# gate_ref_select

==> src/rtl/gate_ref_select.sv <==
// gate_ref_select: golden-reference 3-input gate evaluator for the IC tester.
// The selected gate function (AND/OR/NAND/NOR/XOR/XNOR) is evaluated on
// the current stimulus bits and registered with exactly one cycle of latency.
// Optional feature macro: GATE_REF_TABLE_EN adds a registered 8-row
// expected truth table on truth_table (bit i = f(A=i[0], B=i[1], C=i[2])).
module gate_ref_select #(
    parameter logic INVALID_Y = 1'b0
) (
    input  logic       clk,
    input  logic       reset,
    input  logic       A,
    input  logic       B,
    input  logic       C,
    input  logic [2:0] gateSelect,
    output logic       Y,
    output logic       sel_err
`ifdef GATE_REF_TABLE_EN
    ,
    output logic [7:0] truth_table
`endif
);

    // Select codes; 110 and 111 are unused.
    localparam logic [2:0] SEL_AND  = 3'b000;
    localparam logic [2:0] SEL_OR   = 3'b001;
    localparam logic [2:0] SEL_NAND = 3'b010;
    localparam logic [2:0] SEL_NOR  = 3'b011;
    localparam logic [2:0] SEL_XOR  = 3'b100;
    localparam logic [2:0] SEL_XNOR = 3'b101;

    // Evaluates the selected gate on one stimulus pattern {C,B,A}.
    // Unused select codes yield INVALID_Y so Y and the table agree.
    function automatic logic gate_eval(input logic [2:0] sel, input logic [2:0] abc);
        logic all_and;
        logic any_or;
        logic parity;
        all_and = &abc;
        any_or  = |abc;
        parity  = ^abc;
        case (sel)
            SEL_AND:  gate_eval = all_and;
            SEL_OR:   gate_eval = any_or;
            SEL_NAND: gate_eval = ~all_and;
            SEL_NOR:  gate_eval = ~any_or;
            SEL_XOR:  gate_eval = parity;
            SEL_XNOR: gate_eval = ~parity;
            default:  gate_eval = INVALID_Y;
        endcase
    endfunction

    logic y_reg;
    logic y_next;
    logic sel_err_reg;
    logic sel_err_next;

    // Combinational gate function on the live stimulus and select.
    always_comb begin
        y_next       = gate_eval(gateSelect, {C, B, A});
        sel_err_next = gateSelect[2] & gateSelect[1];
    end

    // Output registers; reset has priority over everything else.
    always_ff @(posedge clk) begin
        if (reset) begin
            y_reg       <= 1'b0;
            sel_err_reg <= 1'b0;
        end else begin
            y_reg       <= y_next;
            sel_err_reg <= sel_err_next;
        end
    end

    assign Y       = y_reg;
    assign sel_err = sel_err_reg;

`ifdef GATE_REF_TABLE_EN
    logic [7:0] tt_reg;
    logic [7:0] tt_next;

    // One evaluator per truth-table row; row index gi is the pattern {C,B,A}.
    for (genvar gi = 0; gi < 8; gi++) begin : g_tt
        assign tt_next[gi] = gate_eval(gateSelect, 3'(gi));
    end

    // Truth-table register, cleared by reset like Y.
    always_ff @(posedge clk) begin
        if (reset) begin
            tt_reg <= 8'h00;
        end else begin
            tt_reg <= tt_next;
        end
    end

    assign truth_table = tt_reg;
`endif

endmodule

==> config.mk <==
export PLATFORM = sky130hd
export DESIGN_NAME = gate_ref_select
export DESIGN_NICKNAME = d
export VERILOG_FILES = /design/src/rtl/gate_ref_select.sv
export SDC_FILE = /design/constraint.sdc
export NUM_CORES = 1
export LEC_CHECK = 0
export CAP_MARGIN = 20
export CORE_AREA = 2 2 39 41
export CTS_BUF_LIST = sky130_fd_sc_hd__clkbuf_2
export DETAILED_ROUTE_END_ITERATION = 10
export DIE_AREA = 0 0 41 43
export PLACE_DENSITY = 0.37
export REMOVE_ABC_BUFFERS = 1
export SLEW_MARGIN = 0
export SYNTH_ARGS = -nofsm -noshare
export SYNTH_HDL_FRONTEND = slang
export SYNTH_SLANG_ARGS = --single-unit
==> constraint.sdc <==
create_clock -name clk -period 2.9 [get_ports clk]
set_input_delay 0.725 -clock clk [delete_from_list [all_inputs] [get_ports clk]]
set_output_delay 0.725 -clock clk [all_outputs]
set_load 0.02 [all_outputs]
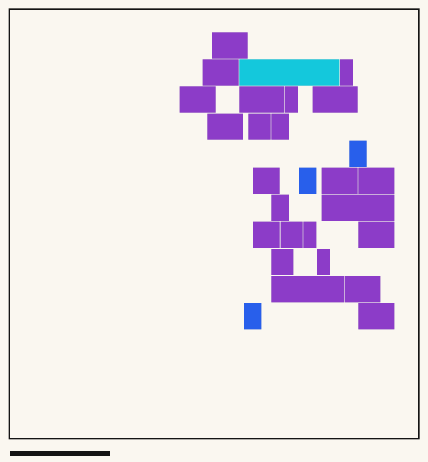
Figure 1: gate_ref_select, drive-strength map.
The bar under the picture is 10 µm long.
x2: in blue, cells 3, share 11%. x1 and smaller: in purple, cells 24, share 86%. x3 and x4: in cyan, cells 1, share 3.6%.
Design Area, Final: 277 µm²
final worst setup slack: 0.798 ns

==> results_slide.txt <==
Key Metrics from the Run

Layout
  • Most common logic cell in the routed design: clkdlybuf4s50_1
  • Combinational Area: 104 µm²
  • CLK BUF: 3
  • Filler cells: 153

Critical path
  • CP Data Arrival Time: 2.17 ns
  • Element type at the critical path end: flip-flop
  • CP Buf/Inv Count: 2
  • Crit path max fanout: 2
  • CP peak stage delay: 0.49 ns

Synthesis
  • Main logic family: simple AND/OR/NAND/NOR gates
  • Synth Area in Adders: 16.5%
  • Top cells by area: dfxtp_1 (26%), xor3_4 (18%), ha_1 (17%)
  • Xor+xnor area frac: 18.2%
  • Synth warnings: 0
  • Area leader share: 26.4%
  • Avg Inst Size Synth: 9.46 µm²
  • Yosys stat chip area: 151 µm²

STA
  • # setup viols final: 0

Floorplanning
  • Die Y: 43 µm
  • Site row count: 14
  • Die X: 41 µm

Route
  • Overall routed net length: 353 µm
  • DR vias/cell: 3.55
  • Drc violations: 0
  • Via Count: 156

Placement
  • Post-placement cell area: 262 µm²
  • DP Cell Count: 41
  • DP Wirelength: 288 µm

Pwr
  • Design Power: 0.104 mW

Clock network
  • Root buf cell: clkbuf_2

GRT
  • Met1 Use GR: 3.17%

Status
  • Status: finished, final reports clean
-- power by group --
group	internal, mW	switching [mW]	leakage [nW]	total, mW
Clock	0.0273	0.0156	0.0125	0.0430
Combinational	0.0212	0.0102	0.0926	0.0314
Sequential	0.0295	0.000375	0.0165	0.0299
-- final timing paths --
check	to	slack, ns	cells past startpoint
setup / recovery	Y	0.80	6
hold / removal	sel_err	1.10	2
-- synth_stat cells --
cell,count
a21oi_1,1
a31oi_1,1
dfxtp_1,2
ha_1,2
inv_1,2
nand2_1,1
nand3b_1,1
nor2_1,1
nor2b_1,2
o21ai_0,1
or4_1,1
xor3_4,1

# fft_addr_gen

**src/rtl/fft_pkg.sv**
```systemverilog
// rtl/fft_pkg.sv - shared constants, FSM encoding and butterfly address math for the FFT address generator
package fft_pkg;

    localparam int FFT_N    = 32;
    localparam int FFT_R    = 5;
    localparam int FFT_HALF = FFT_N / 2;
    localparam int FFT_EW   = FFT_R - 1;

    typedef enum logic [2:0] {
        ST_IDLE,
        ST_RUN,
        ST_GAP,
        ST_FLUSH,
        ST_DONE
    } fft_state_t;

    typedef struct packed {
        logic [15:0] a;
        logic [15:0] b;
        logic [15:0] expo;
    } bfly_t;

    // Operand pair and twiddle exponent of butterfly j in stage s of a 2^r-point DIT FFT.
    // a inserts a zero at bit s of j, b is its partner, and the exponent keeps
    // the low s bits of j scaled into the N/2-entry twiddle table.
    function automatic bfly_t fft_bfly(input logic [31:0] r, input logic [31:0] s,
                                       input logic [31:0] j);
        logic [31:0] lo;
        logic [31:0] hi;
        logic [31:0] a;
        logic [31:0] b;
        logic [31:0] e;
        bfly_t       f;
        lo     = j & ((32'd1 << s) - 32'd1);
        hi     = (j >> s) << (s + 32'd1);
        a      = hi | lo;
        b      = a | (32'd1 << s);
        e      = lo << (r - 32'd1 - s);
        f.a    = a[15:0];
        f.b    = b[15:0];
        f.expo = e[15:0];
        return f;
    endfunction

endpackage

```
**src/rtl/fft_delay_line.sv**
```systemverilog
// rtl/fft_delay_line.sv - valid-qualified shift register that aligns butterfly addresses with the twiddle ROM output
module fft_delay_line #(
    parameter int W     = 8,
    parameter int DEPTH = 1
) (
    input  logic         i_clk,
    input  logic         i_rst_n,
    input  logic         i_valid,
    input  logic [W-1:0] i_data,
    output logic         o_valid,
    output logic [W-1:0] o_data
);

    generate
        if (DEPTH == 0) begin : g_bypass
            logic clk_rst_unused;
            assign clk_rst_unused = i_clk ^ i_rst_n;
            assign o_valid        = i_valid;
            assign o_data         = i_data;
        end else begin : g_pipe
            logic [DEPTH-1:0] vld_q;
            logic [DEPTH-1:0] vld_d;
            logic [W-1:0]     dat_q [DEPTH];
            logic [W-1:0]     dat_d [DEPTH];

            // valid always shifts; a data stage only loads when valid data arrives, so idle cycles hold the last butterfly
            always_comb begin
                vld_d    = vld_q << 1;
                vld_d[0] = i_valid;
                dat_d[0] = i_valid ? i_data : dat_q[0];
                for (int k = 1; k < DEPTH; k++) begin
                    dat_d[k] = vld_q[k-1] ? dat_q[k-1] : dat_q[k];
                end
            end

            // stage registers, cleared at once on reset so outputs drop before the next edge
            always_ff @(posedge i_clk or negedge i_rst_n) begin
                if (!i_rst_n) begin
                    vld_q <= '0;
                    for (int k = 0; k < DEPTH; k++) begin
                        dat_q[k] <= '0;
                    end
                end else begin
                    vld_q <= vld_d;
                    for (int k = 0; k < DEPTH; k++) begin
                        dat_q[k] <= dat_d[k];
                    end
                end
            end

            assign o_valid = vld_q[DEPTH-1];
            assign o_data  = dat_q[DEPTH-1];
        end
    endgenerate

endmodule

```
**src/rtl/fft_addr_gen.sv**
```systemverilog
// rtl/fft_addr_gen.sv - stage/butterfly sequencer issuing twiddle exponents and aligned in-place RAM addresses
module fft_addr_gen
    import fft_pkg::*;
#(
    parameter int N         = FFT_N,
    parameter int R         = FFT_R,
    parameter int TW_LAT    = 1,
    parameter int STAGE_GAP = 2,
    parameter int SW        = 3
) (
    input  logic          i_clk,
    input  logic          i_rst_n,
    input  logic          i_start,
    output logic          o_busy,
    output logic          o_done,
    output logic [R-2:0]  o_twiddle_exponent,
    output logic          o_tw_valid,
    output logic [R-1:0]  o_addr_a,
    output logic [R-1:0]  o_addr_b,
    output logic [SW-1:0] o_stage,
    output logic          o_valid
);

    localparam int             HALF       = N / 2;
    localparam int             DW         = SW + 2 * R;
    localparam logic [R-2:0]   J_LAST     = (R-1)'(HALF - 1);
    localparam logic [SW-1:0]  S_LAST     = SW'(R - 1);
    localparam logic [15:0]    GAP_LAST   = 16'(STAGE_GAP - 1);
    localparam logic [15:0]    FLUSH_LAST = 16'(TW_LAT - 1);

    fft_state_t    state_q, state_d;
    logic [SW-1:0] s_q, s_d;
    logic [R-2:0]  j_q, j_d;
    logic [15:0]   cnt_q, cnt_d;
    logic [R-2:0]  exp_q, exp_d;
    logic [R-1:0]  a_q, a_d;
    logic [R-1:0]  b_q, b_d;
    logic [SW-1:0] st_q, st_d;
    logic          tw_valid_q, tw_valid_d;
    logic          busy_q, busy_d;
    logic          done_q, done_d;
    bfly_t         bf;
    logic          bf_unused;
    logic [DW-1:0] dl_data;

    assign bf        = fft_bfly(32'(R), 32'(s_q), 32'(j_q));
    assign bf_unused = ^{bf.a[15:R], bf.b[15:R], bf.expo[15:R-1]};

    // sequencer: walks stages and butterflies, registers one issue per RUN cycle
    always_comb begin
        state_d    = state_q;
        s_d        = s_q;
        j_d        = j_q;
        cnt_d      = cnt_q;
        exp_d      = exp_q;
        a_d        = a_q;
        b_d        = b_q;
        st_d       = st_q;
        tw_valid_d = 1'b0;
        busy_d     = (state_q != ST_IDLE);
        done_d     = (state_q == ST_DONE);
        case (state_q)
            ST_IDLE: begin
                // busy_q is still high in the cycle after DONE, which keeps a late start from retriggering
                if (i_start && !busy_q) begin
                    state_d = ST_RUN;
                    s_d     = '0;
                    j_d     = '0;
                end
            end
            ST_RUN: begin
                tw_valid_d = 1'b1;
                exp_d      = bf.expo[R-2:0];
                a_d        = bf.a[R-1:0];
                b_d        = bf.b[R-1:0];
                st_d       = s_q;
                j_d        = j_q + 1'b1;
                cnt_d      = '0;
                if (j_q == J_LAST) begin
                    j_d = '0;
                    if (s_q == S_LAST) begin
                        state_d = (TW_LAT > 0) ? ST_FLUSH : ST_DONE;
                    end else if (STAGE_GAP > 0) begin
                        state_d = ST_GAP;
                    end else begin
                        s_d = s_q + 1'b1;
                    end
                end
            end
            ST_GAP: begin
                // drain the butterfly pipeline before the next stage reads what this one wrote
                cnt_d = cnt_q + 16'd1;
                if (cnt_q == GAP_LAST) begin
                    state_d = ST_RUN;
                    s_d     = s_q + 1'b1;
                end
            end
            ST_FLUSH: begin
                cnt_d = cnt_q + 16'd1;
                if (cnt_q == FLUSH_LAST) begin
                    state_d = ST_DONE;
                end
            end
            ST_DONE: begin
                state_d = ST_IDLE;
            end
            default: begin
                state_d = ST_IDLE;
            end
        endcase
    end

    // state, counters and issue registers
    always_ff @(posedge i_clk or negedge i_rst_n) begin
        if (!i_rst_n) begin
            state_q    <= ST_IDLE;
            s_q        <= '0;
            j_q        <= '0;
            cnt_q      <= '0;
            exp_q      <= '0;
            a_q        <= '0;
            b_q        <= '0;
            st_q       <= '0;
            tw_valid_q <= 1'b0;
            busy_q     <= 1'b0;
            done_q     <= 1'b0;
        end else begin
            state_q    <= state_d;
            s_q        <= s_d;
            j_q        <= j_d;
            cnt_q      <= cnt_d;
            exp_q      <= exp_d;
            a_q        <= a_d;
            b_q        <= b_d;
            st_q       <= st_d;
            tw_valid_q <= tw_valid_d;
            busy_q     <= busy_d;
            done_q     <= done_d;
        end
    end

    fft_delay_line #(
        .W     (DW),
        .DEPTH (TW_LAT)
    ) u_delay (
        .i_clk   (i_clk),
        .i_rst_n (i_rst_n),
        .i_valid (tw_valid_q),
        .i_data  ({st_q, a_q, b_q}),
        .o_valid (o_valid),
        .o_data  (dl_data)
    );

    assign o_stage            = dl_data[DW-1 -: SW];
    assign o_addr_a           = dl_data[2*R-1 -: R];
    assign o_addr_b           = dl_data[R-1:0];
    assign o_twiddle_exponent = exp_q;
    assign o_tw_valid         = tw_valid_q;
    assign o_busy             = busy_q;
    assign o_done             = done_q;

endmodule
```
**config.mk**
```make
export PLATFORM = sky130hd
export DESIGN_NAME = fft_addr_gen
export DESIGN_NICKNAME = d
export VERILOG_FILES = /design/src/rtl/fft_pkg.sv /design/src/rtl/fft_delay_line.sv /design/src/rtl/fft_addr_gen.sv
export SDC_FILE = /design/constraint.sdc
export NUM_CORES = 1
export LEC_CHECK = 0
export ABC_AREA = 1
export CORE_ASPECT_RATIO = 0.9
export CORE_MARGIN = 2
export CORE_UTILIZATION = 58
export DETAILED_ROUTE_END_ITERATION = 12
export HOLD_SLACK_MARGIN = 0.12
export PLACE_DENSITY = 0.79
export SYNTH_ARGS = -nofsm -noshare
export SYNTH_HDL_FRONTEND = slang
export SYNTH_SLANG_ARGS = --single-unit
```
**constraint.sdc**
```tcl
create_clock -name i_clk -period 2.2 [get_ports i_clk]
set_clock_uncertainty 0.2 [all_clocks]
set_input_delay 0.66 -clock i_clk [delete_from_list [all_inputs] [get_ports i_clk]]
set_output_delay 0.66 -clock i_clk [all_outputs]
set_load 0.1 [all_outputs]
```
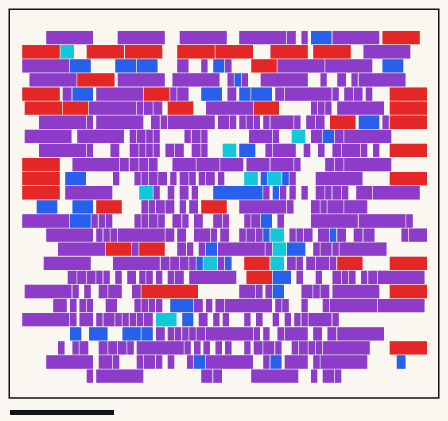
Figure 2: fft_addr_gen, drive-strength map.
The bar under the picture is 20 µm long.
x1 and smaller: in purple, cells 343, share 80%. x3 and x4: in cyan, cells 11, share 2.6%. x2: in blue, cells 40, share 9.3%. x6 and larger: in red, cells 36, share 8.4%.
Area growth, synth to finish: 24.0%
Non-clk bufs: 34
Design Area, Final: 3990 µm²
final worst setup slack: 0.164 ns

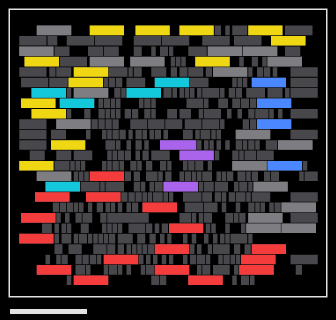
Figure 3: fft_addr_gen, register map, names as in the netlist.
The bar under the picture is 20 µm long. Other sequential cells in the stronger gray, the rest of the logic in the fainter gray.
cnt_q: in red, sequential cells 16. b_q: in cyan, sequential cells 5. o_twiddle_exponent: in blue, sequential cells 4. s_q: in purple, sequential cells 3. u_delay.o_data: in yellow, sequential cells 13.
Another 19 sequential cells are not colored.
Seq. pwr: 1.74 mW
flip-flop and latch area: 1500 µm²

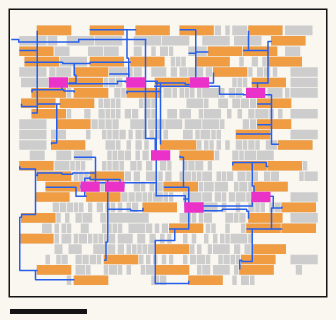
Figure 4: fft_addr_gen, clock distribution.
The bar under the picture is 20 µm long.
clock-net drivers: in magenta, count 9. flip-flops: in orange, count 60. clock wires: in blue, length 775 µm.
Position of the flops: spread over the die. There are 10 routed clock nets.
Clk pwr share: 17.3%
Clock group: 1.04 mW
clk latency late pin: 0.33 ns

==> results_slide.txt <==
Key Metrics from the Run

Synthesis
  • Syn Inst Count: 391
  • Synth warnings: 0
  • Avg Inst Size Synth: 8.24 µm²
  • Sequential area share after synthesis: 46.6%
  • Area leader share: 46.6%

Placement
  • DP Cell Count: 482
  • Post-placement cell area: 3770 µm²

Layout
  • Nets: 442
  • Seq/total area: 37.6%
  • Flop count: 60
  • Finished Core Util: 75.1%
  • Filler cells: 384
  • Cell Count, Final, Fillers Out: 497
  • Number of non-clock inverters: 52

Clock network
  • Clock slew at reported path FFs: 0.07 ns

Floorplanning
  • Site row count: 25
  • Core footprint: 5320 µm²

STA
  • Hold_ws: 0.116 ns
  • Count of final hold-check violations: 0

Pwr
  • Maximum vdd ir drop: 1700 µV
  • Switching pwr: 2.81 mW
  • Seq pwr share: 28.9%
  • Leakage: 1.94 nW

GRT
  • Global route hottest layer: met2
  • Grt total ovfl: 0
  • Met1 Use GR: 38.0%

Critical path
  • CP Cell Sequence: inv_2 > ha_1 > ha_1 > inv_1 > ha_1 > nor2_1 > inv_1 > o22ai_1 > o21ai_0 > o21ai_1
  • Element type at the critical path end: flip-flop
  • Most frequent CP cell: ha_1
  • CP Launch Type: flip-flop

Status
  • Status: finished, final reports clean

Route
  • Routed met2 length: 3110 µm
  • Met3 WL: 447 µm
what timing repair did:
action,4_1_cts,5_1_grt
gates resized,0,1
endpoints found under the setup margin,0,1
setup buffers,0,1
logic make-up after synthesis:
logic type,Yosys count,synth area share (%)
AND/OR/NAND/NOR,177,24.4
AND-OR/OR-AND,64,11.0
buffers and inverters,61,7.69
flip-flops,60,46.6
multiplexers,13,4.55
adder cells (fa/ha/maj),12,4.66
XOR/XNOR,4,1.09

# fetch_stage_flat

### src/rtl/fetch_stage_if.sv
// Fetch-stage bus bundle: instruction-memory handshake, redirect/stall control
// from later stages, and the instruction presented to decode.
interface fetch_stage_if;
  logic        stall_fetch;
  logic        mispredict;
  logic [31:0] redirect_pc;
  logic        imem_resp;
  logic [31:0] imem_rdata;
  logic        imem_read;
  logic [31:0] imem_address;
  logic [31:0] IF_instr_data;
  logic [31:0] IF_pc;
  logic [31:0] IF_pc_rdata;
  logic        fetch_busy;

  modport master (
    input  stall_fetch, mispredict, redirect_pc, imem_resp, imem_rdata,
    output imem_read, imem_address, IF_instr_data, IF_pc, IF_pc_rdata, fetch_busy
  );

  modport slave (
    output stall_fetch, mispredict, redirect_pc, imem_resp, imem_rdata,
    input  imem_read, imem_address, IF_instr_data, IF_pc, IF_pc_rdata, fetch_busy
  );
endinterface

### src/rtl/fetch_stage.sv
// Instruction fetch: one outstanding memory request, a single-entry output
// buffer for decode, and redirect handling that discards stale responses.
module fetch_stage #(
  parameter logic [31:0] RESET_PC = 32'h4000_0000
) (
  input logic           clk,
  input logic           rst,
  fetch_stage_if.master bus
);

  typedef enum logic [1:0] {REQ, HOLD, DISCARD} state_e;

  state_e      state_q, state_d;
  logic        active_q;
  logic [31:0] pc_q;
  logic [31:0] stale_q;
  logic [31:0] instr_q;
  logic [31:0] ipc_q;
  logic        resp;
  logic        capture;

  // No request is outstanding until the first edge after reset, so a response
  // seen before then is not ours.
  assign resp = bus.imem_resp & active_q;

  // NOTE: state is updated with non-blocking assignments so every flop samples
  // pre-edge values regardless of block ordering.
  always_ff @(posedge clk or posedge rst) begin
    if (rst) begin
      state_q  <= REQ;
      active_q <= 1'b0;
    end else begin
      state_q  <= state_d;
      active_q <= 1'b1;
    end
  end

  // NOTE: every output of this block is given a default first so no path
  // leaves a signal unassigned and no latch is inferred.
  always_comb begin
    state_d           = state_q;
    capture           = 1'b0;
    bus.imem_read     = 1'b0;
    bus.imem_address  = 32'h0;
    bus.IF_instr_data = 32'h0;
    bus.IF_pc         = 32'h0;
    bus.IF_pc_rdata   = 32'h0;
    bus.fetch_busy    = 1'b1;

    unique case (state_q)
      REQ: begin
        bus.imem_read    = active_q;
        bus.imem_address = active_q ? pc_q : 32'h0;
        if (bus.mispredict) begin
          // A request still in flight must be drained before re-issuing.
          state_d = (resp || !active_q) ? REQ : DISCARD;
        end else if (resp) begin
          capture = 1'b1;
          state_d = HOLD;
        end
      end
      HOLD: begin
        bus.IF_instr_data = instr_q;
        bus.IF_pc         = ipc_q;
        bus.IF_pc_rdata   = ipc_q + 32'd4;
        bus.fetch_busy    = 1'b0;
        if (bus.mispredict || !bus.stall_fetch) state_d = REQ;
      end
      DISCARD: begin
        bus.imem_read    = 1'b1;
        bus.imem_address = stale_q;
        if (resp) state_d = REQ;
      end
      default: state_d = REQ;
    endcase
  end

  always_ff @(posedge clk or posedge rst) begin
    if (rst) begin
      pc_q    <= RESET_PC;
      stale_q <= 32'h0;
      instr_q <= 32'h0;
      ipc_q   <= 32'h0;
    end else begin
      if (state_q == REQ && state_d == DISCARD) stale_q <= pc_q;

      if (bus.mispredict) begin
        pc_q <= {bus.redirect_pc[31:2], 2'b00};
        if (state_q == HOLD) begin
          instr_q <= 32'h0;
          ipc_q   <= 32'h0;
        end
      end else if (capture) begin
        instr_q <= bus.imem_rdata;
        ipc_q   <= pc_q;
        pc_q    <= pc_q + 32'd4;
      end else if (state_q == HOLD && !bus.stall_fetch) begin
        instr_q <= 32'h0;
        ipc_q   <= 32'h0;
      end
    end
  end

endmodule

### src/flat_wrapper.sv
// flat-port wrapper written by rule: the top's interface ports become plain ports
module fetch_stage_flat 
#(
  parameter logic [31:0] RESET_PC = 32'h4000_0000
)
  (clk, rst, bus_stall_fetch, bus_mispredict, bus_redirect_pc, bus_imem_resp, bus_imem_rdata, bus_imem_read, bus_imem_address, bus_IF_instr_data, bus_IF_pc, bus_IF_pc_rdata, bus_fetch_busy);
  fetch_stage_if bus_i ();
  input logic clk;
  input logic rst;
  input wire logic [$bits(bus_i.stall_fetch)-1:0] bus_stall_fetch;
  input wire logic [$bits(bus_i.mispredict)-1:0] bus_mispredict;
  input wire logic [$bits(bus_i.redirect_pc)-1:0] bus_redirect_pc;
  input wire logic [$bits(bus_i.imem_resp)-1:0] bus_imem_resp;
  input wire logic [$bits(bus_i.imem_rdata)-1:0] bus_imem_rdata;
  output wire logic [$bits(bus_i.imem_read)-1:0] bus_imem_read;
  output wire logic [$bits(bus_i.imem_address)-1:0] bus_imem_address;
  output wire logic [$bits(bus_i.IF_instr_data)-1:0] bus_IF_instr_data;
  output wire logic [$bits(bus_i.IF_pc)-1:0] bus_IF_pc;
  output wire logic [$bits(bus_i.IF_pc_rdata)-1:0] bus_IF_pc_rdata;
  output wire logic [$bits(bus_i.fetch_busy)-1:0] bus_fetch_busy;
  assign bus_i.stall_fetch = bus_stall_fetch;
  assign bus_i.mispredict = bus_mispredict;
  assign bus_i.redirect_pc = bus_redirect_pc;
  assign bus_i.imem_resp = bus_imem_resp;
  assign bus_i.imem_rdata = bus_imem_rdata;
  assign bus_imem_read = bus_i.imem_read;
  assign bus_imem_address = bus_i.imem_address;
  assign bus_IF_instr_data = bus_i.IF_instr_data;
  assign bus_IF_pc = bus_i.IF_pc;
  assign bus_IF_pc_rdata = bus_i.IF_pc_rdata;
  assign bus_fetch_busy = bus_i.fetch_busy;
  fetch_stage #(.RESET_PC(RESET_PC)) u_core (.clk(clk), .rst(rst), .bus(bus_i));
endmodule
### config.mk
export PLATFORM = sky130hd
export DESIGN_NAME = fetch_stage_flat
export DESIGN_NICKNAME = d
export VERILOG_FILES = /design/src/rtl/fetch_stage_if.sv /design/src/rtl/fetch_stage.sv /design/src/flat_wrapper.sv
export SDC_FILE = /design/constraint.sdc
export NUM_CORES = 1
export LEC_CHECK = 0
export CORE_UTILIZATION = 35
export DETAILED_ROUTE_END_ITERATION = 6
export PLACE_DENSITY = 0.72
export SYNTH_ARGS = -nofsm -noshare
export SYNTH_HDL_FRONTEND = slang
export SYNTH_SLANG_ARGS = --single-unit
export TNS_END_PERCENT = 50
### constraint.sdc
create_clock -name clk -period 9.1 [get_ports clk]
set_input_delay 1.82 -clock clk [delete_from_list [all_inputs] [get_ports clk]]
set_output_delay 1.82 -clock clk [all_outputs]
set_load 0.03 [all_outputs]
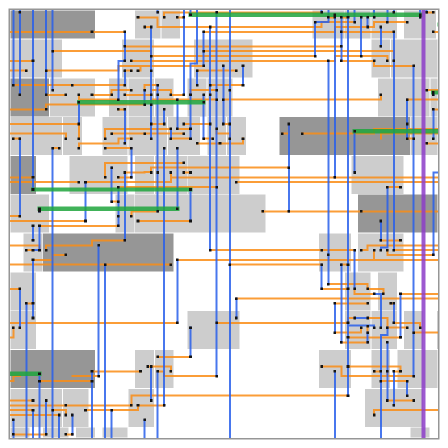
Figure 5: fetch_stage_flat, layout detail.
Window x 92 to 122, y 21 to 51 µm. Cells in gray, sequential cells in the stronger gray; small squares are vias.
M2: in blue. M4: in purple. M3: in green. M1: in orange.
Netlist names of flops here include u_core.ipc_q (3), u_core.instr_q (2). Most frequent: nor2_1 (8), clkdlybuf4s50_1 (8), nor3_1 (7). Sequential cells in the window: 5. 58 logic cells have their middle in the window.

==> results_slide.txt <==
Key Metrics from the Run

Status
  • Status: finished, final reports clean

Layout
  • Top class by area: multi-input combinational cells
  • Non-clk bufs: 203
  • Fraction of area in multi-input gates: 35.9%

Floorplanning
  • Site row count: 50

GRT
  • Initial antenna violation count: 0
  • Met1 Use GR: 27.3%

Synthesis
  • Syn Inst Count: 709
  • Avg Inst Size Synth: 9.71 µm²

Pwr
  • Int Pwr: 1.35 mW
  • Top power group: registers

STA
  • Setup TNS: 0 ns

Worst hold path
  • Hold crit path type: reg -> reg

Clock network
  • CTS resizes: 0

Critical path
  • CP Launch Type: flip-flop
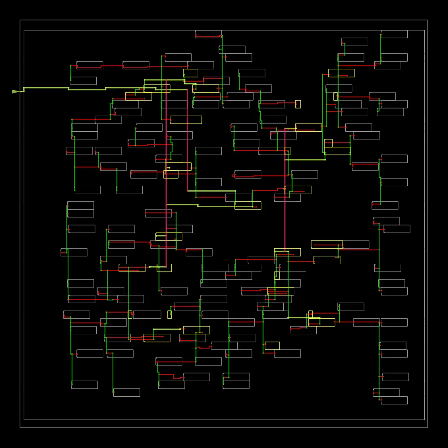
Figure 6: fetch_stage_flat, clock wiring as the flow saved it.
Clock group: 0.667 mW
CTS Buf Count: 17
worst clock skew: 0.00539 ns
flop count: 126

## path summary, 6_finish.rpt
check / start / endpoint / cells after the start
setup / recovery: u_core.state_q[0] / bus_IF_pc_rdata[22] / 7
hold / removal: u_core.ipc_q[1] / u_core.ipc_q[1] / 1
setup reg to reg: u_core.state_q[0] / u_core.instr_q[4] / 8
hold reg to reg: u_core.ipc_q[1] / u_core.ipc_q[1] / 1
max in group asynchronous: rst / u_core.ipc_q[20] / 3
min in group asynchronous: rst / u_core.instr_q[10] / 2

# dram_arbiter

--- config.mk ---
export PLATFORM = sky130hd
export DESIGN_NAME = dram_arbiter
export DESIGN_NICKNAME = d
export VERILOG_FILES = /design/src/rtl/dram_arbiter.sv
export SDC_FILE = /design/constraint.sdc
export NUM_CORES = 1
export LEC_CHECK = 0
export CAP_MARGIN = 20
export CORE_MARGIN = 4
export CORE_UTILIZATION = 45
export DETAILED_ROUTE_END_ITERATION = 8
export GPL_TIMING_DRIVEN = 0
export PLACE_DENSITY_LB_ADDON = 0.08
export RECOVER_POWER = 100
export SLEW_MARGIN = 5
export SYNTH_ARGS = -nofsm -noshare
export SYNTH_HDL_FRONTEND = slang
export SYNTH_SLANG_ARGS = --single-unit
--- constraint.sdc ---
create_clock -name clk -period 2.9 [get_ports clk]
set_clock_uncertainty 0.1 [all_clocks]
set_input_delay 0.435 -clock clk [delete_from_list [all_inputs] [get_ports clk]]
set_output_delay 0.435 -clock clk [all_outputs]
set_load 0.02 [all_outputs]
--- src/rtl/dram_arbiter.sv ---
// dram_arbiter: two-port (core, loader) round-robin arbiter in front of a
// single-ported word RAM. Core accesses may be byte/halfword/word with sign or
// zero extension on loads; sub-word stores use a read-modify-write cycle.
// Loader accesses are always whole words.
module dram_arbiter #(
  parameter int unsigned RAM_WORDS = 120072
) (
  input  logic        clk,
  input  logic        rst,
  input  logic        c_req,
  input  logic        c_we,
  input  logic [1:0]  c_size,
  input  logic        c_unsigned,
  input  logic [31:0] c_addr,
  input  logic [31:0] c_wdata,
  output logic [31:0] c_rdata,
  output logic        c_ack,
  output logic        c_err,
  input  logic        l_req,
  input  logic        l_we,
  input  logic [31:0] l_addr,
  input  logic [31:0] l_wdata,
  output logic [31:0] l_rdata,
  output logic        l_ack,
  output logic        ram_we,
  output logic [31:0] ram_addr,
  output logic [31:0] ram_wdata,
  input  logic [31:0] ram_rdata
);

  localparam logic [1:0] S_IDLE   = 2'd0;
  localparam logic [1:0] S_ACCESS = 2'd1;
  localparam logic [1:0] S_MERGE  = 2'd2;

  localparam logic [1:0] SZ_BYTE = 2'b00;
  localparam logic [1:0] SZ_HALF = 2'b01;
  localparam logic [1:0] SZ_WORD = 2'b10;

  logic [1:0]  state_q, state_d;
  logic        last_ld_q, last_ld_d;   // 1: loader was granted last (core wins ties next)
  logic        sel_ld_q, sel_ld_d;     // owner of the transaction in flight
  logic        we_q, we_d;
  logic [1:0]  size_q, size_d;
  logic        uns_q, uns_d;
  logic [31:0] addr_q, addr_d;
  logic [31:0] wdata_q, wdata_d;
  logic        err_q, err_d;
  logic [31:0] merged_q, merged_d;
  logic        c_ack_q, c_ack_d;
  logic        c_err_q, c_err_d;
  logic [31:0] c_rdata_q, c_rdata_d;
  logic        l_ack_q, l_ack_d;
  logic [31:0] l_rdata_q, l_rdata_d;

  logic        c_elig, l_elig, c_bad;
  logic [7:0]  rd_byte;
  logic [15:0] rd_half;
  logic [31:0] ld_ext, merge_word;

  assign c_ack   = c_ack_q;
  assign c_err   = c_err_q;
  assign c_rdata = c_rdata_q;
  assign l_ack   = l_ack_q;
  assign l_rdata = l_rdata_q;

  // Lane extraction/extension for loads and lane insertion for sub-word stores
  always_comb begin
    rd_byte = ram_rdata[7:0];
    case (addr_q[1:0])
      2'd0: rd_byte = ram_rdata[7:0];
      2'd1: rd_byte = ram_rdata[15:8];
      2'd2: rd_byte = ram_rdata[23:16];
      default: rd_byte = ram_rdata[31:24];
    endcase
    rd_half = addr_q[1] ? ram_rdata[31:16] : ram_rdata[15:0];
    case (size_q)
      SZ_BYTE: ld_ext = {{24{~uns_q & rd_byte[7]}}, rd_byte};
      SZ_HALF: ld_ext = {{16{~uns_q & rd_half[15]}}, rd_half};
      default: ld_ext = ram_rdata;
    endcase
    merge_word = ram_rdata;
    if (size_q == SZ_BYTE) begin
      case (addr_q[1:0])
        2'd0: merge_word = {ram_rdata[31:8], wdata_q[7:0]};
        2'd1: merge_word = {ram_rdata[31:16], wdata_q[7:0], ram_rdata[7:0]};
        2'd2: merge_word = {ram_rdata[31:24], wdata_q[7:0], ram_rdata[15:0]};
        default: merge_word = {wdata_q[7:0], ram_rdata[23:0]};
      endcase
    end else if (size_q == SZ_HALF) begin
      merge_word = addr_q[1] ? {wdata_q[15:0], ram_rdata[15:0]}
                             : {ram_rdata[31:16], wdata_q[15:0]};
    end
  end

  // Arbitration, FSM next state and RAM port drive
  always_comb begin
    state_d   = state_q;
    last_ld_d = last_ld_q;
    sel_ld_d  = sel_ld_q;
    we_d      = we_q;
    size_d    = size_q;
    uns_d     = uns_q;
    addr_d    = addr_q;
    wdata_d   = wdata_q;
    err_d     = err_q;
    merged_d  = merged_q;
    c_ack_d   = 1'b0;
    c_err_d   = 1'b0;
    c_rdata_d = c_rdata_q;
    l_ack_d   = 1'b0;
    l_rdata_d = l_rdata_q;
    ram_we    = 1'b0;
    ram_addr  = {addr_q[31:2], 2'b00};
    ram_wdata = wdata_q;

    // A port whose ack is showing is still holding req; don't serve it twice.
    c_elig = c_req & ~c_ack_q;
    l_elig = l_req & ~l_ack_q;
    c_bad  = (c_size == 2'b11) | ((c_size == SZ_HALF) & c_addr[0]) |
             ((c_size == SZ_WORD) & (c_addr[1:0] != 2'b00));

    case (state_q)
      S_IDLE: begin
        if (c_elig && (!l_elig || last_ld_q)) begin
          sel_ld_d  = 1'b0;
          last_ld_d = 1'b0;
          we_d      = c_we;
          size_d    = c_size;
          uns_d     = c_unsigned;
          addr_d    = c_addr;
          wdata_d   = c_wdata;
          err_d     = c_bad;
          state_d   = S_ACCESS;
        end else if (l_elig) begin
          sel_ld_d  = 1'b1;
          last_ld_d = 1'b1;
          we_d      = l_we;
          size_d    = SZ_WORD;
          uns_d     = 1'b0;
          addr_d    = {l_addr[31:2], 2'b00};
          wdata_d   = l_wdata;
          err_d     = 1'b0;
          state_d   = S_ACCESS;
        end
      end
      S_ACCESS: begin
        ram_we = we_q & ~err_q & (size_q == SZ_WORD);
        if (we_q && !err_q && size_q != SZ_WORD) begin
          merged_d = merge_word;
          state_d  = S_MERGE;
        end else begin
          state_d = S_IDLE;
          if (sel_ld_q) begin
            l_ack_d   = 1'b1;
            l_rdata_d = we_q ? 32'h0 : ram_rdata;
          end else begin
            c_ack_d   = 1'b1;
            c_err_d   = err_q;
            c_rdata_d = (err_q || we_q) ? 32'h0 : ld_ext;
          end
        end
      end
      S_MERGE: begin
        ram_we    = 1'b1;
        ram_wdata = merged_q;
        c_ack_d   = 1'b1;
        c_rdata_d = 32'h0;
        state_d   = S_IDLE;
      end
      default: state_d = S_IDLE;
    endcase

    // Reset kills any RAM write in the same cycle and parks the bus at zero.
    if (rst) begin
      ram_we    = 1'b0;
      ram_addr  = 32'h0;
      ram_wdata = 32'h0;
    end
  end

  // State registers with synchronous reset; a reset mid-transaction drops it
  always_ff @(posedge clk) begin
    if (rst) begin
      state_q   <= S_IDLE;
      last_ld_q <= 1'b1;
      sel_ld_q  <= 1'b0;
      we_q      <= 1'b0;
      size_q    <= SZ_WORD;
      uns_q     <= 1'b0;
      addr_q    <= 32'h0;
      wdata_q   <= 32'h0;
      err_q     <= 1'b0;
      merged_q  <= 32'h0;
      c_ack_q   <= 1'b0;
      c_err_q   <= 1'b0;
      c_rdata_q <= 32'h0;
      l_ack_q   <= 1'b0;
      l_rdata_q <= 32'h0;
    end else begin
      state_q   <= state_d;
      last_ld_q <= last_ld_d;
      sel_ld_q  <= sel_ld_d;
      we_q      <= we_d;
      size_q    <= size_d;
      uns_q     <= uns_d;
      addr_q    <= addr_d;
      wdata_q   <= wdata_d;
      err_q     <= err_d;
      merged_q  <= merged_d;
      c_ack_q   <= c_ack_d;
      c_err_q   <= c_err_d;
      c_rdata_q <= c_rdata_d;
      l_ack_q   <= l_ack_d;
      l_rdata_q <= l_rdata_d;
    end
  end

endmodule
==> results_slide.txt <==
Key Metrics from the Run

Clock network
  • CTS resizes: 23
  • Root buf cell: clkbuf_16
  • CTS Buf Count: 17
  • CTS Buffer Depth: 2
  • CTS sink cnt: 172
  • Clock slew at reported path FFs: 0.06 ns

Synthesis
  • AO/OA Area Share: 22.7%
  • Number of synthesized flops with an enable pin: 0
  • Yosys stat chip area: 8230 µm²
  • Main logic family: AND-OR/OR-AND gates
  • Synthesized cell area: 8230 µm²
  • Fraction of synthesized area in multiplexers: 13.6%
  • Syn Inst Count: 901

Floorplanning
  • Die X: 143 µm
  • Site row count: 49
  • FP Util: 45.8%

Layout
  • Most common logic cell in the routed design: clkdlybuf4s50_1
  • Share of layout cells above drive strength 1: 6.03%
  • Filler cells: 1542
  • Seq/total area: 28.6%
  • Finished Core Util: 66.9%

GRT
  • Largest net degree at the start of global routing: 17
  • Gr usage total: 26.8%
  • Met3 usage: 6.63%

Route
  • Top sig layer: met4
  • Average wire per standard cell: 19.6 µm

Placement
  • Post-place setup slack: -0.709 ns
  • DP Wirelength: 21700 µm

Pwr
  • PwrDens: 529 nW/µm²
  • Leakage: 4.93 nW

Critical path
  • Cells on worst reg2reg path: 8
  • CP Launch Type: input pin
  • Worst R2R End: merged_q[2]
  • Family with the most delay on the worst path: buffers and inverters
  • RR Startpoint: state_q[1]
  • Element type at the critical path end: output pin
  • CP Buf/Inv Count: 4
  • CP Data Arrival Time: 2.29 ns
  • Crit path max fanout: 11

STA
  • Hold_ws: 0.348 ns
  • # setup viols final: 0
  • Setup TNS: 0 ns

Status
  • Status: finished, final reports clean
## worst reg2reg max path: stages, from the launching register on
cell      delay [ns]
dfxtp_1         0.33
inv_1           0.08
ha_1            0.23
nor2b_1         0.40
and3_1          0.21
clkbuf_1        0.15
clkbuf_1        0.43
clkbuf_1        0.47
a311oi_1        0.18
## report_power, final
part           internal, mW  switching, mW  leakage (nW)  total (mW)
combinational         0.632          0.717          3.23        1.35
sequential             2.53          0.116          1.41        2.65
clock                  1.43          0.934         0.295        2.37
total                  4.60           1.77          4.93        6.36
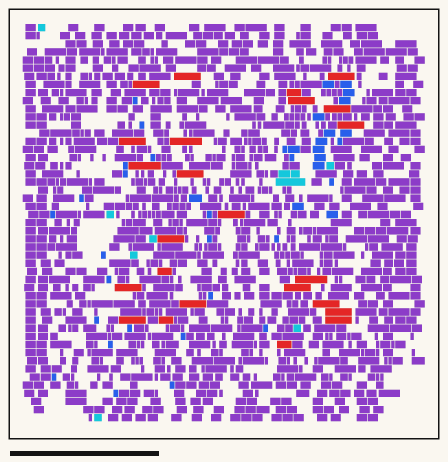
Figure 7: dram_arbiter, drive-strength map.
The bar under the picture is 50 µm long.
x1 and smaller: in purple, cells 1153, share 94%. x2: in blue, cells 40, share 3.3%. x3 and x4: in cyan, cells 10, share 0.81%. x6 and larger: in red, cells 24, share 2.0%.
final worst setup slack: 0.0766 ns
Non-clk bufs: 385
Design Area, Final: 12000 µm²
Area growth, synth to finish: 46.1%

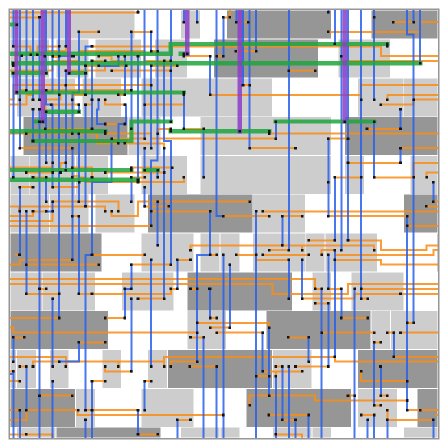
Figure 8: dram_arbiter, layout detail.
Window x 92 to 122, y 21 to 51 µm. Cells in gray, sequential cells in the stronger gray; small squares are vias.
M2: in blue. M4: in purple. M3: in green. M1: in orange.
Netlist names of flops here include wdata_q (7), merged_q (5), l_rdata (2). Sequential cells in the window: 14. 61 logic cells have their middle in the window. Most frequent: dfxtp_1 (14), nor2_1 (9), mux2i_1 (8).


# alu_issue_stage

Figure 9. Layout detail (alu_issue_stage).
Window x 134 to 164, y 10 to 40 µm. Cells in gray, sequential cells in the stronger gray; small squares are vias.
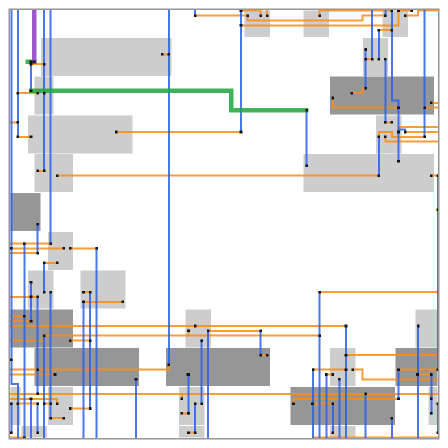
## config.mk

```make
export PLATFORM = sky130hd
export DESIGN_NAME = alu_issue_stage
export DESIGN_NICKNAME = d
export VERILOG_FILES = /design/src/rtl/alu_issue_stage.sv
export SDC_FILE = /design/constraint.sdc
export NUM_CORES = 1
export LEC_CHECK = 0
export CAP_MARGIN = 40
export CELL_PAD_IN_SITES_DETAIL_PLACEMENT = 2
export CELL_PAD_IN_SITES_GLOBAL_PLACEMENT = 2
export CORE_ASPECT_RATIO = 0.5
export CORE_MARGIN = 2
export CORE_UTILIZATION = 21
export DETAILED_ROUTE_END_ITERATION = 12
export PLACE_DENSITY_LB_ADDON = 0.25
export SLEW_MARGIN = 0
export SYNTH_ARGS = -nofsm -noshare
export SYNTH_HDL_FRONTEND = slang
export SYNTH_SLANG_ARGS = --single-unit
```

## constraint.sdc

```tcl
create_clock -name Clk -period 1.6 [get_ports Clk]
set_clock_uncertainty 0.05 [all_clocks]
set_input_delay 0.48 -clock Clk [delete_from_list [all_inputs] [get_ports Clk]]
set_output_delay 0.48 -clock Clk [all_outputs]
set_load 0.02 [all_outputs]
```

## src/rtl/alu_issue_stage.sv

```systemverilog
// Two-register execute wrapper in front of the 32-bit ALU: stage 1 drives the ALU, stage 2 holds its result.
// Optional result forwarding into the operand capture is enabled by defining ALU_FWD_EN.
module alu_issue_stage #(
  parameter int WIDTH = 32
) (
  input  logic             Clk,
  input  logic             Rst_n,
  input  logic             in_valid,
  output logic             in_ready,
  input  logic [3:0]       in_ctl,
  input  logic [WIDTH-1:0] in_a,
  input  logic [WIDTH-1:0] in_b,
  input  logic             in_fwd_a,
  input  logic             in_fwd_b,
  output logic [WIDTH-1:0] alu_a,
  output logic [WIDTH-1:0] alu_b,
  output logic [2:0]       alu_op,
  input  logic [WIDTH-1:0] alu_result,
  input  logic             alu_zero,
  output logic             out_valid,
  input  logic             out_ready,
  output logic [WIDTH-1:0] out_result,
  output logic             out_zero,
  output logic             out_illegal
);

  logic             s1_valid_q, s1_valid_d;
  logic             s1_ill_q, s1_ill_d;
  logic [WIDTH-1:0] alu_a_q, alu_a_d;
  logic [WIDTH-1:0] alu_b_q, alu_b_d;
  logic [2:0]       alu_op_q, alu_op_d;
  logic             s2_valid_q, s2_valid_d;
  logic [WIDTH-1:0] res_q, res_d;
  logic             zero_q, zero_d;
  logic             ill_q, ill_d;

  logic             s2_free, s1_adv, s1_take;
  logic [2:0]       dec_op;
  logic             dec_ill;
  logic [WIDTH-1:0] a_sel, b_sel;

  assign s2_free  = !s2_valid_q || out_ready;
  assign s1_adv   = s1_valid_q && s2_free;
  assign in_ready = !Rst_n || !s1_valid_q || s1_adv;
  assign s1_take  = in_valid && in_ready;

  // Unsupported codes still execute as ADD; only the illegal flag marks them.
  always_comb begin
    dec_op  = 3'b010;
    dec_ill = 1'b0;
    case (in_ctl)
      4'b0000: dec_op = 3'b000;
      4'b0001: dec_op = 3'b001;
      4'b0010: dec_op = 3'b010;
      4'b0110: dec_op = 3'b110;
      4'b0111: dec_op = 3'b111;
      default: dec_ill = 1'b1;
    endcase
  end

`ifdef ALU_FWD_EN
  logic [WIDTH-1:0] last_result_q, last_result_d;
  logic [WIDTH-1:0] fwd_val;

  // A live stage 1 command is the predecessor; otherwise it already left via stage 2.
  assign fwd_val = s1_valid_q ? alu_result : last_result_q;
  assign a_sel   = in_fwd_a ? fwd_val : in_a;
  assign b_sel   = in_fwd_b ? fwd_val : in_b;
  assign last_result_d = s1_adv ? alu_result : last_result_q;

  always_ff @(posedge Clk) begin
    if (!Rst_n) begin
      last_result_q <= '0;
    end else begin
      last_result_q <= last_result_d;
    end
  end
`else
  logic unused_fwd;

  assign a_sel      = in_a;
  assign b_sel      = in_b;
  assign unused_fwd = in_fwd_a ^ in_fwd_b;
`endif

  always_comb begin
    s1_valid_d = s1_valid_q;
    s1_ill_d   = s1_ill_q;
    alu_a_d    = alu_a_q;
    alu_b_d    = alu_b_q;
    alu_op_d   = alu_op_q;
    s2_valid_d = s2_valid_q;
    res_d      = res_q;
    zero_d     = zero_q;
    ill_d      = ill_q;

    if (s1_take) begin
      s1_valid_d = 1'b1;
      s1_ill_d   = dec_ill;
      alu_a_d    = a_sel;
      alu_b_d    = b_sel;
      alu_op_d   = dec_op;
    end else if (s1_adv) begin
      s1_valid_d = 1'b0;
    end

    if (s1_adv) begin
      s2_valid_d = 1'b1;
      res_d      = alu_result;
      zero_d     = alu_zero;
      ill_d      = s1_ill_q;
    end else if (out_ready) begin
      s2_valid_d = 1'b0;
    end
  end

  always_ff @(posedge Clk) begin
    if (!Rst_n) begin
      s1_valid_q <= 1'b0;
      s1_ill_q   <= 1'b0;
      alu_a_q    <= '0;
      alu_b_q    <= '0;
      alu_op_q   <= 3'b010;
      s2_valid_q <= 1'b0;
      res_q      <= '0;
      zero_q     <= 1'b0;
      ill_q      <= 1'b0;
    end else begin
      s1_valid_q <= s1_valid_d;
      s1_ill_q   <= s1_ill_d;
      alu_a_q    <= alu_a_d;
      alu_b_q    <= alu_b_d;
      alu_op_q   <= alu_op_d;
      s2_valid_q <= s2_valid_d;
      res_q      <= res_d;
      zero_q     <= zero_d;
      ill_q      <= ill_d;
    end
  end

  assign alu_a       = alu_a_q;
  assign alu_b       = alu_b_q;
  assign alu_op      = alu_op_q;
  assign out_valid   = s2_valid_q;
  assign out_result  = res_q;
  assign out_zero    = zero_q;
  assign out_illegal = ill_q;

endmodule

```

==> results_slide.txt <==
Key Metrics from the Run

Route
  • Drt pass-1 iters: 4
  • DR vias/cell: 4.66
  • Routed Antenna Nets: 0
  • Average wire per standard cell: 17.8 µm
  • Routed met2 length: 8410 µm
  • DRT met1 WL: 7320 µm

STA
  • Final worst setup slack: -0.0784 ns
  • # setup viols final: 1
  • Fmax: 596 MHz
  • Actual slew at the worst max-slew pin: 0.305 ns
  • Final slew viol count: 0

Critical path
  • CP peak stage delay: 0.28 ns
  • Cells on worst reg2reg path: 6
  • Worst path slowest cell: and4b_4
  • CP Data Arrival Time: 1.15 ns
  • Origin of the worst setup path: Rst_n
  • CP required: 1.07 ns
  • CP Cell Sequence: dlygate4sd2_1 > and4b_4 > inv_4 > buf_6

Synthesis
  • Number of distinct library cells after synthesis: 26
  • Syn Inst Count: 479
  • Most numerous cell in the Yosys netlist: dfxtp_1
  • Synth warnings: 0
  • Top FF cell, synth: dfxtp_1

GRT
  • Global route hottest layer: met2
  • Met3 usage: 4.36%

Placement
  • Placer Congestion: 0.744
  • DP Wirelength: 11300 µm
  • Post-place setup slack: -0.774 ns

Pwr
  • Clk pwr share: 36.2%

Status
  • Failing checks: setup timing
  • Status: finished, violations left

Layout
  • Design Area, Final: 6640 µm²
  • Cell Count, Final, Fillers Out: 933
About Figure 9:
M1: in orange. M2: in blue. M3: in green. M4: in purple.
Most frequent: dfxtp_1 (5), nand3_1 (4), a21oi_1 (3). 22 logic cells have their middle in the window. Sequential cells in the window: 5. Netlist names of flops here include alu_b (5).

-- cell type report --
type | count | area share [%]
repair buffers | 233 | 34.7
flip-flops and latches | 104 | 31.4
multi-input cells | 316 | 24.3
well taps | 259 | 4.88
clock buffers | 14 | 4.13
inverters | 5 | 0.339
clock inverters | 2 | 0.188
-- power groups by stage --
stage	sequential [mW]	combinational, mW	clock [mW]
finish	2.79	1.06	2.18
detailed placement	2.86	1.16	0
floorplan	3.01	0.293	0
global placement	2.85	1.14	0
CTS	2.79	1.07	2.29
global route	2.81	1.15	2.39

# prf_sequencer_flat

==> src/rtl/prf_sequencer_if.sv <==
// Host/config and clock-generator signal bundle for the PRF sequencer.
// The host side (master) drives config and run control; the sequencer (slave) drives the generator lines.
interface prf_sequencer_if #(
  parameter int unsigned PER_W = 16,
  parameter int unsigned BC_W  = 6,
  parameter int unsigned LN_W  = 12
);
  logic             CFG_WR;
  logic [1:0]       CFG_FREQ;
  logic [BC_W-1:0]  CFG_BCYC;
  logic [PER_W-1:0] CFG_PER;
  logic [PER_W-1:0] CFG_GDLY;
  logic [PER_W-1:0] CFG_GLEN;
  logic [LN_W-1:0]  CFG_NLINE;
  logic             START;
  logic             STOP;
  logic             F8;
  logic             F4;
  logic             F2;
  logic             WR_Freq;
  logic             BURST_EN;
  logic             ADC_EN;
  logic             SMPL_EN;
  logic             LINE_DONE;
  logic [LN_W-1:0]  LINE_CNT;
  logic             BUSY;
  logic             OVR;

  modport master (
    output CFG_WR, CFG_FREQ, CFG_BCYC, CFG_PER, CFG_GDLY, CFG_GLEN, CFG_NLINE, START, STOP,
    input  F8, F4, F2, WR_Freq, BURST_EN, ADC_EN, SMPL_EN, LINE_DONE, LINE_CNT, BUSY, OVR
  );

  modport slave (
    input  CFG_WR, CFG_FREQ, CFG_BCYC, CFG_PER, CFG_GDLY, CFG_GLEN, CFG_NLINE, START, STOP,
    output F8, F4, F2, WR_Freq, BURST_EN, ADC_EN, SMPL_EN, LINE_DONE, LINE_CNT, BUSY, OVR
  );
endinterface

==> src/rtl/prf_sequencer.sv <==
// Pulse-repetition sequencer: one transmit/receive line per PRF period, with burst-clock
// frequency programming inserted at line boundaries when the applied frequency changes.
module prf_sequencer #(
  parameter int unsigned PER_W = 16,
  parameter int unsigned BC_W  = 6,
  parameter int unsigned LN_W  = 12
) (
  input logic            CLK64,
  input logic            RES,
  prf_sequencer_if.slave bus
);
  localparam int unsigned TB_W = BC_W + 5;
  localparam int unsigned EW   = ((PER_W > TB_W) ? PER_W : TB_W) + 1;

  typedef enum logic [1:0] {IDLE, FREQ, LINE} state_t;

  state_t           state;
  logic [1:0]       fcnt;
  logic [PER_W-1:0] pcnt;
  logic             stop_pend;

  logic [1:0]       s_freq, a_freq;
  logic [BC_W-1:0]  s_bcyc, a_bcyc;
  logic [PER_W-1:0] s_per, a_per;
  logic [PER_W-1:0] s_gdly, a_gdly;
  logic [PER_W-1:0] s_glen, a_glen;
  logic [LN_W-1:0]  s_nline, a_nline;

  logic [2:0]       f_sel;
  logic             wr_freq;
  logic             burst_en;
  logic             adc_en;
  logic             smpl_en;
  logic             line_done;
  logic [LN_W-1:0]  line_cnt;
  logic             busy;
  logic             ovr;

  logic [EW-1:0]    tb_len, per_eff, p_ext, g_start, g_end;
  logic             last, burst_c, adc_c, smpl_c, trunc, run_end, go_freq;
  logic [1:0]       nxt_freq;
  logic [LN_W-1:0]  cnt_inc;

  function automatic logic [2:0] freq_oh(input logic [1:0] f);
    unique case (f)
      2'b01:   freq_oh = 3'b100;
      2'b10:   freq_oh = 3'b010;
      2'b11:   freq_oh = 3'b001;
      default: freq_oh = 3'b000;
    endcase
  endfunction

  // Window compares against the running period counter, all from the active config
  always_comb begin
    tb_len = '0;
    unique case (a_freq)
      2'b01:   tb_len = EW'({a_bcyc, 3'b000});
      2'b10:   tb_len = EW'({a_bcyc, 4'b0000});
      2'b11:   tb_len = EW'({a_bcyc, 5'b00000});
      default: tb_len = '0;
    endcase
    per_eff  = (a_per == '0) ? EW'(1) : EW'(a_per);
    p_ext    = EW'(pcnt);
    g_start  = EW'(a_gdly);
    g_end    = EW'(a_gdly) + EW'(a_glen);
    last     = (p_ext == per_eff - EW'(1));
    burst_c  = (p_ext < tb_len);
    smpl_c   = (p_ext >= g_start) && (p_ext < g_end);
    adc_c    = burst_c || (p_ext < g_end);
    trunc    = (tb_len > per_eff) || ((a_glen != '0) && (g_end > per_eff));
    cnt_inc  = (line_cnt == '1) ? line_cnt : line_cnt + LN_W'(1);
    run_end  = stop_pend || bus.STOP || ((a_nline != '0) && (cnt_inc == a_nline));
    // An invalid shadowed frequency keeps the generator on its current setting
    nxt_freq = (s_freq != 2'b00) ? s_freq : a_freq;
    go_freq  = (freq_oh(nxt_freq) != f_sel);
  end

  always_ff @(posedge CLK64 or posedge RES) begin
    if (RES) begin
      state     <= IDLE;
      fcnt      <= '0;
      pcnt      <= '0;
      stop_pend <= 1'b0;
      s_freq    <= '0;
      s_bcyc    <= '0;
      s_per     <= '0;
      s_gdly    <= '0;
      s_glen    <= '0;
      s_nline   <= '0;
      a_freq    <= '0;
      a_bcyc    <= '0;
      a_per     <= '0;
      a_gdly    <= '0;
      a_glen    <= '0;
      a_nline   <= '0;
      f_sel     <= '0;
      wr_freq   <= 1'b0;
      burst_en  <= 1'b0;
      adc_en    <= 1'b0;
      smpl_en   <= 1'b0;
      line_done <= 1'b0;
      line_cnt  <= '0;
      busy      <= 1'b0;
      ovr       <= 1'b0;
    end else begin
      wr_freq   <= 1'b0;
      burst_en  <= 1'b0;
      adc_en    <= 1'b0;
      smpl_en   <= 1'b0;
      line_done <= 1'b0;

      if (bus.CFG_WR) begin
        s_freq  <= bus.CFG_FREQ;
        s_bcyc  <= bus.CFG_BCYC;
        s_per   <= bus.CFG_PER;
        s_gdly  <= bus.CFG_GDLY;
        s_glen  <= bus.CFG_GLEN;
        s_nline <= bus.CFG_NLINE;
      end

      if ((state != IDLE) && bus.STOP) stop_pend <= 1'b1;

      unique case (state)
        IDLE: begin
          if (bus.START && !bus.STOP && (s_freq != 2'b00)) begin
            a_freq    <= s_freq;
            a_bcyc    <= s_bcyc;
            a_per     <= s_per;
            a_gdly    <= s_gdly;
            a_glen    <= s_glen;
            a_nline   <= s_nline;
            line_cnt  <= '0;
            ovr       <= 1'b0;
            stop_pend <= 1'b0;
            fcnt      <= '0;
            busy      <= 1'b1;
            state     <= FREQ;
          end
        end

        // c0 sets the select lines, c1 raises the latch strobe, c2 drops it
        FREQ: begin
          f_sel   <= freq_oh(a_freq);
          wr_freq <= (fcnt == 2'd1);
          fcnt    <= fcnt + 2'd1;
          if (fcnt == 2'd2) begin
            fcnt  <= '0;
            pcnt  <= '0;
            state <= LINE;
          end
        end

        LINE: begin
          burst_en <= burst_c;
          adc_en   <= adc_c;
          smpl_en  <= smpl_c;
          if (trunc) ovr <= 1'b1;
          pcnt <= pcnt + PER_W'(1);
          if (last) begin
            line_done <= 1'b1;
            line_cnt  <= cnt_inc;
            pcnt      <= '0;
            a_freq    <= nxt_freq;
            a_bcyc    <= s_bcyc;
            a_per     <= s_per;
            a_gdly    <= s_gdly;
            a_glen    <= s_glen;
            a_nline   <= s_nline;
            if (run_end) begin
              busy      <= 1'b0;
              stop_pend <= 1'b0;
              state     <= IDLE;
            end else if (go_freq) begin
              fcnt  <= '0;
              state <= FREQ;
            end
          end
        end

        default: state <= IDLE;
      endcase
    end
  end

  assign bus.F8        = f_sel[2];
  assign bus.F4        = f_sel[1];
  assign bus.F2        = f_sel[0];
  assign bus.WR_Freq   = wr_freq;
  assign bus.BURST_EN  = burst_en;
  assign bus.ADC_EN    = adc_en;
  assign bus.SMPL_EN   = smpl_en;
  assign bus.LINE_DONE = line_done;
  assign bus.LINE_CNT  = line_cnt;
  assign bus.BUSY      = busy;
  assign bus.OVR       = ovr;
endmodule
==> src/flat_wrapper.sv <==
// flat-port wrapper written by rule: the top's interface ports become plain ports
module prf_sequencer_flat 
#(
  parameter int unsigned PER_W = 16,
  parameter int unsigned BC_W  = 6,
  parameter int unsigned LN_W  = 12
)
  (CLK64, RES, bus_CFG_WR, bus_CFG_FREQ, bus_CFG_BCYC, bus_CFG_PER, bus_CFG_GDLY, bus_CFG_GLEN, bus_CFG_NLINE, bus_START, bus_STOP, bus_F8, bus_F4, bus_F2, bus_WR_Freq, bus_BURST_EN, bus_ADC_EN, bus_SMPL_EN, bus_LINE_DONE, bus_LINE_CNT, bus_BUSY, bus_OVR);
  prf_sequencer_if #(.PER_W(PER_W), .BC_W(BC_W), .LN_W(LN_W)) bus_i ();
  input logic CLK64;
  input logic RES;
  input wire logic [$bits(bus_i.CFG_WR)-1:0] bus_CFG_WR;
  input wire logic [$bits(bus_i.CFG_FREQ)-1:0] bus_CFG_FREQ;
  input wire logic [$bits(bus_i.CFG_BCYC)-1:0] bus_CFG_BCYC;
  input wire logic [$bits(bus_i.CFG_PER)-1:0] bus_CFG_PER;
  input wire logic [$bits(bus_i.CFG_GDLY)-1:0] bus_CFG_GDLY;
  input wire logic [$bits(bus_i.CFG_GLEN)-1:0] bus_CFG_GLEN;
  input wire logic [$bits(bus_i.CFG_NLINE)-1:0] bus_CFG_NLINE;
  input wire logic [$bits(bus_i.START)-1:0] bus_START;
  input wire logic [$bits(bus_i.STOP)-1:0] bus_STOP;
  output wire logic [$bits(bus_i.F8)-1:0] bus_F8;
  output wire logic [$bits(bus_i.F4)-1:0] bus_F4;
  output wire logic [$bits(bus_i.F2)-1:0] bus_F2;
  output wire logic [$bits(bus_i.WR_Freq)-1:0] bus_WR_Freq;
  output wire logic [$bits(bus_i.BURST_EN)-1:0] bus_BURST_EN;
  output wire logic [$bits(bus_i.ADC_EN)-1:0] bus_ADC_EN;
  output wire logic [$bits(bus_i.SMPL_EN)-1:0] bus_SMPL_EN;
  output wire logic [$bits(bus_i.LINE_DONE)-1:0] bus_LINE_DONE;
  output wire logic [$bits(bus_i.LINE_CNT)-1:0] bus_LINE_CNT;
  output wire logic [$bits(bus_i.BUSY)-1:0] bus_BUSY;
  output wire logic [$bits(bus_i.OVR)-1:0] bus_OVR;
  assign bus_i.CFG_WR = bus_CFG_WR;
  assign bus_i.CFG_FREQ = bus_CFG_FREQ;
  assign bus_i.CFG_BCYC = bus_CFG_BCYC;
  assign bus_i.CFG_PER = bus_CFG_PER;
  assign bus_i.CFG_GDLY = bus_CFG_GDLY;
  assign bus_i.CFG_GLEN = bus_CFG_GLEN;
  assign bus_i.CFG_NLINE = bus_CFG_NLINE;
  assign bus_i.START = bus_START;
  assign bus_i.STOP = bus_STOP;
  assign bus_F8 = bus_i.F8;
  assign bus_F4 = bus_i.F4;
  assign bus_F2 = bus_i.F2;
  assign bus_WR_Freq = bus_i.WR_Freq;
  assign bus_BURST_EN = bus_i.BURST_EN;
  assign bus_ADC_EN = bus_i.ADC_EN;
  assign bus_SMPL_EN = bus_i.SMPL_EN;
  assign bus_LINE_DONE = bus_i.LINE_DONE;
  assign bus_LINE_CNT = bus_i.LINE_CNT;
  assign bus_BUSY = bus_i.BUSY;
  assign bus_OVR = bus_i.OVR;
  prf_sequencer #(.PER_W(PER_W), .BC_W(BC_W), .LN_W(LN_W)) u_core (.CLK64(CLK64), .RES(RES), .bus(bus_i));
endmodule
==> config.mk <==
export PLATFORM = sky130hd
export DESIGN_NAME = prf_sequencer_flat
export DESIGN_NICKNAME = d
export VERILOG_FILES = /design/src/rtl/prf_sequencer_if.sv /design/src/rtl/prf_sequencer.sv /design/src/flat_wrapper.sv
export SDC_FILE = /design/constraint.sdc
export NUM_CORES = 1
export LEC_CHECK = 0
export CAP_MARGIN = 30
export CORE_UTILIZATION = 39
export DETAILED_ROUTE_END_ITERATION = 16
export GPL_ROUTABILITY_DRIVEN = 0
export GPL_TIMING_DRIVEN = 0
export SLEW_MARGIN = 20
export SYNTH_ARGS = -nofsm -noshare
export SYNTH_HDL_FRONTEND = slang
export SYNTH_SLANG_ARGS = --single-unit
==> constraint.sdc <==
create_clock -name CLK64 -period 12.3 [get_ports CLK64]
set_input_delay 2.46 -clock CLK64 [delete_from_list [all_inputs] [get_ports CLK64]]
set_output_delay 2.46 -clock CLK64 [all_outputs]
set_load 0.005 [all_outputs]
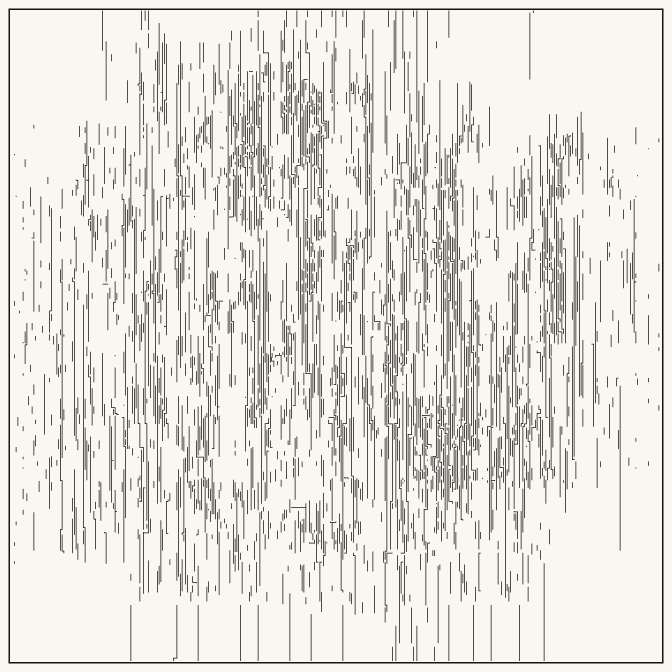
Figure 10: prf_sequencer_flat, metal 2.
The layer holds 45% of the routed length. The layer carries 13200 µm of wire.
Via Count: 8964
met2 usage: 33.4%
overall routed net length: 29200 µm

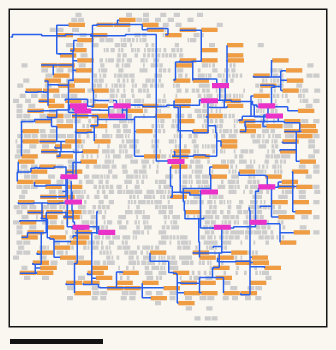
Figure 11: prf_sequencer_flat, clock distribution.
The bar under the picture is 50 µm long.
clock wires: in blue, length 2540 µm. flip-flops: in orange, count 179. clock-net drivers: in magenta, count 17.
There are 18 routed clock nets.
worst clock skew: 0.0165 ns
Clk pwr share: 18.4%
Clock group: 0.544 mW
clk latency late pin: 0.45 ns

==> results_slide.txt <==
Key Metrics from the Run

Synthesis
  • Top cells by area: dfrtp_1 (41%), ha_1 (9.3%), mux2_2 (8.9%)
  • Yosys stat chip area: 11000 µm²
  • Most numerous cell in the Yosys netlist: dfrtp_1
  • FFs w/ async S/R, synth: 100%
  • Main logic family: AND-OR/OR-AND gates
  • Syn Inst Count: 1111
  • AO/OA Area Share: 15.4%

Clock network
  • CTS Buf Count: 17
  • H-tree depth: 4
  • Root buf cell: clkbuf_16

Layout
  • Number of non-clock inverters: 84
  • CLK BUF: 18
  • Share of layout cells above drive strength 1: 13.2%
  • Clk cell area share: 4.41%
  • Flop count: 179
  • Most frequent cells in the layout: dfrtp_1 (179), o21ai_0 (115), clkdlybuf4s50_1 (93)

GRT
  • Global route hottest layer: met2
  • First-pass GRT wire length: 47600 µm
  • Initial antenna violation count: 0

Critical path
  • CP Buf/Inv Count: 4
  • CP Data Arrival Time: 5.44 ns

Pwr
  • Leakage: 5.70 nW
  • Top power group: combinational cells
  • Logic pwr share: 50.4%

STA
  • Actual slew at the worst max-slew pin: 0.837 ns
  • Setup TNS: 0 ns
  • Fmax: 197 MHz

Floorplanning
  • Die X: 170 µm
  • DIE AREA: 28900 µm²
  • FP Util: 39.6%
  • # IOs: 95

Route
  • Average wire per standard cell: 18.0 µm
  • Top sig layer: met4
  • DR vias/cell: 5.55
  • Drc violations: 0

Placement
  • DP Cell Count: 1584
  • IO Port Bufs: 93

Flow run
  • Number of max-cap violations: 0

Status
  • Status: finished, final reports clean
[stage by stage]
| stage | utilization (%) | cell area, µm² | power [mW] | hold WS (ns) | setup slack [ns] |
|---|---|---|---|---|---|
| after floorplan | - | 11000 | 2.00 | 0.460 | 4.98 |
| after global placement | 44.6 | 12400 | 2.36 | 0.472 | 2.44 |
| after detailed placement | 44.8 | 12400 | 2.41 | 0.479 | 6.84 |
| after CTS | 46.8 | 13000 | 2.97 | 0.497 | 7.29 |
| after global routing | 46.8 | 13000 | 3.23 | 0.517 | 7.05 |
| final | 46.8 | 13000 | 2.96 | 0.496 | 7.22 |

# stream_mux_rr

File: src/rtl/stream_mux_rr.sv
`default_nettype none
// ============================================================================
// stream_mux_rr : packet-atomic round-robin stream multiplexer, 1-cycle latency
// Optional macro STREAM_MUX_STATIC_SEL_EN adds sel_en/sel static selection.
// Rev 1.0
// ============================================================================
module stream_mux_rr #(
    parameter  int DATA_WIDTH = 8,
    parameter  int NUM_CH     = 2,
    localparam int SEL_W      = $clog2(NUM_CH)
) (
    input  logic                         clk,
    input  logic                         rst_n,
    input  logic [NUM_CH*DATA_WIDTH-1:0] in_data,
    input  logic [NUM_CH-1:0]            in_valid,
    input  logic [NUM_CH-1:0]            in_last,
    output logic [NUM_CH-1:0]            in_ready,
    output logic [DATA_WIDTH-1:0]        out_data,
    output logic                         out_valid,
    output logic                         out_last,
    input  logic                         out_ready,
`ifdef STREAM_MUX_STATIC_SEL_EN
    input  logic                         sel_en,
    input  logic [SEL_W-1:0]             sel,
`endif
    output logic [SEL_W-1:0]             out_ch
);
    typedef enum logic [0:0] {
        S_IDLE   = 1'b0,
        S_LOCKED = 1'b1
    } state_t;

    localparam int               IDX_W     = SEL_W + 1;
    localparam logic [IDX_W-1:0] c_NUM_CH  = IDX_W'(NUM_CH);
    localparam logic [SEL_W-1:0] c_LAST_CH = SEL_W'(NUM_CH - 1);

    state_t                r_state;
    logic [SEL_W-1:0]      r_rr_ptr;
    logic [SEL_W-1:0]      r_grant;
    logic                  r_hold_ptr;
    logic [DATA_WIDTH-1:0] r_out_data;
    logic                  r_out_valid;
    logic                  r_out_last;
    logic [SEL_W-1:0]      r_out_ch;

    logic                  w_rr_found;
    logic [SEL_W-1:0]      w_rr_ch;
    logic [IDX_W-1:0]      w_idx;
    logic                  w_arb_found;
    logic [SEL_W-1:0]      w_arb_ch;
    logic                  w_use_static;
    logic [DATA_WIDTH-1:0] w_sel_data;
    logic                  w_sel_valid;
    logic                  w_sel_last;
    logic                  w_out_free;
    logic                  w_in_xfer;
    logic [SEL_W-1:0]      w_next_ptr;

    // First requester at or above r_rr_ptr, wrapping modulo NUM_CH.
    always_comb begin
        w_rr_found = 1'b0;
        w_rr_ch    = '0;
        w_idx      = '0;
        for (int i = 0; i < NUM_CH; i++) begin
            w_idx = {1'b0, r_rr_ptr} + IDX_W'(i);
            if (w_idx >= c_NUM_CH) begin
                w_idx = w_idx - c_NUM_CH;
            end
            if (!w_rr_found && in_valid[w_idx[SEL_W-1:0]]) begin
                w_rr_found = 1'b1;
                w_rr_ch    = w_idx[SEL_W-1:0];
            end
        end
    end

`ifdef STREAM_MUX_STATIC_SEL_EN
    assign w_use_static = sel_en;
    always_comb begin
        if (sel_en) begin
            w_arb_found = in_valid[sel];
            w_arb_ch    = sel;
        end else begin
            w_arb_found = w_rr_found;
            w_arb_ch    = w_rr_ch;
        end
    end
`else
    assign w_use_static = 1'b0;
    assign w_arb_found  = w_rr_found;
    assign w_arb_ch     = w_rr_ch;
`endif

    always_comb begin
        w_sel_data  = '0;
        w_sel_valid = 1'b0;
        w_sel_last  = 1'b0;
        for (int g = 0; g < NUM_CH; g++) begin
            if (r_grant == SEL_W'(g)) begin
                w_sel_data  = in_data[g*DATA_WIDTH +: DATA_WIDTH];
                w_sel_valid = in_valid[g];
                w_sel_last  = in_last[g];
            end
        end
    end

    assign w_out_free = !r_out_valid || out_ready;
    assign w_in_xfer  = (r_state == S_LOCKED) && w_sel_valid && w_out_free;
    assign w_next_ptr = (r_grant == c_LAST_CH) ? '0 : r_grant + 1'b1;

    always_comb begin
        in_ready = '0;
        for (int g = 0; g < NUM_CH; g++) begin
            in_ready[g] = (r_state == S_LOCKED) && (r_grant == SEL_W'(g)) && w_out_free;
        end
    end

    always_ff @(posedge clk or negedge rst_n) begin
        if (!rst_n) begin
            r_state     <= S_IDLE;
            r_rr_ptr    <= '0;
            r_grant     <= '0;
            r_hold_ptr  <= 1'b0;
            r_out_data  <= '0;
            r_out_valid <= 1'b0;
            r_out_last  <= 1'b0;
            r_out_ch    <= '0;
        end else begin
            case (r_state)
                S_IDLE: begin
                    if (w_arb_found) begin
                        r_grant    <= w_arb_ch;
                        r_hold_ptr <= w_use_static;
                        r_state    <= S_LOCKED;
                    end
                end
                S_LOCKED: begin
                    // Grant is held until the last beat, regardless of gaps in in_valid.
                    if (w_in_xfer && w_sel_last) begin
                        r_state <= S_IDLE;
                        if (!r_hold_ptr) begin
                            r_rr_ptr <= w_next_ptr;
                        end
                    end
                end
                default: r_state <= S_IDLE;
            endcase

            if (w_in_xfer) begin
                r_out_data  <= w_sel_data;
                r_out_last  <= w_sel_last;
                r_out_ch    <= r_grant;
                r_out_valid <= 1'b1;
            end else if (out_ready) begin
                r_out_valid <= 1'b0;
            end
        end
    end

    assign out_data  = r_out_data;
    assign out_valid = r_out_valid;
    assign out_last  = r_out_last;
    assign out_ch    = r_out_ch;

endmodule
`default_nettype wire

File: config.mk
export PLATFORM = sky130hd
export DESIGN_NAME = stream_mux_rr
export DESIGN_NICKNAME = d
export VERILOG_FILES = /design/src/rtl/stream_mux_rr.sv
export SDC_FILE = /design/constraint.sdc
export NUM_CORES = 1
export LEC_CHECK = 0
export CAP_MARGIN = 30
export CORE_ASPECT_RATIO = 1.2
export CORE_MARGIN = 1
export CORE_UTILIZATION = 25
export DETAILED_ROUTE_END_ITERATION = 8
export MAX_ROUTING_LAYER = met4
export SLEW_MARGIN = 20
export SYNTH_ARGS = -nofsm -noshare
export SYNTH_HDL_FRONTEND = slang
export SYNTH_SLANG_ARGS = --single-unit
File: constraint.sdc
create_clock -name clk -period 3.9 [get_ports clk]
set_clock_uncertainty 0.1 [all_clocks]
set_input_delay 0.585 -clock clk [delete_from_list [all_inputs] [get_ports clk]]
set_output_delay 0.585 -clock clk [all_outputs]
set_load 0.01 [all_outputs]
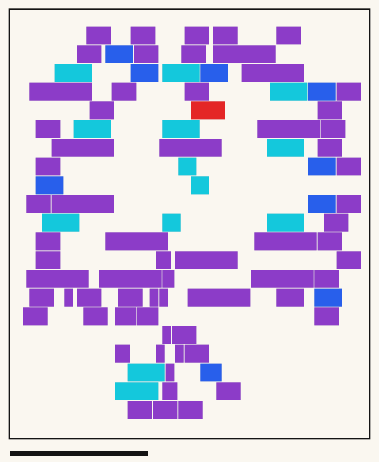
Figure 12: stream_mux_rr, drive-strength map.
The bar under the picture is 20 µm long.
x2: in blue, cells 9, share 10%. x6 and larger: in red, cells 1, share 1.1%. x3 and x4: in cyan, cells 13, share 15%. x1 and smaller: in purple, cells 66, share 74%.
Design Area, Final: 1140 µm²
final worst setup slack: 1.28 ns

==> results_slide.txt <==
Key Metrics from the Run

Status
  • Status: finished, final reports clean

Synthesis
  • Fraction of synthesized area in multiplexers: 34.0%
  • Syn Inst Count: 54
  • Number of distinct library cells after synthesis: 21
  • Top cells by area: dfrtp_1 (46%), mux2_4 (18%), mux2_2 (12%)
  • Simple-Gate Area Share: 7.63%

Worst hold path
  • Hold path startpoint: out_data[3]

Pwr
  • Comb power: 0.426 mW
  • Clock group: 0.103 mW
  • Seq pwr share: 35.4%
  • Clk pwr share: 12.5%

GRT
  • Grt total ovfl: 0
  • Vias in the first global route: 532

Layout
  • Area growth, synth to finish: 51.1%
  • Max reg flops: 8

Route
  • Top sig layer: met3
  • DRT met1 WL: 652 µm
  • Routed Antenna Nets: 0
  • DR vias/cell: 4.50

Floorplanning
  • Die X: 52.2 µm
  • Site row count: 21
  • Core footprint: 2840 µm²

Clock network
  • H-tree depth: 1
  • CTS Buf Count: 3
  • CTS Buffer Depth: 2
  • Root buf cell: clkbuf_4

Placement
  • Placer Congestion: 0.720

STA
  • Final worst path period need: 2.62 ns
  • Setup TNS: 0 ns

Critical path
  • CP Launch Type: input pin
  • CP required: 3.21 ns
  • Most frequent CP cell: clkdlybuf4s50_1
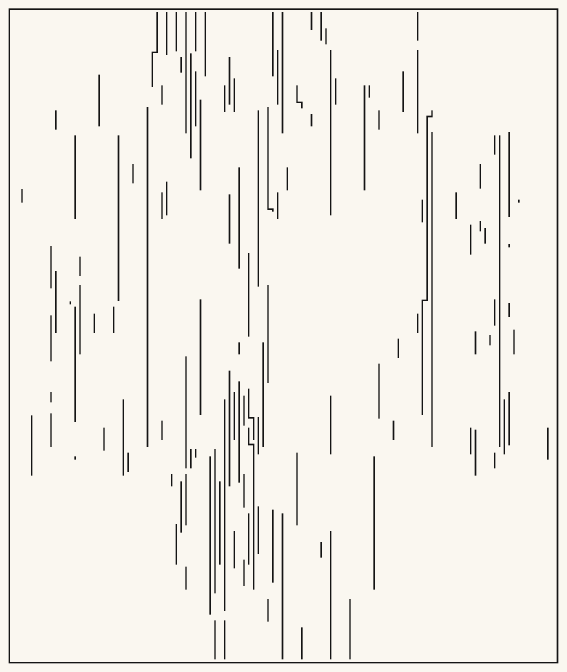
Figure 13: stream_mux_rr, metal 2.
The wires run mostly vertical. The longest straight run is 32.3 µm. The layer carries 746 µm of wire. The layer holds 50% of the routed length.

-- final timing paths --
path / endpoint / cells past startpoint
worst max-delay path: in_ready[0] / 5
worst min register to register: out_data[3] / 1
worst min-delay path: out_data[3] / 1
max in group asynchronous: out_data[7] / 1
worst max register to register: out_data[3] / 3
min in group asynchronous: out_data[6] / 1
-- area by class of cell --
type	count	area [µm²]	area share, %
multi-input combinational	34	353	31.0
inverter	2	7.51	0.659
timing repair buffer	35	350	30.7
clock buffer	4	36.3	3.18
tap	34	42.5	3.73
sequential	14	350	30.7

# multicycle_control

Figure 14. Clock distribution (multicycle_control).
The bar under the picture is 10 µm long.
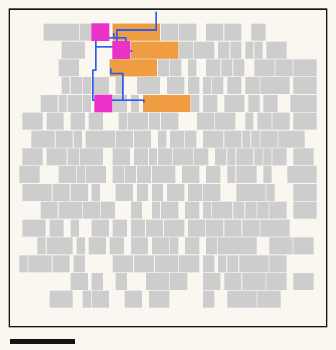
Figure 15. Layout detail (multicycle_control).
Window x 18 to 48, y 0 to 30 µm. Cells in gray, sequential cells in the stronger gray; small squares are vias.
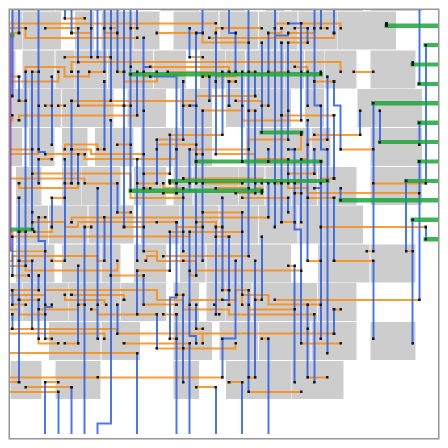
Figure 16. Drive-strength map (multicycle_control).
The bar under the picture is 10 µm long.
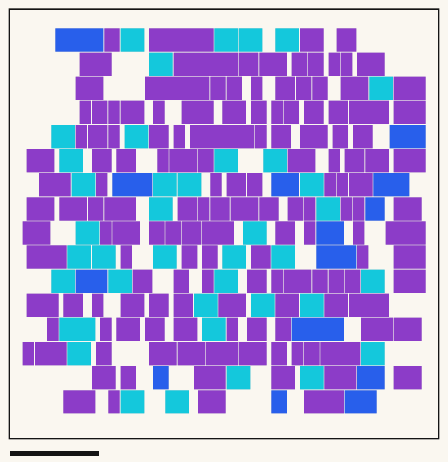
--- src/rtl/multicycle_control.sv ---
// Control FSM for the multicycle RV32I core: sequences each instruction through
// fetch/decode/execute/memory/writeback and owns the memory request handshake.
module multicycle_control (
  input  logic       clock,
  input  logic       reset,
  input  logic [6:0] inst_opcode,
  input  logic [2:0] inst_funct3,
  input  logic [6:0] inst_funct7,
  input  logic       alu_result_equal_zero,
  input  logic       mem_ready,
  output logic       mem_read_enable,
  output logic       mem_write_enable,
  output logic [4:0] alu_function,
  output logic       alu_operand_a_select,
  output logic [1:0] alu_operand_b_select,
  output logic [1:0] next_pc_select,
  output logic [1:0] reg_writeback_select,
  output logic       pc_write_enable,
  output logic       pc4_write_enable,
  output logic       alu_out_write_enable,
  output logic       inst_write_enable,
  output logic       data_write_enable,
  output logic       regfile_write_enable,
  output logic       inst_or_data,
  output logic       inst_retired,
  output logic       halted
);

  localparam logic [4:0] ALU_ADD                = 5'd1;
  localparam logic [4:0] ALU_SUB                = 5'd2;
  localparam logic [4:0] ALU_SLL                = 5'd3;
  localparam logic [4:0] ALU_SRL                = 5'd4;
  localparam logic [4:0] ALU_SRA                = 5'd5;
  localparam logic [4:0] ALU_LESS_THAN_SIGNED   = 5'd7;
  localparam logic [4:0] ALU_LESS_THAN_UNSIGNED = 5'd8;
  localparam logic [4:0] ALU_XOR                = 5'd9;
  localparam logic [4:0] ALU_OR                 = 5'd10;
  localparam logic [4:0] ALU_AND                = 5'd11;

  localparam logic [6:0] OPC_LOAD     = 7'h03;
  localparam logic [6:0] OPC_MISC_MEM = 7'h0F;
  localparam logic [6:0] OPC_OP_IMM   = 7'h13;
  localparam logic [6:0] OPC_AUIPC    = 7'h17;
  localparam logic [6:0] OPC_STORE    = 7'h23;
  localparam logic [6:0] OPC_OP       = 7'h33;
  localparam logic [6:0] OPC_LUI      = 7'h37;
  localparam logic [6:0] OPC_BRANCH   = 7'h63;
  localparam logic [6:0] OPC_JALR     = 7'h67;
  localparam logic [6:0] OPC_JAL      = 7'h6F;

  localparam logic       A_RS1   = 1'b0;
  localparam logic       A_PC    = 1'b1;
  localparam logic [1:0] B_RS2   = 2'd0;
  localparam logic [1:0] B_IMM   = 2'd1;
  localparam logic [1:0] B_FOUR  = 2'd2;
  localparam logic [1:0] NPC_PC4 = 2'd0;
  localparam logic [1:0] NPC_ALU_OUT = 2'd2;
  localparam logic [1:0] WB_ALU_OUT  = 2'd0;
  localparam logic [1:0] WB_DATA     = 2'd1;
  localparam logic [1:0] WB_IMM      = 2'd3;

  typedef enum logic [3:0] {
    S_FETCH, S_DECODE, S_EXEC, S_ADDR, S_MEM_RD, S_MEM_WR, S_BRANCH,
    S_JALR_ADDR, S_JUMP, S_WB_ALU, S_WB_MEM, S_WB_IMM, S_WB_LINK, S_HALT
  } state_e;

  state_e     state_q, state_d;
  logic [4:0] exec_fn, branch_fn;
  logic       branch_taken;
  logic       funct7_alt;
  logic       unused_funct7;

  assign funct7_alt    = inst_funct7[5];
  assign unused_funct7 = ^{inst_funct7[6], inst_funct7[4:0]};
  assign halted        = (state_q == S_HALT);

  always_ff @(posedge clock) begin
    // NOTE: state registers use <= so every flop samples pre-edge values.
    if (!reset) state_q <= S_FETCH;
    else        state_q <= state_d;
  end

  // SUB only exists for register-register ops; SRA is shared by OP and OP_IMM.
  always_comb begin
    exec_fn = ALU_ADD;
    case (inst_funct3)
      3'b000:  exec_fn = (inst_opcode == OPC_OP && funct7_alt) ? ALU_SUB : ALU_ADD;
      3'b001:  exec_fn = ALU_SLL;
      3'b010:  exec_fn = ALU_LESS_THAN_SIGNED;
      3'b011:  exec_fn = ALU_LESS_THAN_UNSIGNED;
      3'b100:  exec_fn = ALU_XOR;
      3'b101:  exec_fn = funct7_alt ? ALU_SRA : ALU_SRL;
      3'b110:  exec_fn = ALU_OR;
      default: exec_fn = ALU_AND;
    endcase
  end

  always_comb begin
    branch_fn    = ALU_SUB;
    branch_taken = 1'b0;
    case (inst_funct3)
      3'b000: begin branch_fn = ALU_SUB;                branch_taken =  alu_result_equal_zero; end
      3'b001: begin branch_fn = ALU_SUB;                branch_taken = !alu_result_equal_zero; end
      3'b100: begin branch_fn = ALU_LESS_THAN_SIGNED;   branch_taken = !alu_result_equal_zero; end
      3'b101: begin branch_fn = ALU_LESS_THAN_SIGNED;   branch_taken =  alu_result_equal_zero; end
      3'b110: begin branch_fn = ALU_LESS_THAN_UNSIGNED; branch_taken = !alu_result_equal_zero; end
      3'b111: begin branch_fn = ALU_LESS_THAN_UNSIGNED; branch_taken =  alu_result_equal_zero; end
      default: begin branch_fn = ALU_SUB;               branch_taken = 1'b0; end
    endcase
  end

  always_comb begin
    // NOTE: every output is defaulted first so no path through the case infers a latch.
    state_d              = state_q;
    mem_read_enable      = 1'b0;
    mem_write_enable     = 1'b0;
    alu_function         = ALU_ADD;
    alu_operand_a_select = A_RS1;
    alu_operand_b_select = B_RS2;
    next_pc_select       = NPC_PC4;
    reg_writeback_select = WB_ALU_OUT;
    pc_write_enable      = 1'b0;
    pc4_write_enable     = 1'b0;
    alu_out_write_enable = 1'b0;
    inst_write_enable    = 1'b0;
    data_write_enable    = 1'b0;
    regfile_write_enable = 1'b0;
    inst_or_data         = 1'b0;
    inst_retired         = 1'b0;

    case (state_q)
      S_FETCH: begin
        mem_read_enable = 1'b1;
        if (mem_ready) begin
          inst_write_enable    = 1'b1;
          pc4_write_enable     = 1'b1;
          alu_operand_a_select = A_PC;
          alu_operand_b_select = B_FOUR;
          state_d              = S_DECODE;
        end
      end
      S_DECODE: begin
        // Speculatively compute pc+imm for branch, JAL and AUIPC.
        alu_operand_a_select = A_PC;
        alu_operand_b_select = B_IMM;
        alu_out_write_enable = 1'b1;
        case (inst_opcode)
          OPC_OP, OPC_OP_IMM: state_d = S_EXEC;
          OPC_LOAD, OPC_STORE: state_d = (inst_funct3 == 3'b010) ? S_ADDR : S_HALT;
          OPC_BRANCH: state_d = S_BRANCH;
          OPC_JAL:    state_d = S_JUMP;
          OPC_JALR:   state_d = S_JALR_ADDR;
          OPC_LUI:    state_d = S_WB_IMM;
          OPC_AUIPC:  state_d = S_WB_ALU;
          OPC_MISC_MEM: begin
            pc_write_enable = 1'b1;
            inst_retired    = 1'b1;
            state_d         = S_FETCH;
          end
          default: state_d = S_HALT;
        endcase
      end
      S_EXEC: begin
        alu_function         = exec_fn;
        alu_operand_b_select = (inst_opcode == OPC_OP) ? B_RS2 : B_IMM;
        alu_out_write_enable = 1'b1;
        state_d              = S_WB_ALU;
      end
      S_BRANCH: begin
        alu_function    = branch_fn;
        next_pc_select  = branch_taken ? NPC_ALU_OUT : NPC_PC4;
        pc_write_enable = 1'b1;
        inst_retired    = 1'b1;
        state_d         = S_FETCH;
      end
      S_JALR_ADDR: begin
        alu_operand_b_select = B_IMM;
        alu_out_write_enable = 1'b1;
        state_d              = S_JUMP;
      end
      S_JUMP: begin
        next_pc_select       = NPC_ALU_OUT;
        pc_write_enable      = 1'b1;
        alu_operand_a_select = A_PC;
        alu_operand_b_select = B_FOUR;
        alu_out_write_enable = 1'b1;
        state_d              = S_WB_LINK;
      end
      S_ADDR: begin
        alu_operand_b_select = B_IMM;
        alu_out_write_enable = 1'b1;
        state_d = (inst_opcode == OPC_LOAD) ? S_MEM_RD : S_MEM_WR;
      end
      S_MEM_RD: begin
        inst_or_data    = 1'b1;
        mem_read_enable = 1'b1;
        if (mem_ready) begin
          data_write_enable = 1'b1;
          state_d           = S_WB_MEM;
        end
      end
      S_MEM_WR: begin
        inst_or_data     = 1'b1;
        mem_write_enable = 1'b1;
        if (mem_ready) begin
          pc_write_enable = 1'b1;
          inst_retired    = 1'b1;
          state_d         = S_FETCH;
        end
      end
      S_WB_ALU, S_WB_MEM, S_WB_IMM: begin
        regfile_write_enable = 1'b1;
        reg_writeback_select = (state_q == S_WB_MEM) ? WB_DATA :
                               (state_q == S_WB_IMM) ? WB_IMM  : WB_ALU_OUT;
        pc_write_enable      = 1'b1;
        inst_retired         = 1'b1;
        state_d              = S_FETCH;
      end
      S_WB_LINK: begin
        regfile_write_enable = 1'b1;
        inst_retired         = 1'b1;
        state_d              = S_FETCH;
      end
      S_HALT:  state_d = S_HALT;
      default: state_d = S_FETCH;
    endcase

    // Nothing may write architectural state or touch memory while reset is held.
    if (!reset) begin
      mem_read_enable      = 1'b0;
      mem_write_enable     = 1'b0;
      pc_write_enable      = 1'b0;
      pc4_write_enable     = 1'b0;
      alu_out_write_enable = 1'b0;
      inst_write_enable    = 1'b0;
      data_write_enable    = 1'b0;
      regfile_write_enable = 1'b0;
      inst_retired         = 1'b0;
    end
  end

endmodule
--- config.mk ---
export PLATFORM = sky130hd
export DESIGN_NAME = multicycle_control
export DESIGN_NICKNAME = d
export VERILOG_FILES = /design/src/rtl/multicycle_control.sv
export SDC_FILE = /design/constraint.sdc
export NUM_CORES = 1
export LEC_CHECK = 0
export CAP_MARGIN = 20
export CORE_UTILIZATION = 44
export DETAILED_ROUTE_END_ITERATION = 16
export GPL_ROUTABILITY_DRIVEN = 0
export PLACE_DENSITY = 0.85
export SLEW_MARGIN = 5
export SYNTH_ARGS = -nofsm -noshare
export SYNTH_HDL_FRONTEND = slang
export SYNTH_SLANG_ARGS = --single-unit
--- constraint.sdc ---
create_clock -name clock -period 2.5 [get_ports clock]
set_input_delay 0.5 -clock clock [delete_from_list [all_inputs] [get_ports clock]]
set_output_delay 0.5 -clock clock [all_outputs]
set_load 0.02 [all_outputs]
==> results_slide.txt <==
Key Metrics from the Run

Pwr
  • Leakage: 0.720 nW
  • Seq pwr share: 11.9%

Layout
  • Clk cell area share: 1.49%
  • Filler cells: 148
  • Ant diodes: 0
  • CLK BUF: 3

Synthesis
  • Most numerous cell in the Yosys netlist: nor2_1
  • Top FF cell, synth: dfxtp_1
  • Area leader share: 8.50%
  • Synth warnings: 0

Worst hold path
  • Hold path startpoint: state_q[1]

Critical path
  • CP required: 2.00 ns

Status
  • Status: finished, final reports clean

GRT
  • Largest net degree at the start of global routing: 15
  • Met3 usage: 2.96%

Route
  • Top sig layer: met4

Placement
  • DP Wirelength: 2370 µm
## Picture notes: Figure 14
clock wires: in blue, length 46.9 µm. flip-flops: in orange, count 4. clock-net drivers: in magenta, count 3.
There are 4 routed clock nets.

## Picture notes: Figure 15
M4: in purple. M3: in green. M1: in orange. M2: in blue.
Most frequent: buf_4 (16), nor2_1 (7). Sequential cells in the window: 0. 86 logic cells have their middle in the window.

## Picture notes: Figure 16
x3 and x4: in cyan, cells 39, share 19%. x2: in blue, cells 14, share 6.9%. x1 and smaller: in purple, cells 150, share 74%.
final worst setup slack: 0.0859 ns
Area growth, synth to finish: 60.7%

## kinds of logic after synthesis
kind of cell    share of synthesized area (%)
buf+inv                                  12.9
compound gates                           29.5
simple gates                             43.0
mux                                      1.06
other cells                             0.398
flops                                    8.50
xor+xnor                                 4.65
## metrics by stage
stage                     TNS (ns)  std cells  cell area [µm²]  setup slack (ns)  power, mW
final                            0        230             1510            0.0859       1.16
after global routing             0        230             1510            0.0367       1.26
after CTS                        0        230             1480          0.000433       1.14
after detailed placement     -3.98        227             1460            -0.565       1.09
after global placement       -3.55        227             1460            -0.511       1.06
after floorplan                  0        151              946             0.254      0.722

# vpu_issue_ctrl_flat

### config.mk
export PLATFORM = sky130hd
export DESIGN_NAME = vpu_issue_ctrl_flat
export DESIGN_NICKNAME = d
export VERILOG_FILES = /design/src/rtl/vpu_issue_ctrl_pkg.sv /design/src/rtl/vpu_issue_ctrl_if.sv /design/src/rtl/vpu_uop_fifo.sv /design/src/rtl/vpu_issue_ctrl.sv /design/src/flat_wrapper.sv
export SDC_FILE = /design/constraint.sdc
export NUM_CORES = 1
export LEC_CHECK = 0
export ABC_CLOCK_PERIOD_IN_PS = 11200
export CORE_ASPECT_RATIO = 0.5
export CORE_MARGIN = 8
export CORE_UTILIZATION = 39
export CTS_BUF_LIST = sky130_fd_sc_hd__clkbuf_4
export CTS_CLUSTER_SIZE = 25
export DETAILED_ROUTE_END_ITERATION = 10
export PLACE_DENSITY_LB_ADDON = 0.15
export SLEW_MARGIN = 20
export SYNTH_ARGS = -nofsm -noshare
export SYNTH_HDL_FRONTEND = slang
export SYNTH_SLANG_ARGS = --single-unit
### constraint.sdc
create_clock -name clk_i -period 11.2 [get_ports clk_i]
set_input_delay 2.24 -clock clk_i [delete_from_list [all_inputs] [get_ports clk_i]]
set_output_delay 2.24 -clock clk_i [all_outputs]
set_load 0.02 [all_outputs]
### src/rtl/vpu_issue_ctrl_pkg.sv
// Shared VPU types: FU selector, LMUL encoding, decoded uOP layout, group-mask helper.
// Latency: n/a (types and a pure function only).
// Backpressure: n/a.
package vpu_issue_ctrl_pkg;

    localparam int NUM_FU_TYPES = 4;
    localparam int NUM_VREGS    = 32;

    // Functional unit targeted by a uOP; value doubles as the issue-port index.
    typedef enum logic [1:0] {
        FU_VALU = 2'd0,
        FU_VMUL = 2'd1,
        FU_VLSU = 2'd2,
        FU_VCFG = 2'd3
    } FU_e;

    // RVV vlmul encoding; fractional settings occupy a single register.
    typedef enum logic [2:0] {
        LMUL_1    = 3'd0,
        LMUL_2    = 3'd1,
        LMUL_4    = 3'd2,
        LMUL_8    = 3'd3,
        LMUL_RSVD = 3'd4,
        LMUL_F8   = 3'd5,
        LMUL_F4   = 3'd6,
        LMUL_F2   = 3'd7
    } VLMUL_e;

    // One vector register operand: vreg=0 means the slot is unused.
    typedef struct packed {
        logic       vreg;
        logic [4:0] addr;
    } vop_t;

    // Decoded uOP; op is an opaque payload carried through to the FU.
    typedef struct packed {
        FU_e        fu;
        VLMUL_e     vlmul;
        vop_t       rd;
        vop_t       rs1;
        vop_t       rs2;
        logic [7:0] op;
    } VPU_uOP_t;

    // Registers touched by an operand group: emul consecutive regs from addr,
    // anything past v31 simply falls off the top of the 32-bit mask.
    function automatic logic [NUM_VREGS-1:0] vreg_group_mask(
        input logic       vreg,
        input logic [4:0] addr,
        input VLMUL_e     vlmul
    );
        logic [NUM_VREGS-1:0] ones;
        case (vlmul)
            LMUL_2:  ones = 32'h0000_0003;
            LMUL_4:  ones = 32'h0000_000F;
            LMUL_8:  ones = 32'h0000_00FF;
            default: ones = 32'h0000_0001;
        endcase
        if (!vreg) begin
            return '0;
        end
        return ones << addr;
    endfunction

endpackage

### src/rtl/vpu_issue_ctrl_if.sv
// Decode-side and FU-side handshake bundle of the VPU issue controller.
// Latency: n/a (wires only).
// Backpressure: decode_ack_o toward decode, issue_ready_i from each FU.
interface vpu_issue_ctrl_if
    import vpu_issue_ctrl_pkg::*;
#(
    parameter int NUM_FU = 4
);
    logic              decode_entry_valid_i;
    VPU_uOP_t          decode_entry_i;
    logic              decode_ack_o;
    logic [NUM_FU-1:0] issue_valid_o;
    VPU_uOP_t          issue_uop_o;
    logic [NUM_FU-1:0] issue_ready_i;
    logic [NUM_FU-1:0] fu_done_i;
    logic              idle_o;

    // master: the issue controller itself.
    modport master (
        input  decode_entry_valid_i,
        input  decode_entry_i,
        output decode_ack_o,
        output issue_valid_o,
        output issue_uop_o,
        input  issue_ready_i,
        input  fu_done_i,
        output idle_o
    );

    // slave: decode buffer plus functional units around it.
    modport slave (
        output decode_entry_valid_i,
        output decode_entry_i,
        input  decode_ack_o,
        input  issue_valid_o,
        input  issue_uop_o,
        output issue_ready_i,
        output fu_done_i,
        input  idle_o
    );
endinterface

### src/rtl/vpu_uop_fifo.sv
// Circular uOP queue with read/write pointers and an occupancy count.
// Latency: a push in cycle N is visible at head_o in cycle N+1.
// Backpressure: full_o refuses pushes, even when a pop happens the same cycle.
module vpu_uop_fifo
    import vpu_issue_ctrl_pkg::*;
#(
    parameter int DEPTH = 4
) (
    input  logic     clk_i,
    input  logic     rst_i,
    input  logic     push_i,
    input  VPU_uOP_t push_dat_i,
    input  logic     pop_i,
    output VPU_uOP_t head_o,
    output logic     full_o,
    output logic     empty_o
);
    localparam int PW = (DEPTH > 1) ? $clog2(DEPTH) : 1;
    localparam int CW = $clog2(DEPTH + 1);

    VPU_uOP_t        mem_q [DEPTH];
    logic [PW-1:0]   wr_ptr_q;
    logic [PW-1:0]   rd_ptr_q;
    logic [CW-1:0]   count_q;
    logic            push_ok;
    logic            pop_ok;

    assign full_o  = (count_q == CW'(DEPTH));
    assign empty_o = (count_q == '0);
    assign push_ok = push_i & ~full_o;
    assign pop_ok  = pop_i & ~empty_o;
    assign head_o  = mem_q[rd_ptr_q];

    // Storage array: payload only, so it carries no reset.
    always_ff @(posedge clk_i) begin
        if (push_ok) begin
            mem_q[wr_ptr_q] <= push_dat_i;
        end
    end

    // Pointers wrap naturally at DEPTH (power of two); count tracks push minus pop.
    always_ff @(posedge clk_i) begin
        if (rst_i) begin
            wr_ptr_q <= '0;
            rd_ptr_q <= '0;
            count_q  <= '0;
        end else begin
            if (push_ok) begin
                wr_ptr_q <= wr_ptr_q + PW'(1);
            end
            if (pop_ok) begin
                rd_ptr_q <= rd_ptr_q + PW'(1);
            end
            case ({push_ok, pop_ok})
                2'b10:   count_q <= count_q + CW'(1);
                2'b01:   count_q <= count_q - CW'(1);
                default: count_q <= count_q;
            endcase
        end
    end
endmodule

### src/rtl/vpu_issue_ctrl.sv
// In-order VPU issue: queue decoded uOPs, scoreboard vregs per FU, offer head to its FU.
// Latency: accept in N -> earliest issue in N+1; done in N -> dependent issue in N+1.
// Backpressure: decode_ack_o low while queue full; offer held stable until FU ready.
module vpu_issue_ctrl
    import vpu_issue_ctrl_pkg::*;
#(
    parameter int DEPTH  = 4,
    parameter int NUM_FU = 4
) (
    input  logic           clk_i,
    input  logic           rst_i,
    vpu_issue_ctrl_if.master bus
);
    VPU_uOP_t                       head_uop;
    logic                           fifo_full;
    logic                           fifo_empty;
    logic                           push;
    logic                           pop;

    logic [NUM_FU-1:0]              fu_busy_q;
    logic [NUM_FU-1:0][31:0]        fu_mask_q;
    logic [31:0]                    busy_regs;

    logic [31:0]                    rd_mask;
    logic [31:0]                    head_mask;
    logic                           hazard;
    logic                           head_ok;
    logic [NUM_FU-1:0]              issue_valid;

    assign push = bus.decode_entry_valid_i & ~fifo_full;
    assign pop  = |(issue_valid & bus.issue_ready_i);

    vpu_uop_fifo #(
        .DEPTH (DEPTH)
    ) u_fifo (
        .clk_i      (clk_i),
        .rst_i      (rst_i),
        .push_i     (push),
        .push_dat_i (bus.decode_entry_i),
        .pop_i      (pop),
        .head_o     (head_uop),
        .full_o     (fifo_full),
        .empty_o    (fifo_empty)
    );

    // Union of every register group still being written by an outstanding uOP.
    always_comb begin
        busy_regs = '0;
        for (int f = 0; f < NUM_FU; f++) begin
            busy_regs = busy_regs | fu_mask_q[f];
        end
    end

    // Head issue decision; depends only on registered state so the offer stays stable.
    // A config op waits for every FU to drain, and while it is outstanding nothing
    // younger may issue, since every later op depends on the new vector config.
    always_comb begin
        rd_mask   = vreg_group_mask(head_uop.rd.vreg, head_uop.rd.addr, head_uop.vlmul);
        head_mask = rd_mask
                  | vreg_group_mask(head_uop.rs1.vreg, head_uop.rs1.addr, head_uop.vlmul)
                  | vreg_group_mask(head_uop.rs2.vreg, head_uop.rs2.addr, head_uop.vlmul);
        hazard    = |(head_mask & busy_regs);
        head_ok   = ~fifo_empty & ~fu_busy_q[head_uop.fu] & ~hazard
                  & ~fu_busy_q[FU_VCFG];
        if (head_uop.fu == FU_VCFG) begin
            head_ok = head_ok & ~(|fu_busy_q);
        end
        issue_valid = '0;
        if (head_ok) begin
            issue_valid[head_uop.fu] = 1'b1;
        end
    end

    // Scoreboard: issue marks the FU busy with its destination group, done releases it.
    always_ff @(posedge clk_i) begin
        if (rst_i) begin
            fu_busy_q <= '0;
            fu_mask_q <= '0;
        end else begin
            for (int f = 0; f < NUM_FU; f++) begin
                if (bus.fu_done_i[f] && fu_busy_q[f]) begin
                    fu_busy_q[f] <= 1'b0;
                    fu_mask_q[f] <= '0;
                end
                if (issue_valid[f] && bus.issue_ready_i[f]) begin
                    fu_busy_q[f] <= 1'b1;
                    fu_mask_q[f] <= (head_uop.fu == FU_VCFG) ? '0 : rd_mask;
                end
            end
        end
    end

    assign bus.decode_ack_o  = ~fifo_full;
    assign bus.issue_valid_o = issue_valid;
    assign bus.issue_uop_o   = fifo_empty ? '0 : head_uop;
    assign bus.idle_o        = fifo_empty & ~(|fu_busy_q);
endmodule

### src/flat_wrapper.sv
// flat-port wrapper written by rule: the top's interface ports become plain ports
module vpu_issue_ctrl_flat import vpu_issue_ctrl_pkg::*;
#(
    parameter int DEPTH  = 4,
    parameter int NUM_FU = 4
)
  (clk_i, rst_i, bus_decode_entry_valid_i, bus_decode_entry_i, bus_decode_ack_o, bus_issue_valid_o, bus_issue_uop_o, bus_issue_ready_i, bus_fu_done_i, bus_idle_o);
  vpu_issue_ctrl_if #(.NUM_FU(NUM_FU)) bus_i ();
  input  logic clk_i;
  input  logic rst_i;
  input wire logic [$bits(bus_i.decode_entry_valid_i)-1:0] bus_decode_entry_valid_i;
  input wire logic [$bits(bus_i.decode_entry_i)-1:0] bus_decode_entry_i;
  output wire logic [$bits(bus_i.decode_ack_o)-1:0] bus_decode_ack_o;
  output wire logic [$bits(bus_i.issue_valid_o)-1:0] bus_issue_valid_o;
  output wire logic [$bits(bus_i.issue_uop_o)-1:0] bus_issue_uop_o;
  input wire logic [$bits(bus_i.issue_ready_i)-1:0] bus_issue_ready_i;
  input wire logic [$bits(bus_i.fu_done_i)-1:0] bus_fu_done_i;
  output wire logic [$bits(bus_i.idle_o)-1:0] bus_idle_o;
  assign bus_i.decode_entry_valid_i = bus_decode_entry_valid_i;
  assign bus_i.decode_entry_i = bus_decode_entry_i;
  assign bus_decode_ack_o = bus_i.decode_ack_o;
  assign bus_issue_valid_o = bus_i.issue_valid_o;
  assign bus_issue_uop_o = bus_i.issue_uop_o;
  assign bus_i.issue_ready_i = bus_issue_ready_i;
  assign bus_i.fu_done_i = bus_fu_done_i;
  assign bus_idle_o = bus_i.idle_o;
  vpu_issue_ctrl #(.DEPTH(DEPTH), .NUM_FU(NUM_FU)) u_core (.clk_i(clk_i), .rst_i(rst_i), .bus(bus_i));
endmodule
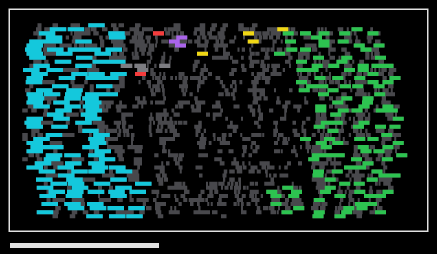
Figure 17: vpu_issue_ctrl_flat, register map, names as in the netlist.
The bar under the picture is 100 µm long. Other sequential cells in the stronger gray, the rest of the logic in the fainter gray.
u_core.u_fifo.wr_ptr_q: in red, sequential cells 2. u_core.u_fifo.mem_q: in cyan, sequential cells 124, where a vertical strip on the left. u_core.fu_mask_q: in green, sequential cells 128, where a vertical strip on the right. u_core.u_fifo.count_q: in purple, sequential cells 3. u_core.fu_busy_q: in yellow, sequential cells 4, where top center.
Finished Core Util: 44.9%
Seq. pwr: 1.11 mW
Seq/total area: 42.5%

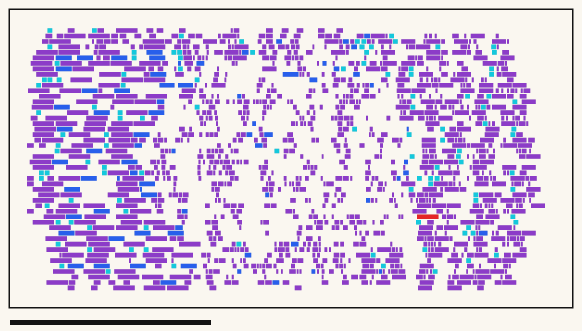
Figure 18: vpu_issue_ctrl_flat, drive-strength map.
The bar under the picture is 100 µm long.
x2: in blue, cells 73, share 5.1%. x6 and larger: in red, cells 1, share 0.070%. x3 and x4: in cyan, cells 111, share 7.8%. x1 and smaller: in purple, cells 1245, share 87%.

==> results_slide.txt <==
Key Metrics from the Run

Status
  • Status: finished, final reports clean

Route
  • 1st-iter DRT viols: 1130
  • Routed Antenna Nets: 0

GRT
  • Met3 usage: 3.90%
  • Met2 usage: 34.3%
  • Global route hottest layer: met2
  • First-pass GRT wire length: 72500 µm

Floorplanning
  • Core footprint: 34300 µm²
  • Site row count: 48

Critical path
  • CP Buf/Inv Count: 4

Worst hold path
  • Hold crit path type: reg -> reg
  • Hold path startpoint: u_core.fu_mask_q[124]
  • WHS Endpoint: u_core.fu_mask_q[124]

Layout
  • Area growth, synth to finish: 14.2%
  • Top flop regs: u_core.fu_mask_q: 128 flops, u_core.u_fifo.mem_q: 124 flops, u_core.fu_busy_q: 4 flops
  • Most common logic cell in the routed design: nand2_1
  • Share of layout cells above drive strength 1: 12.9%
  • Nets: 1430
  • Filler cells: 3282

Synthesis
  • Synth top cells by count: nand2_1 (194), dfxtp_1 (141), edfxtp_1 (124)
  • Top FF cell, synth: dfxtp_1
  • Number of synthesized flops with an enable pin: 124
  • FFs w/ async S/R, synth: 0%
  • Synth Area in Adders: 0.992%
  • Yosys cell count: 1318
  • Syn Inst Count: 1318

Clock network
  • CTS Buf Count: 61
  • CTS tree: yes

STA
  • Slew margin rel.: 16.4%
  • Period utilization: 79.0%
  • Final worst setup slack: 2.35 ns

Placement
  • DP Cell Count: 1794

Pwr
  • Seq pwr share: 34.6%
[worst register-to-register path, delay by kind of cell (launching register included)]
| kind | cells | cell delay (ns) |
|---|---|---|
| flops | 1 | 0.79 |
| simple gates | 3 | 1.89 |
| compound gates | 4 | 1.58 |
| mux | 2 | 1.39 |
| buf+inv | 1 | 0.49 |
[power groups by stage]
stage                     logic, mW  registers (mW)  clock network (mW)
after detailed placement       1.31            1.13                   0
after global placement         1.32            1.13                   0
after floorplan               0.827            1.11                   0
after global routing           1.40            1.12               0.843
after CTS                      1.31            1.11               0.795
final                          1.33            1.11               0.772

# program_counter_flat

Figure 19. Metal 2 (program_counter_flat).
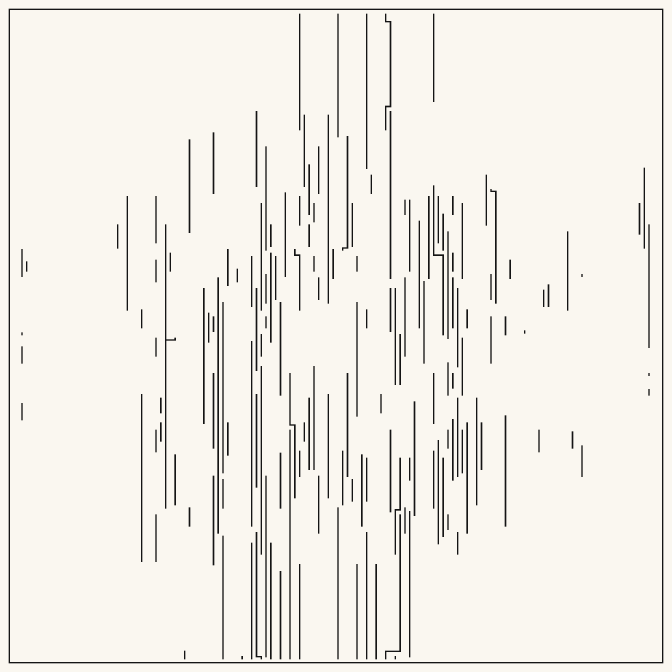
Figure 20. Layout detail (program_counter_flat).
Window x 32 to 62, y 1 to 31 µm. Cells in gray, sequential cells in the stronger gray; small squares are vias.
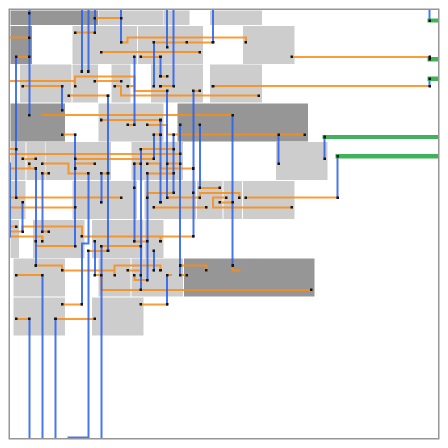
[src/rtl/program_counter_if.sv]
// Program counter control/data bundle.
// Ports: inc, load, in (to the PC), out (from the PC).
interface program_counter_if #(
   parameter int WIDTH = 16
);
   logic             inc;
   logic             load;
   logic [WIDTH-1:0] in;
   logic [WIDTH-1:0] out;

   modport master (
      output inc,
      output load,
      output in,
      input  out
   );

   modport slave (
      input  inc,
      input  load,
      input  in,
      output out
   );
endinterface

[src/rtl/program_counter.sv]
// Program counter: loads a jump target, increments, or holds each edge.
// Ports: clk, reset (async, active-low), pc (slave: inc, load, in -> out).
module program_counter #(
   parameter int               WIDTH       = 16,
   parameter logic [WIDTH-1:0] RESET_VALUE = '0
) (
   input logic             clk,
   input logic             reset,
   program_counter_if.slave pc
);

   logic [WIDTH-1:0] pc_d;
   logic [WIDTH-1:0] pc_q;
   logic [WIDTH-1:0] pc_inc;
   logic [WIDTH-1:0] carry;

   // Ripple half-adder chain; the final carry-out is dropped so the
   // increment wraps modulo 2^WIDTH.
   assign carry[0] = 1'b1;

   for (genvar i = 0; i < WIDTH; i++) begin : g_ha
      assign pc_inc[i] = pc_q[i] ^ carry[i];
      if (i < WIDTH - 1) begin : g_c
         assign carry[i+1] = pc_q[i] & carry[i];
      end
   end

   // Load wins over increment.
   always_comb begin
      pc_d = pc_q;
      if (pc.load) begin
         pc_d = pc.in;
      end else if (pc.inc) begin
         pc_d = pc_inc;
      end
   end

   always_ff @(posedge clk or negedge reset) begin
      if (!reset) begin
         pc_q <= RESET_VALUE;
      end else begin
         pc_q <= pc_d;
      end
   end

   assign pc.out = pc_q;

endmodule

[src/flat_wrapper.sv]
// flat-port wrapper written by rule: the top's interface ports become plain ports
module program_counter_flat 
#(
   parameter int               WIDTH       = 16,
   parameter logic [WIDTH-1:0] RESET_VALUE = '0
)
  (clk, reset, pc_inc, pc_load, pc_in, pc_out);
  program_counter_if #(.WIDTH(WIDTH)) pc_i ();
  input logic clk;
  input logic reset;
  input wire logic [$bits(pc_i.inc)-1:0] pc_inc;
  input wire logic [$bits(pc_i.load)-1:0] pc_load;
  input wire logic [$bits(pc_i.in)-1:0] pc_in;
  output wire logic [$bits(pc_i.out)-1:0] pc_out;
  assign pc_i.inc = pc_inc;
  assign pc_i.load = pc_load;
  assign pc_i.in = pc_in;
  assign pc_out = pc_i.out;
  program_counter #(.WIDTH(WIDTH), .RESET_VALUE(RESET_VALUE)) u_core (.clk(clk), .reset(reset), .pc(pc_i));
endmodule
[config.mk]
export PLATFORM = sky130hd
export DESIGN_NAME = program_counter_flat
export DESIGN_NICKNAME = d
export VERILOG_FILES = /design/src/rtl/program_counter_if.sv /design/src/rtl/program_counter.sv /design/src/flat_wrapper.sv
export SDC_FILE = /design/constraint.sdc
export NUM_CORES = 1
export LEC_CHECK = 0
export CORE_MARGIN = 8
export CORE_UTILIZATION = 43
export DETAILED_ROUTE_END_ITERATION = 8
export PLACE_DENSITY = 0.8
export SLEW_MARGIN = 5
export SYNTH_ARGS = -nofsm -noshare
export SYNTH_HDL_FRONTEND = slang
export SYNTH_SLANG_ARGS = --single-unit
[constraint.sdc]
create_clock -name clk -period 4.95 [get_ports clk]
set_clock_uncertainty 0.2 [all_clocks]
set_input_delay 0.495 -clock clk [delete_from_list [all_inputs] [get_ports clk]]
set_output_delay 0.495 -clock clk [all_outputs]
set_load 0.005 [all_outputs]
==> results_slide.txt <==
Key Metrics from the Run

Worst hold path
  • WHS Endpoint: u_core.pc.out[10]

Clock network
  • Clk latency late pin: 0.29 ns
  • Post-CTS Setup Bufs: 0
  • CTS tree: yes

Critical path
  • CP peak stage delay: 0.43 ns

Synthesis
  • Yosys stat chip area: 936 µm²
  • Number of synthesized flops with an enable pin: 0
  • Main logic family: adder cells
  • Synth Area in Adders: 18.7%
  • Synth top cells by count: dfrtp_1 (16), nand2_1 (16), ha_1 (14), mux2i_1 (14), o21ai_1 (9)

Floorplanning
  • DIE AREA: 3930 µm²
  • Die Y: 62.7 µm

Pwr
  • Leakage: 0.627 nW

GRT
  • First-pass GRT wire length: 3590 µm

Placement
  • Placer Congestion: 0.715

STA
  • Fmax: 269 MHz
  • Final worst path period need: 3.72 ns

Status
  • Status: finished, final reports clean

Layout
  • Max reg flops: 16
Notes on Figure 19 above:
The longest straight run is 27.2 µm. The layer holds 49% of the routed length. The layer carries 1040 µm of wire. The wires run mostly vertical. 122 nets have wire on it.
Via Count: 722
met2 usage: 20.1%
overall routed net length: 2110 µm

Notes on Figure 20 above:
M2: in blue. M1: in orange. M3: in green.
Netlist names of flops here include u_core.pc.out (2). 29 logic cells have their middle in the window. Most frequent: clkdlybuf4s50_1 (9), ha_1 (5), nand2_1 (4). Sequential cells in the window: 2.

==> per-layer routing <==
layer | part of all wire [%] | GRT usage (%) | vias to the layer above
met4 | 2.5 | 7.69 | 0
met3 | 3.3 | 1.61 | 4
met5 | 0 | 0 | -
met1 | 45 | 12.0 | 332
li1 | - | - | 366
met2 | 49 | 20.1 | 20
==> area by class of cell <==
class                      count  area [µm²]
multi-input combinational     63         489
tap                           28        35.0
sequential                    16         400
clock buffer                   4        36.3
fill                         183         816
timing repair buffer          35         350

# ok_dram_fifo_ctrl

==> config.mk <==
export PLATFORM = sky130hd
export DESIGN_NAME = ok_dram_fifo_ctrl
export DESIGN_NICKNAME = d
export VERILOG_FILES = /design/src/rtl/ok_dram_fifo_ctrl.sv
export SDC_FILE = /design/constraint.sdc
export NUM_CORES = 1
export LEC_CHECK = 0
export ABC_CLOCK_PERIOD_IN_PS = 6670
export CAP_MARGIN = 20
export CORE_ASPECT_RATIO = 0.75
export CORE_MARGIN = 2
export CORE_UTILIZATION = 43
export DETAILED_ROUTE_END_ITERATION = 8
export GPL_ROUTABILITY_DRIVEN = 0
export PLACE_DENSITY_LB_ADDON = 0.12
export SKIP_CTS_REPAIR_TIMING = 1
export SLEW_MARGIN = 20
export SYNTH_ARGS = -nofsm -noshare
export SYNTH_HDL_FRONTEND = slang
export SYNTH_SLANG_ARGS = --single-unit
==> constraint.sdc <==
create_clock -name clk -period 6.67 [get_ports clk]
set_input_delay 0.667 -clock clk [delete_from_list [all_inputs] [get_ports clk]]
set_output_delay 0.667 -clock clk [all_outputs]
set_load 0.05 [all_outputs]
==> src/rtl/ok_dram_fifo_ctrl.sv <==
// 64x8 FIFO controller sequencing an external dual-port distributed RAM; flags, count, sticky errors.
// Optional OK_DRAM_FIFO_OREG_EN: rd_data from a registered output stage held by a 2-state FSM.
module ok_dram_fifo_ctrl #(
  parameter int AFULL_THRESH  = 56,
  parameter int AEMPTY_THRESH = 8
) (
  input  logic       clk,
  input  logic       reset,
  input  logic       wr_en,
  input  logic [7:0] wr_data,
  output logic       full,
  output logic       almost_full,
  input  logic       rd_en,
  output logic [7:0] rd_data,
  output logic       empty,
  output logic       almost_empty,
  output logic [6:0] count,
  output logic       overflow,
  output logic       underflow,
  output logic       ram_we,
  output logic [5:0] ram_addr_a,
  output logic [5:0] ram_addr_b,
  output logic [7:0] ram_din,
  input  logic [7:0] ram_dout_b
);

  localparam logic [6:0] AF_T = 7'(AFULL_THRESH);
  localparam logic [6:0] AE_T = 7'(AEMPTY_THRESH);

  logic [6:0] wptr, rptr;
  logic [6:0] ram_cnt;
  logic       wr_acc, rd_acc, rd_adv;

  // Pointer difference (mod 128, wrap bit included) is exactly the word count held in RAM.
  assign ram_cnt = wptr - rptr;

  assign full         = (count == 7'd64);
  assign almost_full  = (count >= AF_T);
  assign almost_empty = (count <= AE_T);

  // Inputs are ignored in the reset cycle so the RAM is not written while pointers clear.
  assign wr_acc = wr_en & ~full & ~reset;
  assign rd_acc = rd_en & ~empty & ~reset;

  assign ram_we     = wr_acc;
  assign ram_din    = wr_data;
  assign ram_addr_a = wptr[5:0];
  assign ram_addr_b = rptr[5:0];

  always_ff @(posedge clk) begin
    if (reset) begin
      wptr      <= '0;
      rptr      <= '0;
      overflow  <= 1'b0;
      underflow <= 1'b0;
    end else begin
      wptr <= wptr + 7'(wr_acc);
      rptr <= rptr + 7'(rd_adv);
      if (wr_en && full)  overflow  <= 1'b1;
      if (rd_en && empty) underflow <= 1'b1;
    end
  end

`ifdef OK_DRAM_FIFO_OREG_EN
  typedef enum logic {S_EMPTY = 1'b0, S_VALID = 1'b1} state_t;
  state_t     state, state_nxt;
  logic [7:0] oreg;
  logic       load;

  // count includes the word parked in the output register.
  assign count   = ram_cnt + 7'(state == S_VALID);
  assign empty   = (state == S_EMPTY);
  assign rd_data = oreg;
  assign rd_adv  = load;

  always_ff @(posedge clk) begin
    if (reset) state <= S_EMPTY;
    else       state <= state_nxt;
  end

  always_comb begin
    state_nxt = state;
    case (state)
      S_EMPTY: if (ram_cnt != 7'd0) state_nxt = S_VALID;
      S_VALID: if (rd_acc && ram_cnt == 7'd0) state_nxt = S_EMPTY;
      default: state_nxt = S_EMPTY;
    endcase
  end

  always_comb begin
    load = 1'b0;
    case (state)
      S_EMPTY: load = (ram_cnt != 7'd0);
      S_VALID: load = rd_acc && (ram_cnt != 7'd0);
      default: load = 1'b0;
    endcase
  end

  always_ff @(posedge clk) begin
    if (reset)     oreg <= 8'h00;
    else if (load) oreg <= ram_dout_b;
  end
`else
  assign count   = ram_cnt;
  assign empty   = (ram_cnt == 7'd0);
  assign rd_data = ram_dout_b;
  assign rd_adv  = rd_acc;
`endif

endmodule

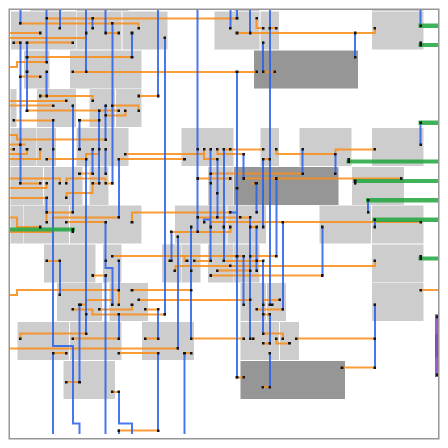
Figure 21: ok_dram_fifo_ctrl, layout detail.
Window x 34 to 64, y 0 to 30 µm. Cells in gray, sequential cells in the stronger gray; small squares are vias.
M3: in green. M1: in orange. M2: in blue. M4: in purple.
Sequential cells in the window: 3. 50 logic cells have their middle in the window. Most frequent: clkdlybuf4s50_1 (13).

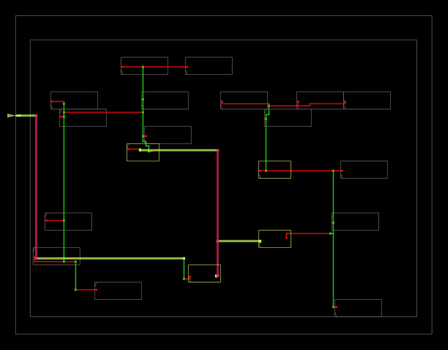
Figure 22: ok_dram_fifo_ctrl, clock wiring as the flow saved it.
CTS Buf Count: 3
clk latency late pin: 0.25 ns
worst clock skew: 0.00139 ns

==> results_slide.txt <==
Key Metrics from the Run

Critical path
  • CP required: 6.00 ns
  • Origin of the worst setup path: wptr[0]
  • CP peak stage delay: 0.72 ns
  • Crit path max fanout: 7
  • Setup crit end: ram_we
  • CP Cell Sequence: inv_1 > ha_1 > fa_1 > nand2b_2 > a2111oi_4 > mux2i_1 > or4_1 > o211a_2 > o311a_1 > clkdlybuf4s50_1

Layout
  • Nets: 179
  • Filler cells: 269
  • Flip-flop and latch area: 320 µm²
  • Most frequent cells in the layout: clkdlybuf4s50_1 (29), dfxtp_1 (16), inv_1 (13), nor2_1 (13), ha_1 (10)

Synthesis
  • Simple-Gate Area Share: 18.1%
  • Top cells by area: dfxtp_1 (26%), buf_4 (17%), ha_1 (10%)
  • Synth top cells by count: buf_4 (28), dfxtp_1 (16), inv_1 (13), nor2_1 (13), ha_1 (10)
  • Syn Inst Count: 143
  • Yosys cell count: 143
  • Number of synthesized flops with an enable pin: 0
  • Area leader share: 26.3%

Placement
  • DP Wirelength: 1890 µm
  • DP Cell Count: 179
  • IO Port Bufs: 29

Floorplanning
  • # IOs: 62

STA
  • Period utilization: 64.1%
  • Final worst path period need: 4.28 ns
  • Fmax: 234 MHz

Status
  • Status: finished, final reports clean

Route
  • 1st-iter DRT viols: 24
  • Via Count: 912
  • DR vias/cell: 4.98

Pwr
  • Clock group: 0.0872 mW
  • Comb power: 0.334 mW
  • Seq. pwr: 0.108 mW

GRT
  • Initial antenna violation count: 0
  • Gr usage total: 16.0%
  • Vias in the first global route: 852

Worst hold path
  • WHS Endpoint: underflow

Clock network
  • Root buf cell: clkbuf_8
  • CTS Buffer Depth: 2
layout make-up:
type / count / share of cell area (%)
timing repair buffer: 29 / 20.8
clock buffer: 4 / 3.95
inverter: 13 / 3.50
multi-input combinational: 85 / 45.5
tap: 36 / 3.23
sequential: 16 / 23.0
worst min-delay path, delay by kind of cell (launching register included):
kind,cells,cell delay (ns)
AND-OR/OR-AND,1,0.05
flip-flops,1,0.31
AND/OR/NAND/NOR,1,0.05
metal layers:
metal	part of all wire, %	up-vias	track usage [%]
met3	5.8	15	4.57
met5	0	-	0
li1	-	454	-
met4	2.9	0	8.68
met1	48	420	19.3
met2	43	23	25.7


## Gallery

Metal 2.
panel A
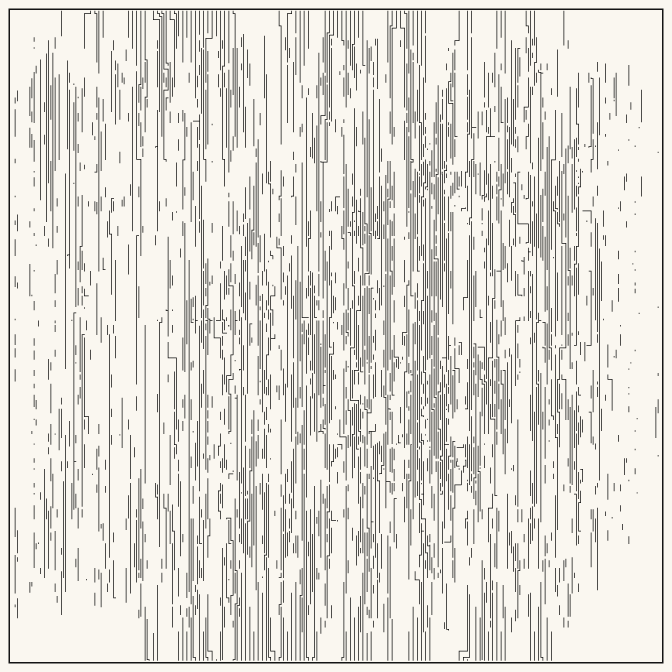
panel B
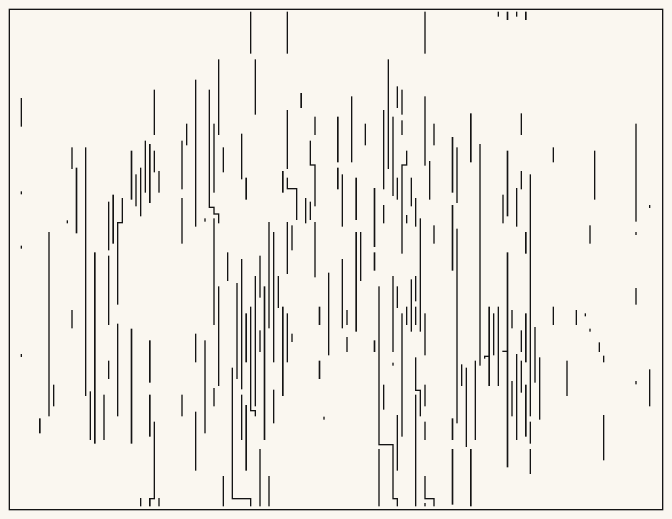
panel C
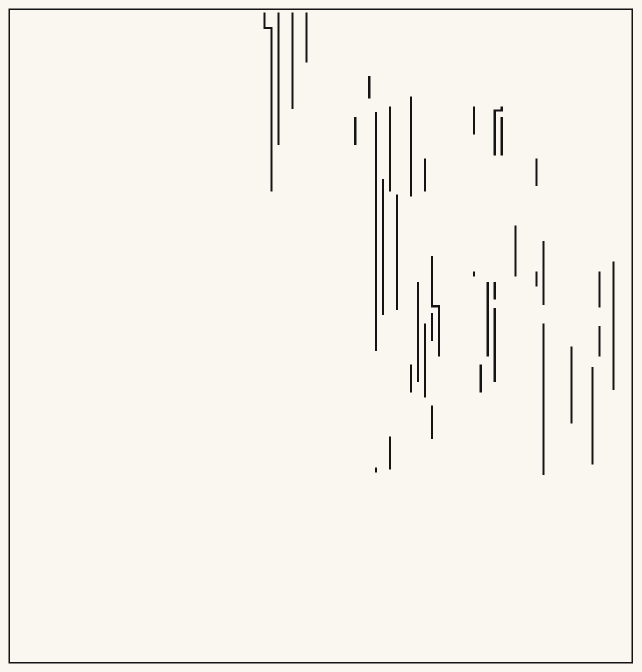
panel D
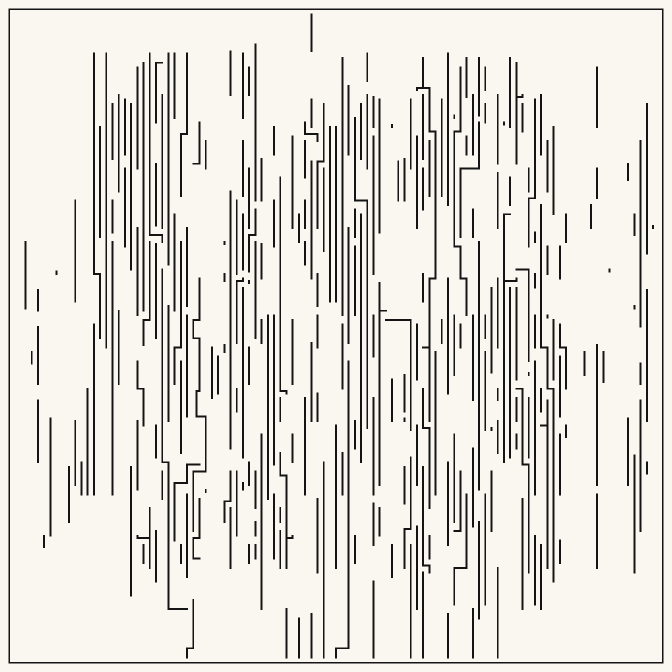
Panel C comes from gate_ref_select.
Panel A comes from dram_arbiter.
Panel D comes from multicycle_control.
Panel B comes from ok_dram_fifo_ctrl.


==> layout pictures side by side <==
Clock distribution.
(a)
The bar under the picture is 100 µm long.
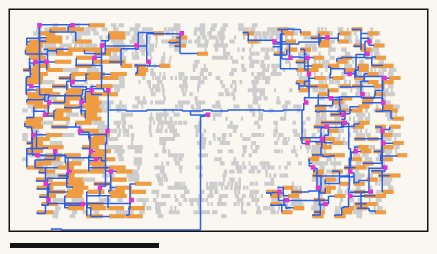
(b)
The bar under the picture is 20 µm long.
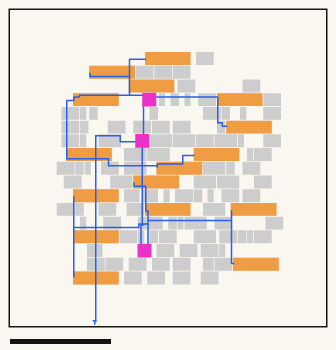
(c)
The bar under the picture is 50 µm long.
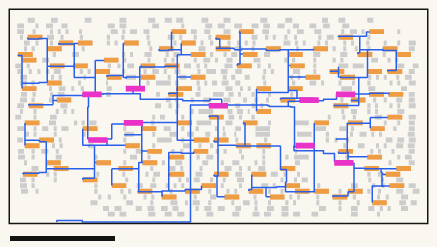
(d)
The bar under the picture is 20 µm long.
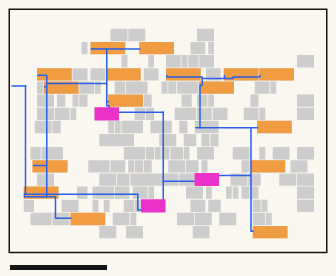
(e)
The bar under the picture is 20 µm long.
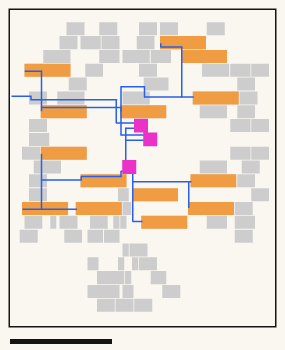
(f)
The bar under the picture is 50 µm long.
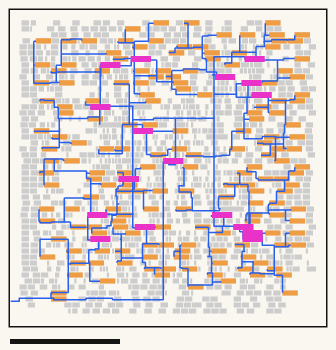
(c) comes from alu_issue_stage.
(e) comes from stream_mux_rr.
(f) comes from dram_arbiter.
(b) comes from program_counter_flat.
(a) comes from vpu_issue_ctrl_flat.
(d) comes from ok_dram_fifo_ctrl.

Power and IR drop assume default switching activity.
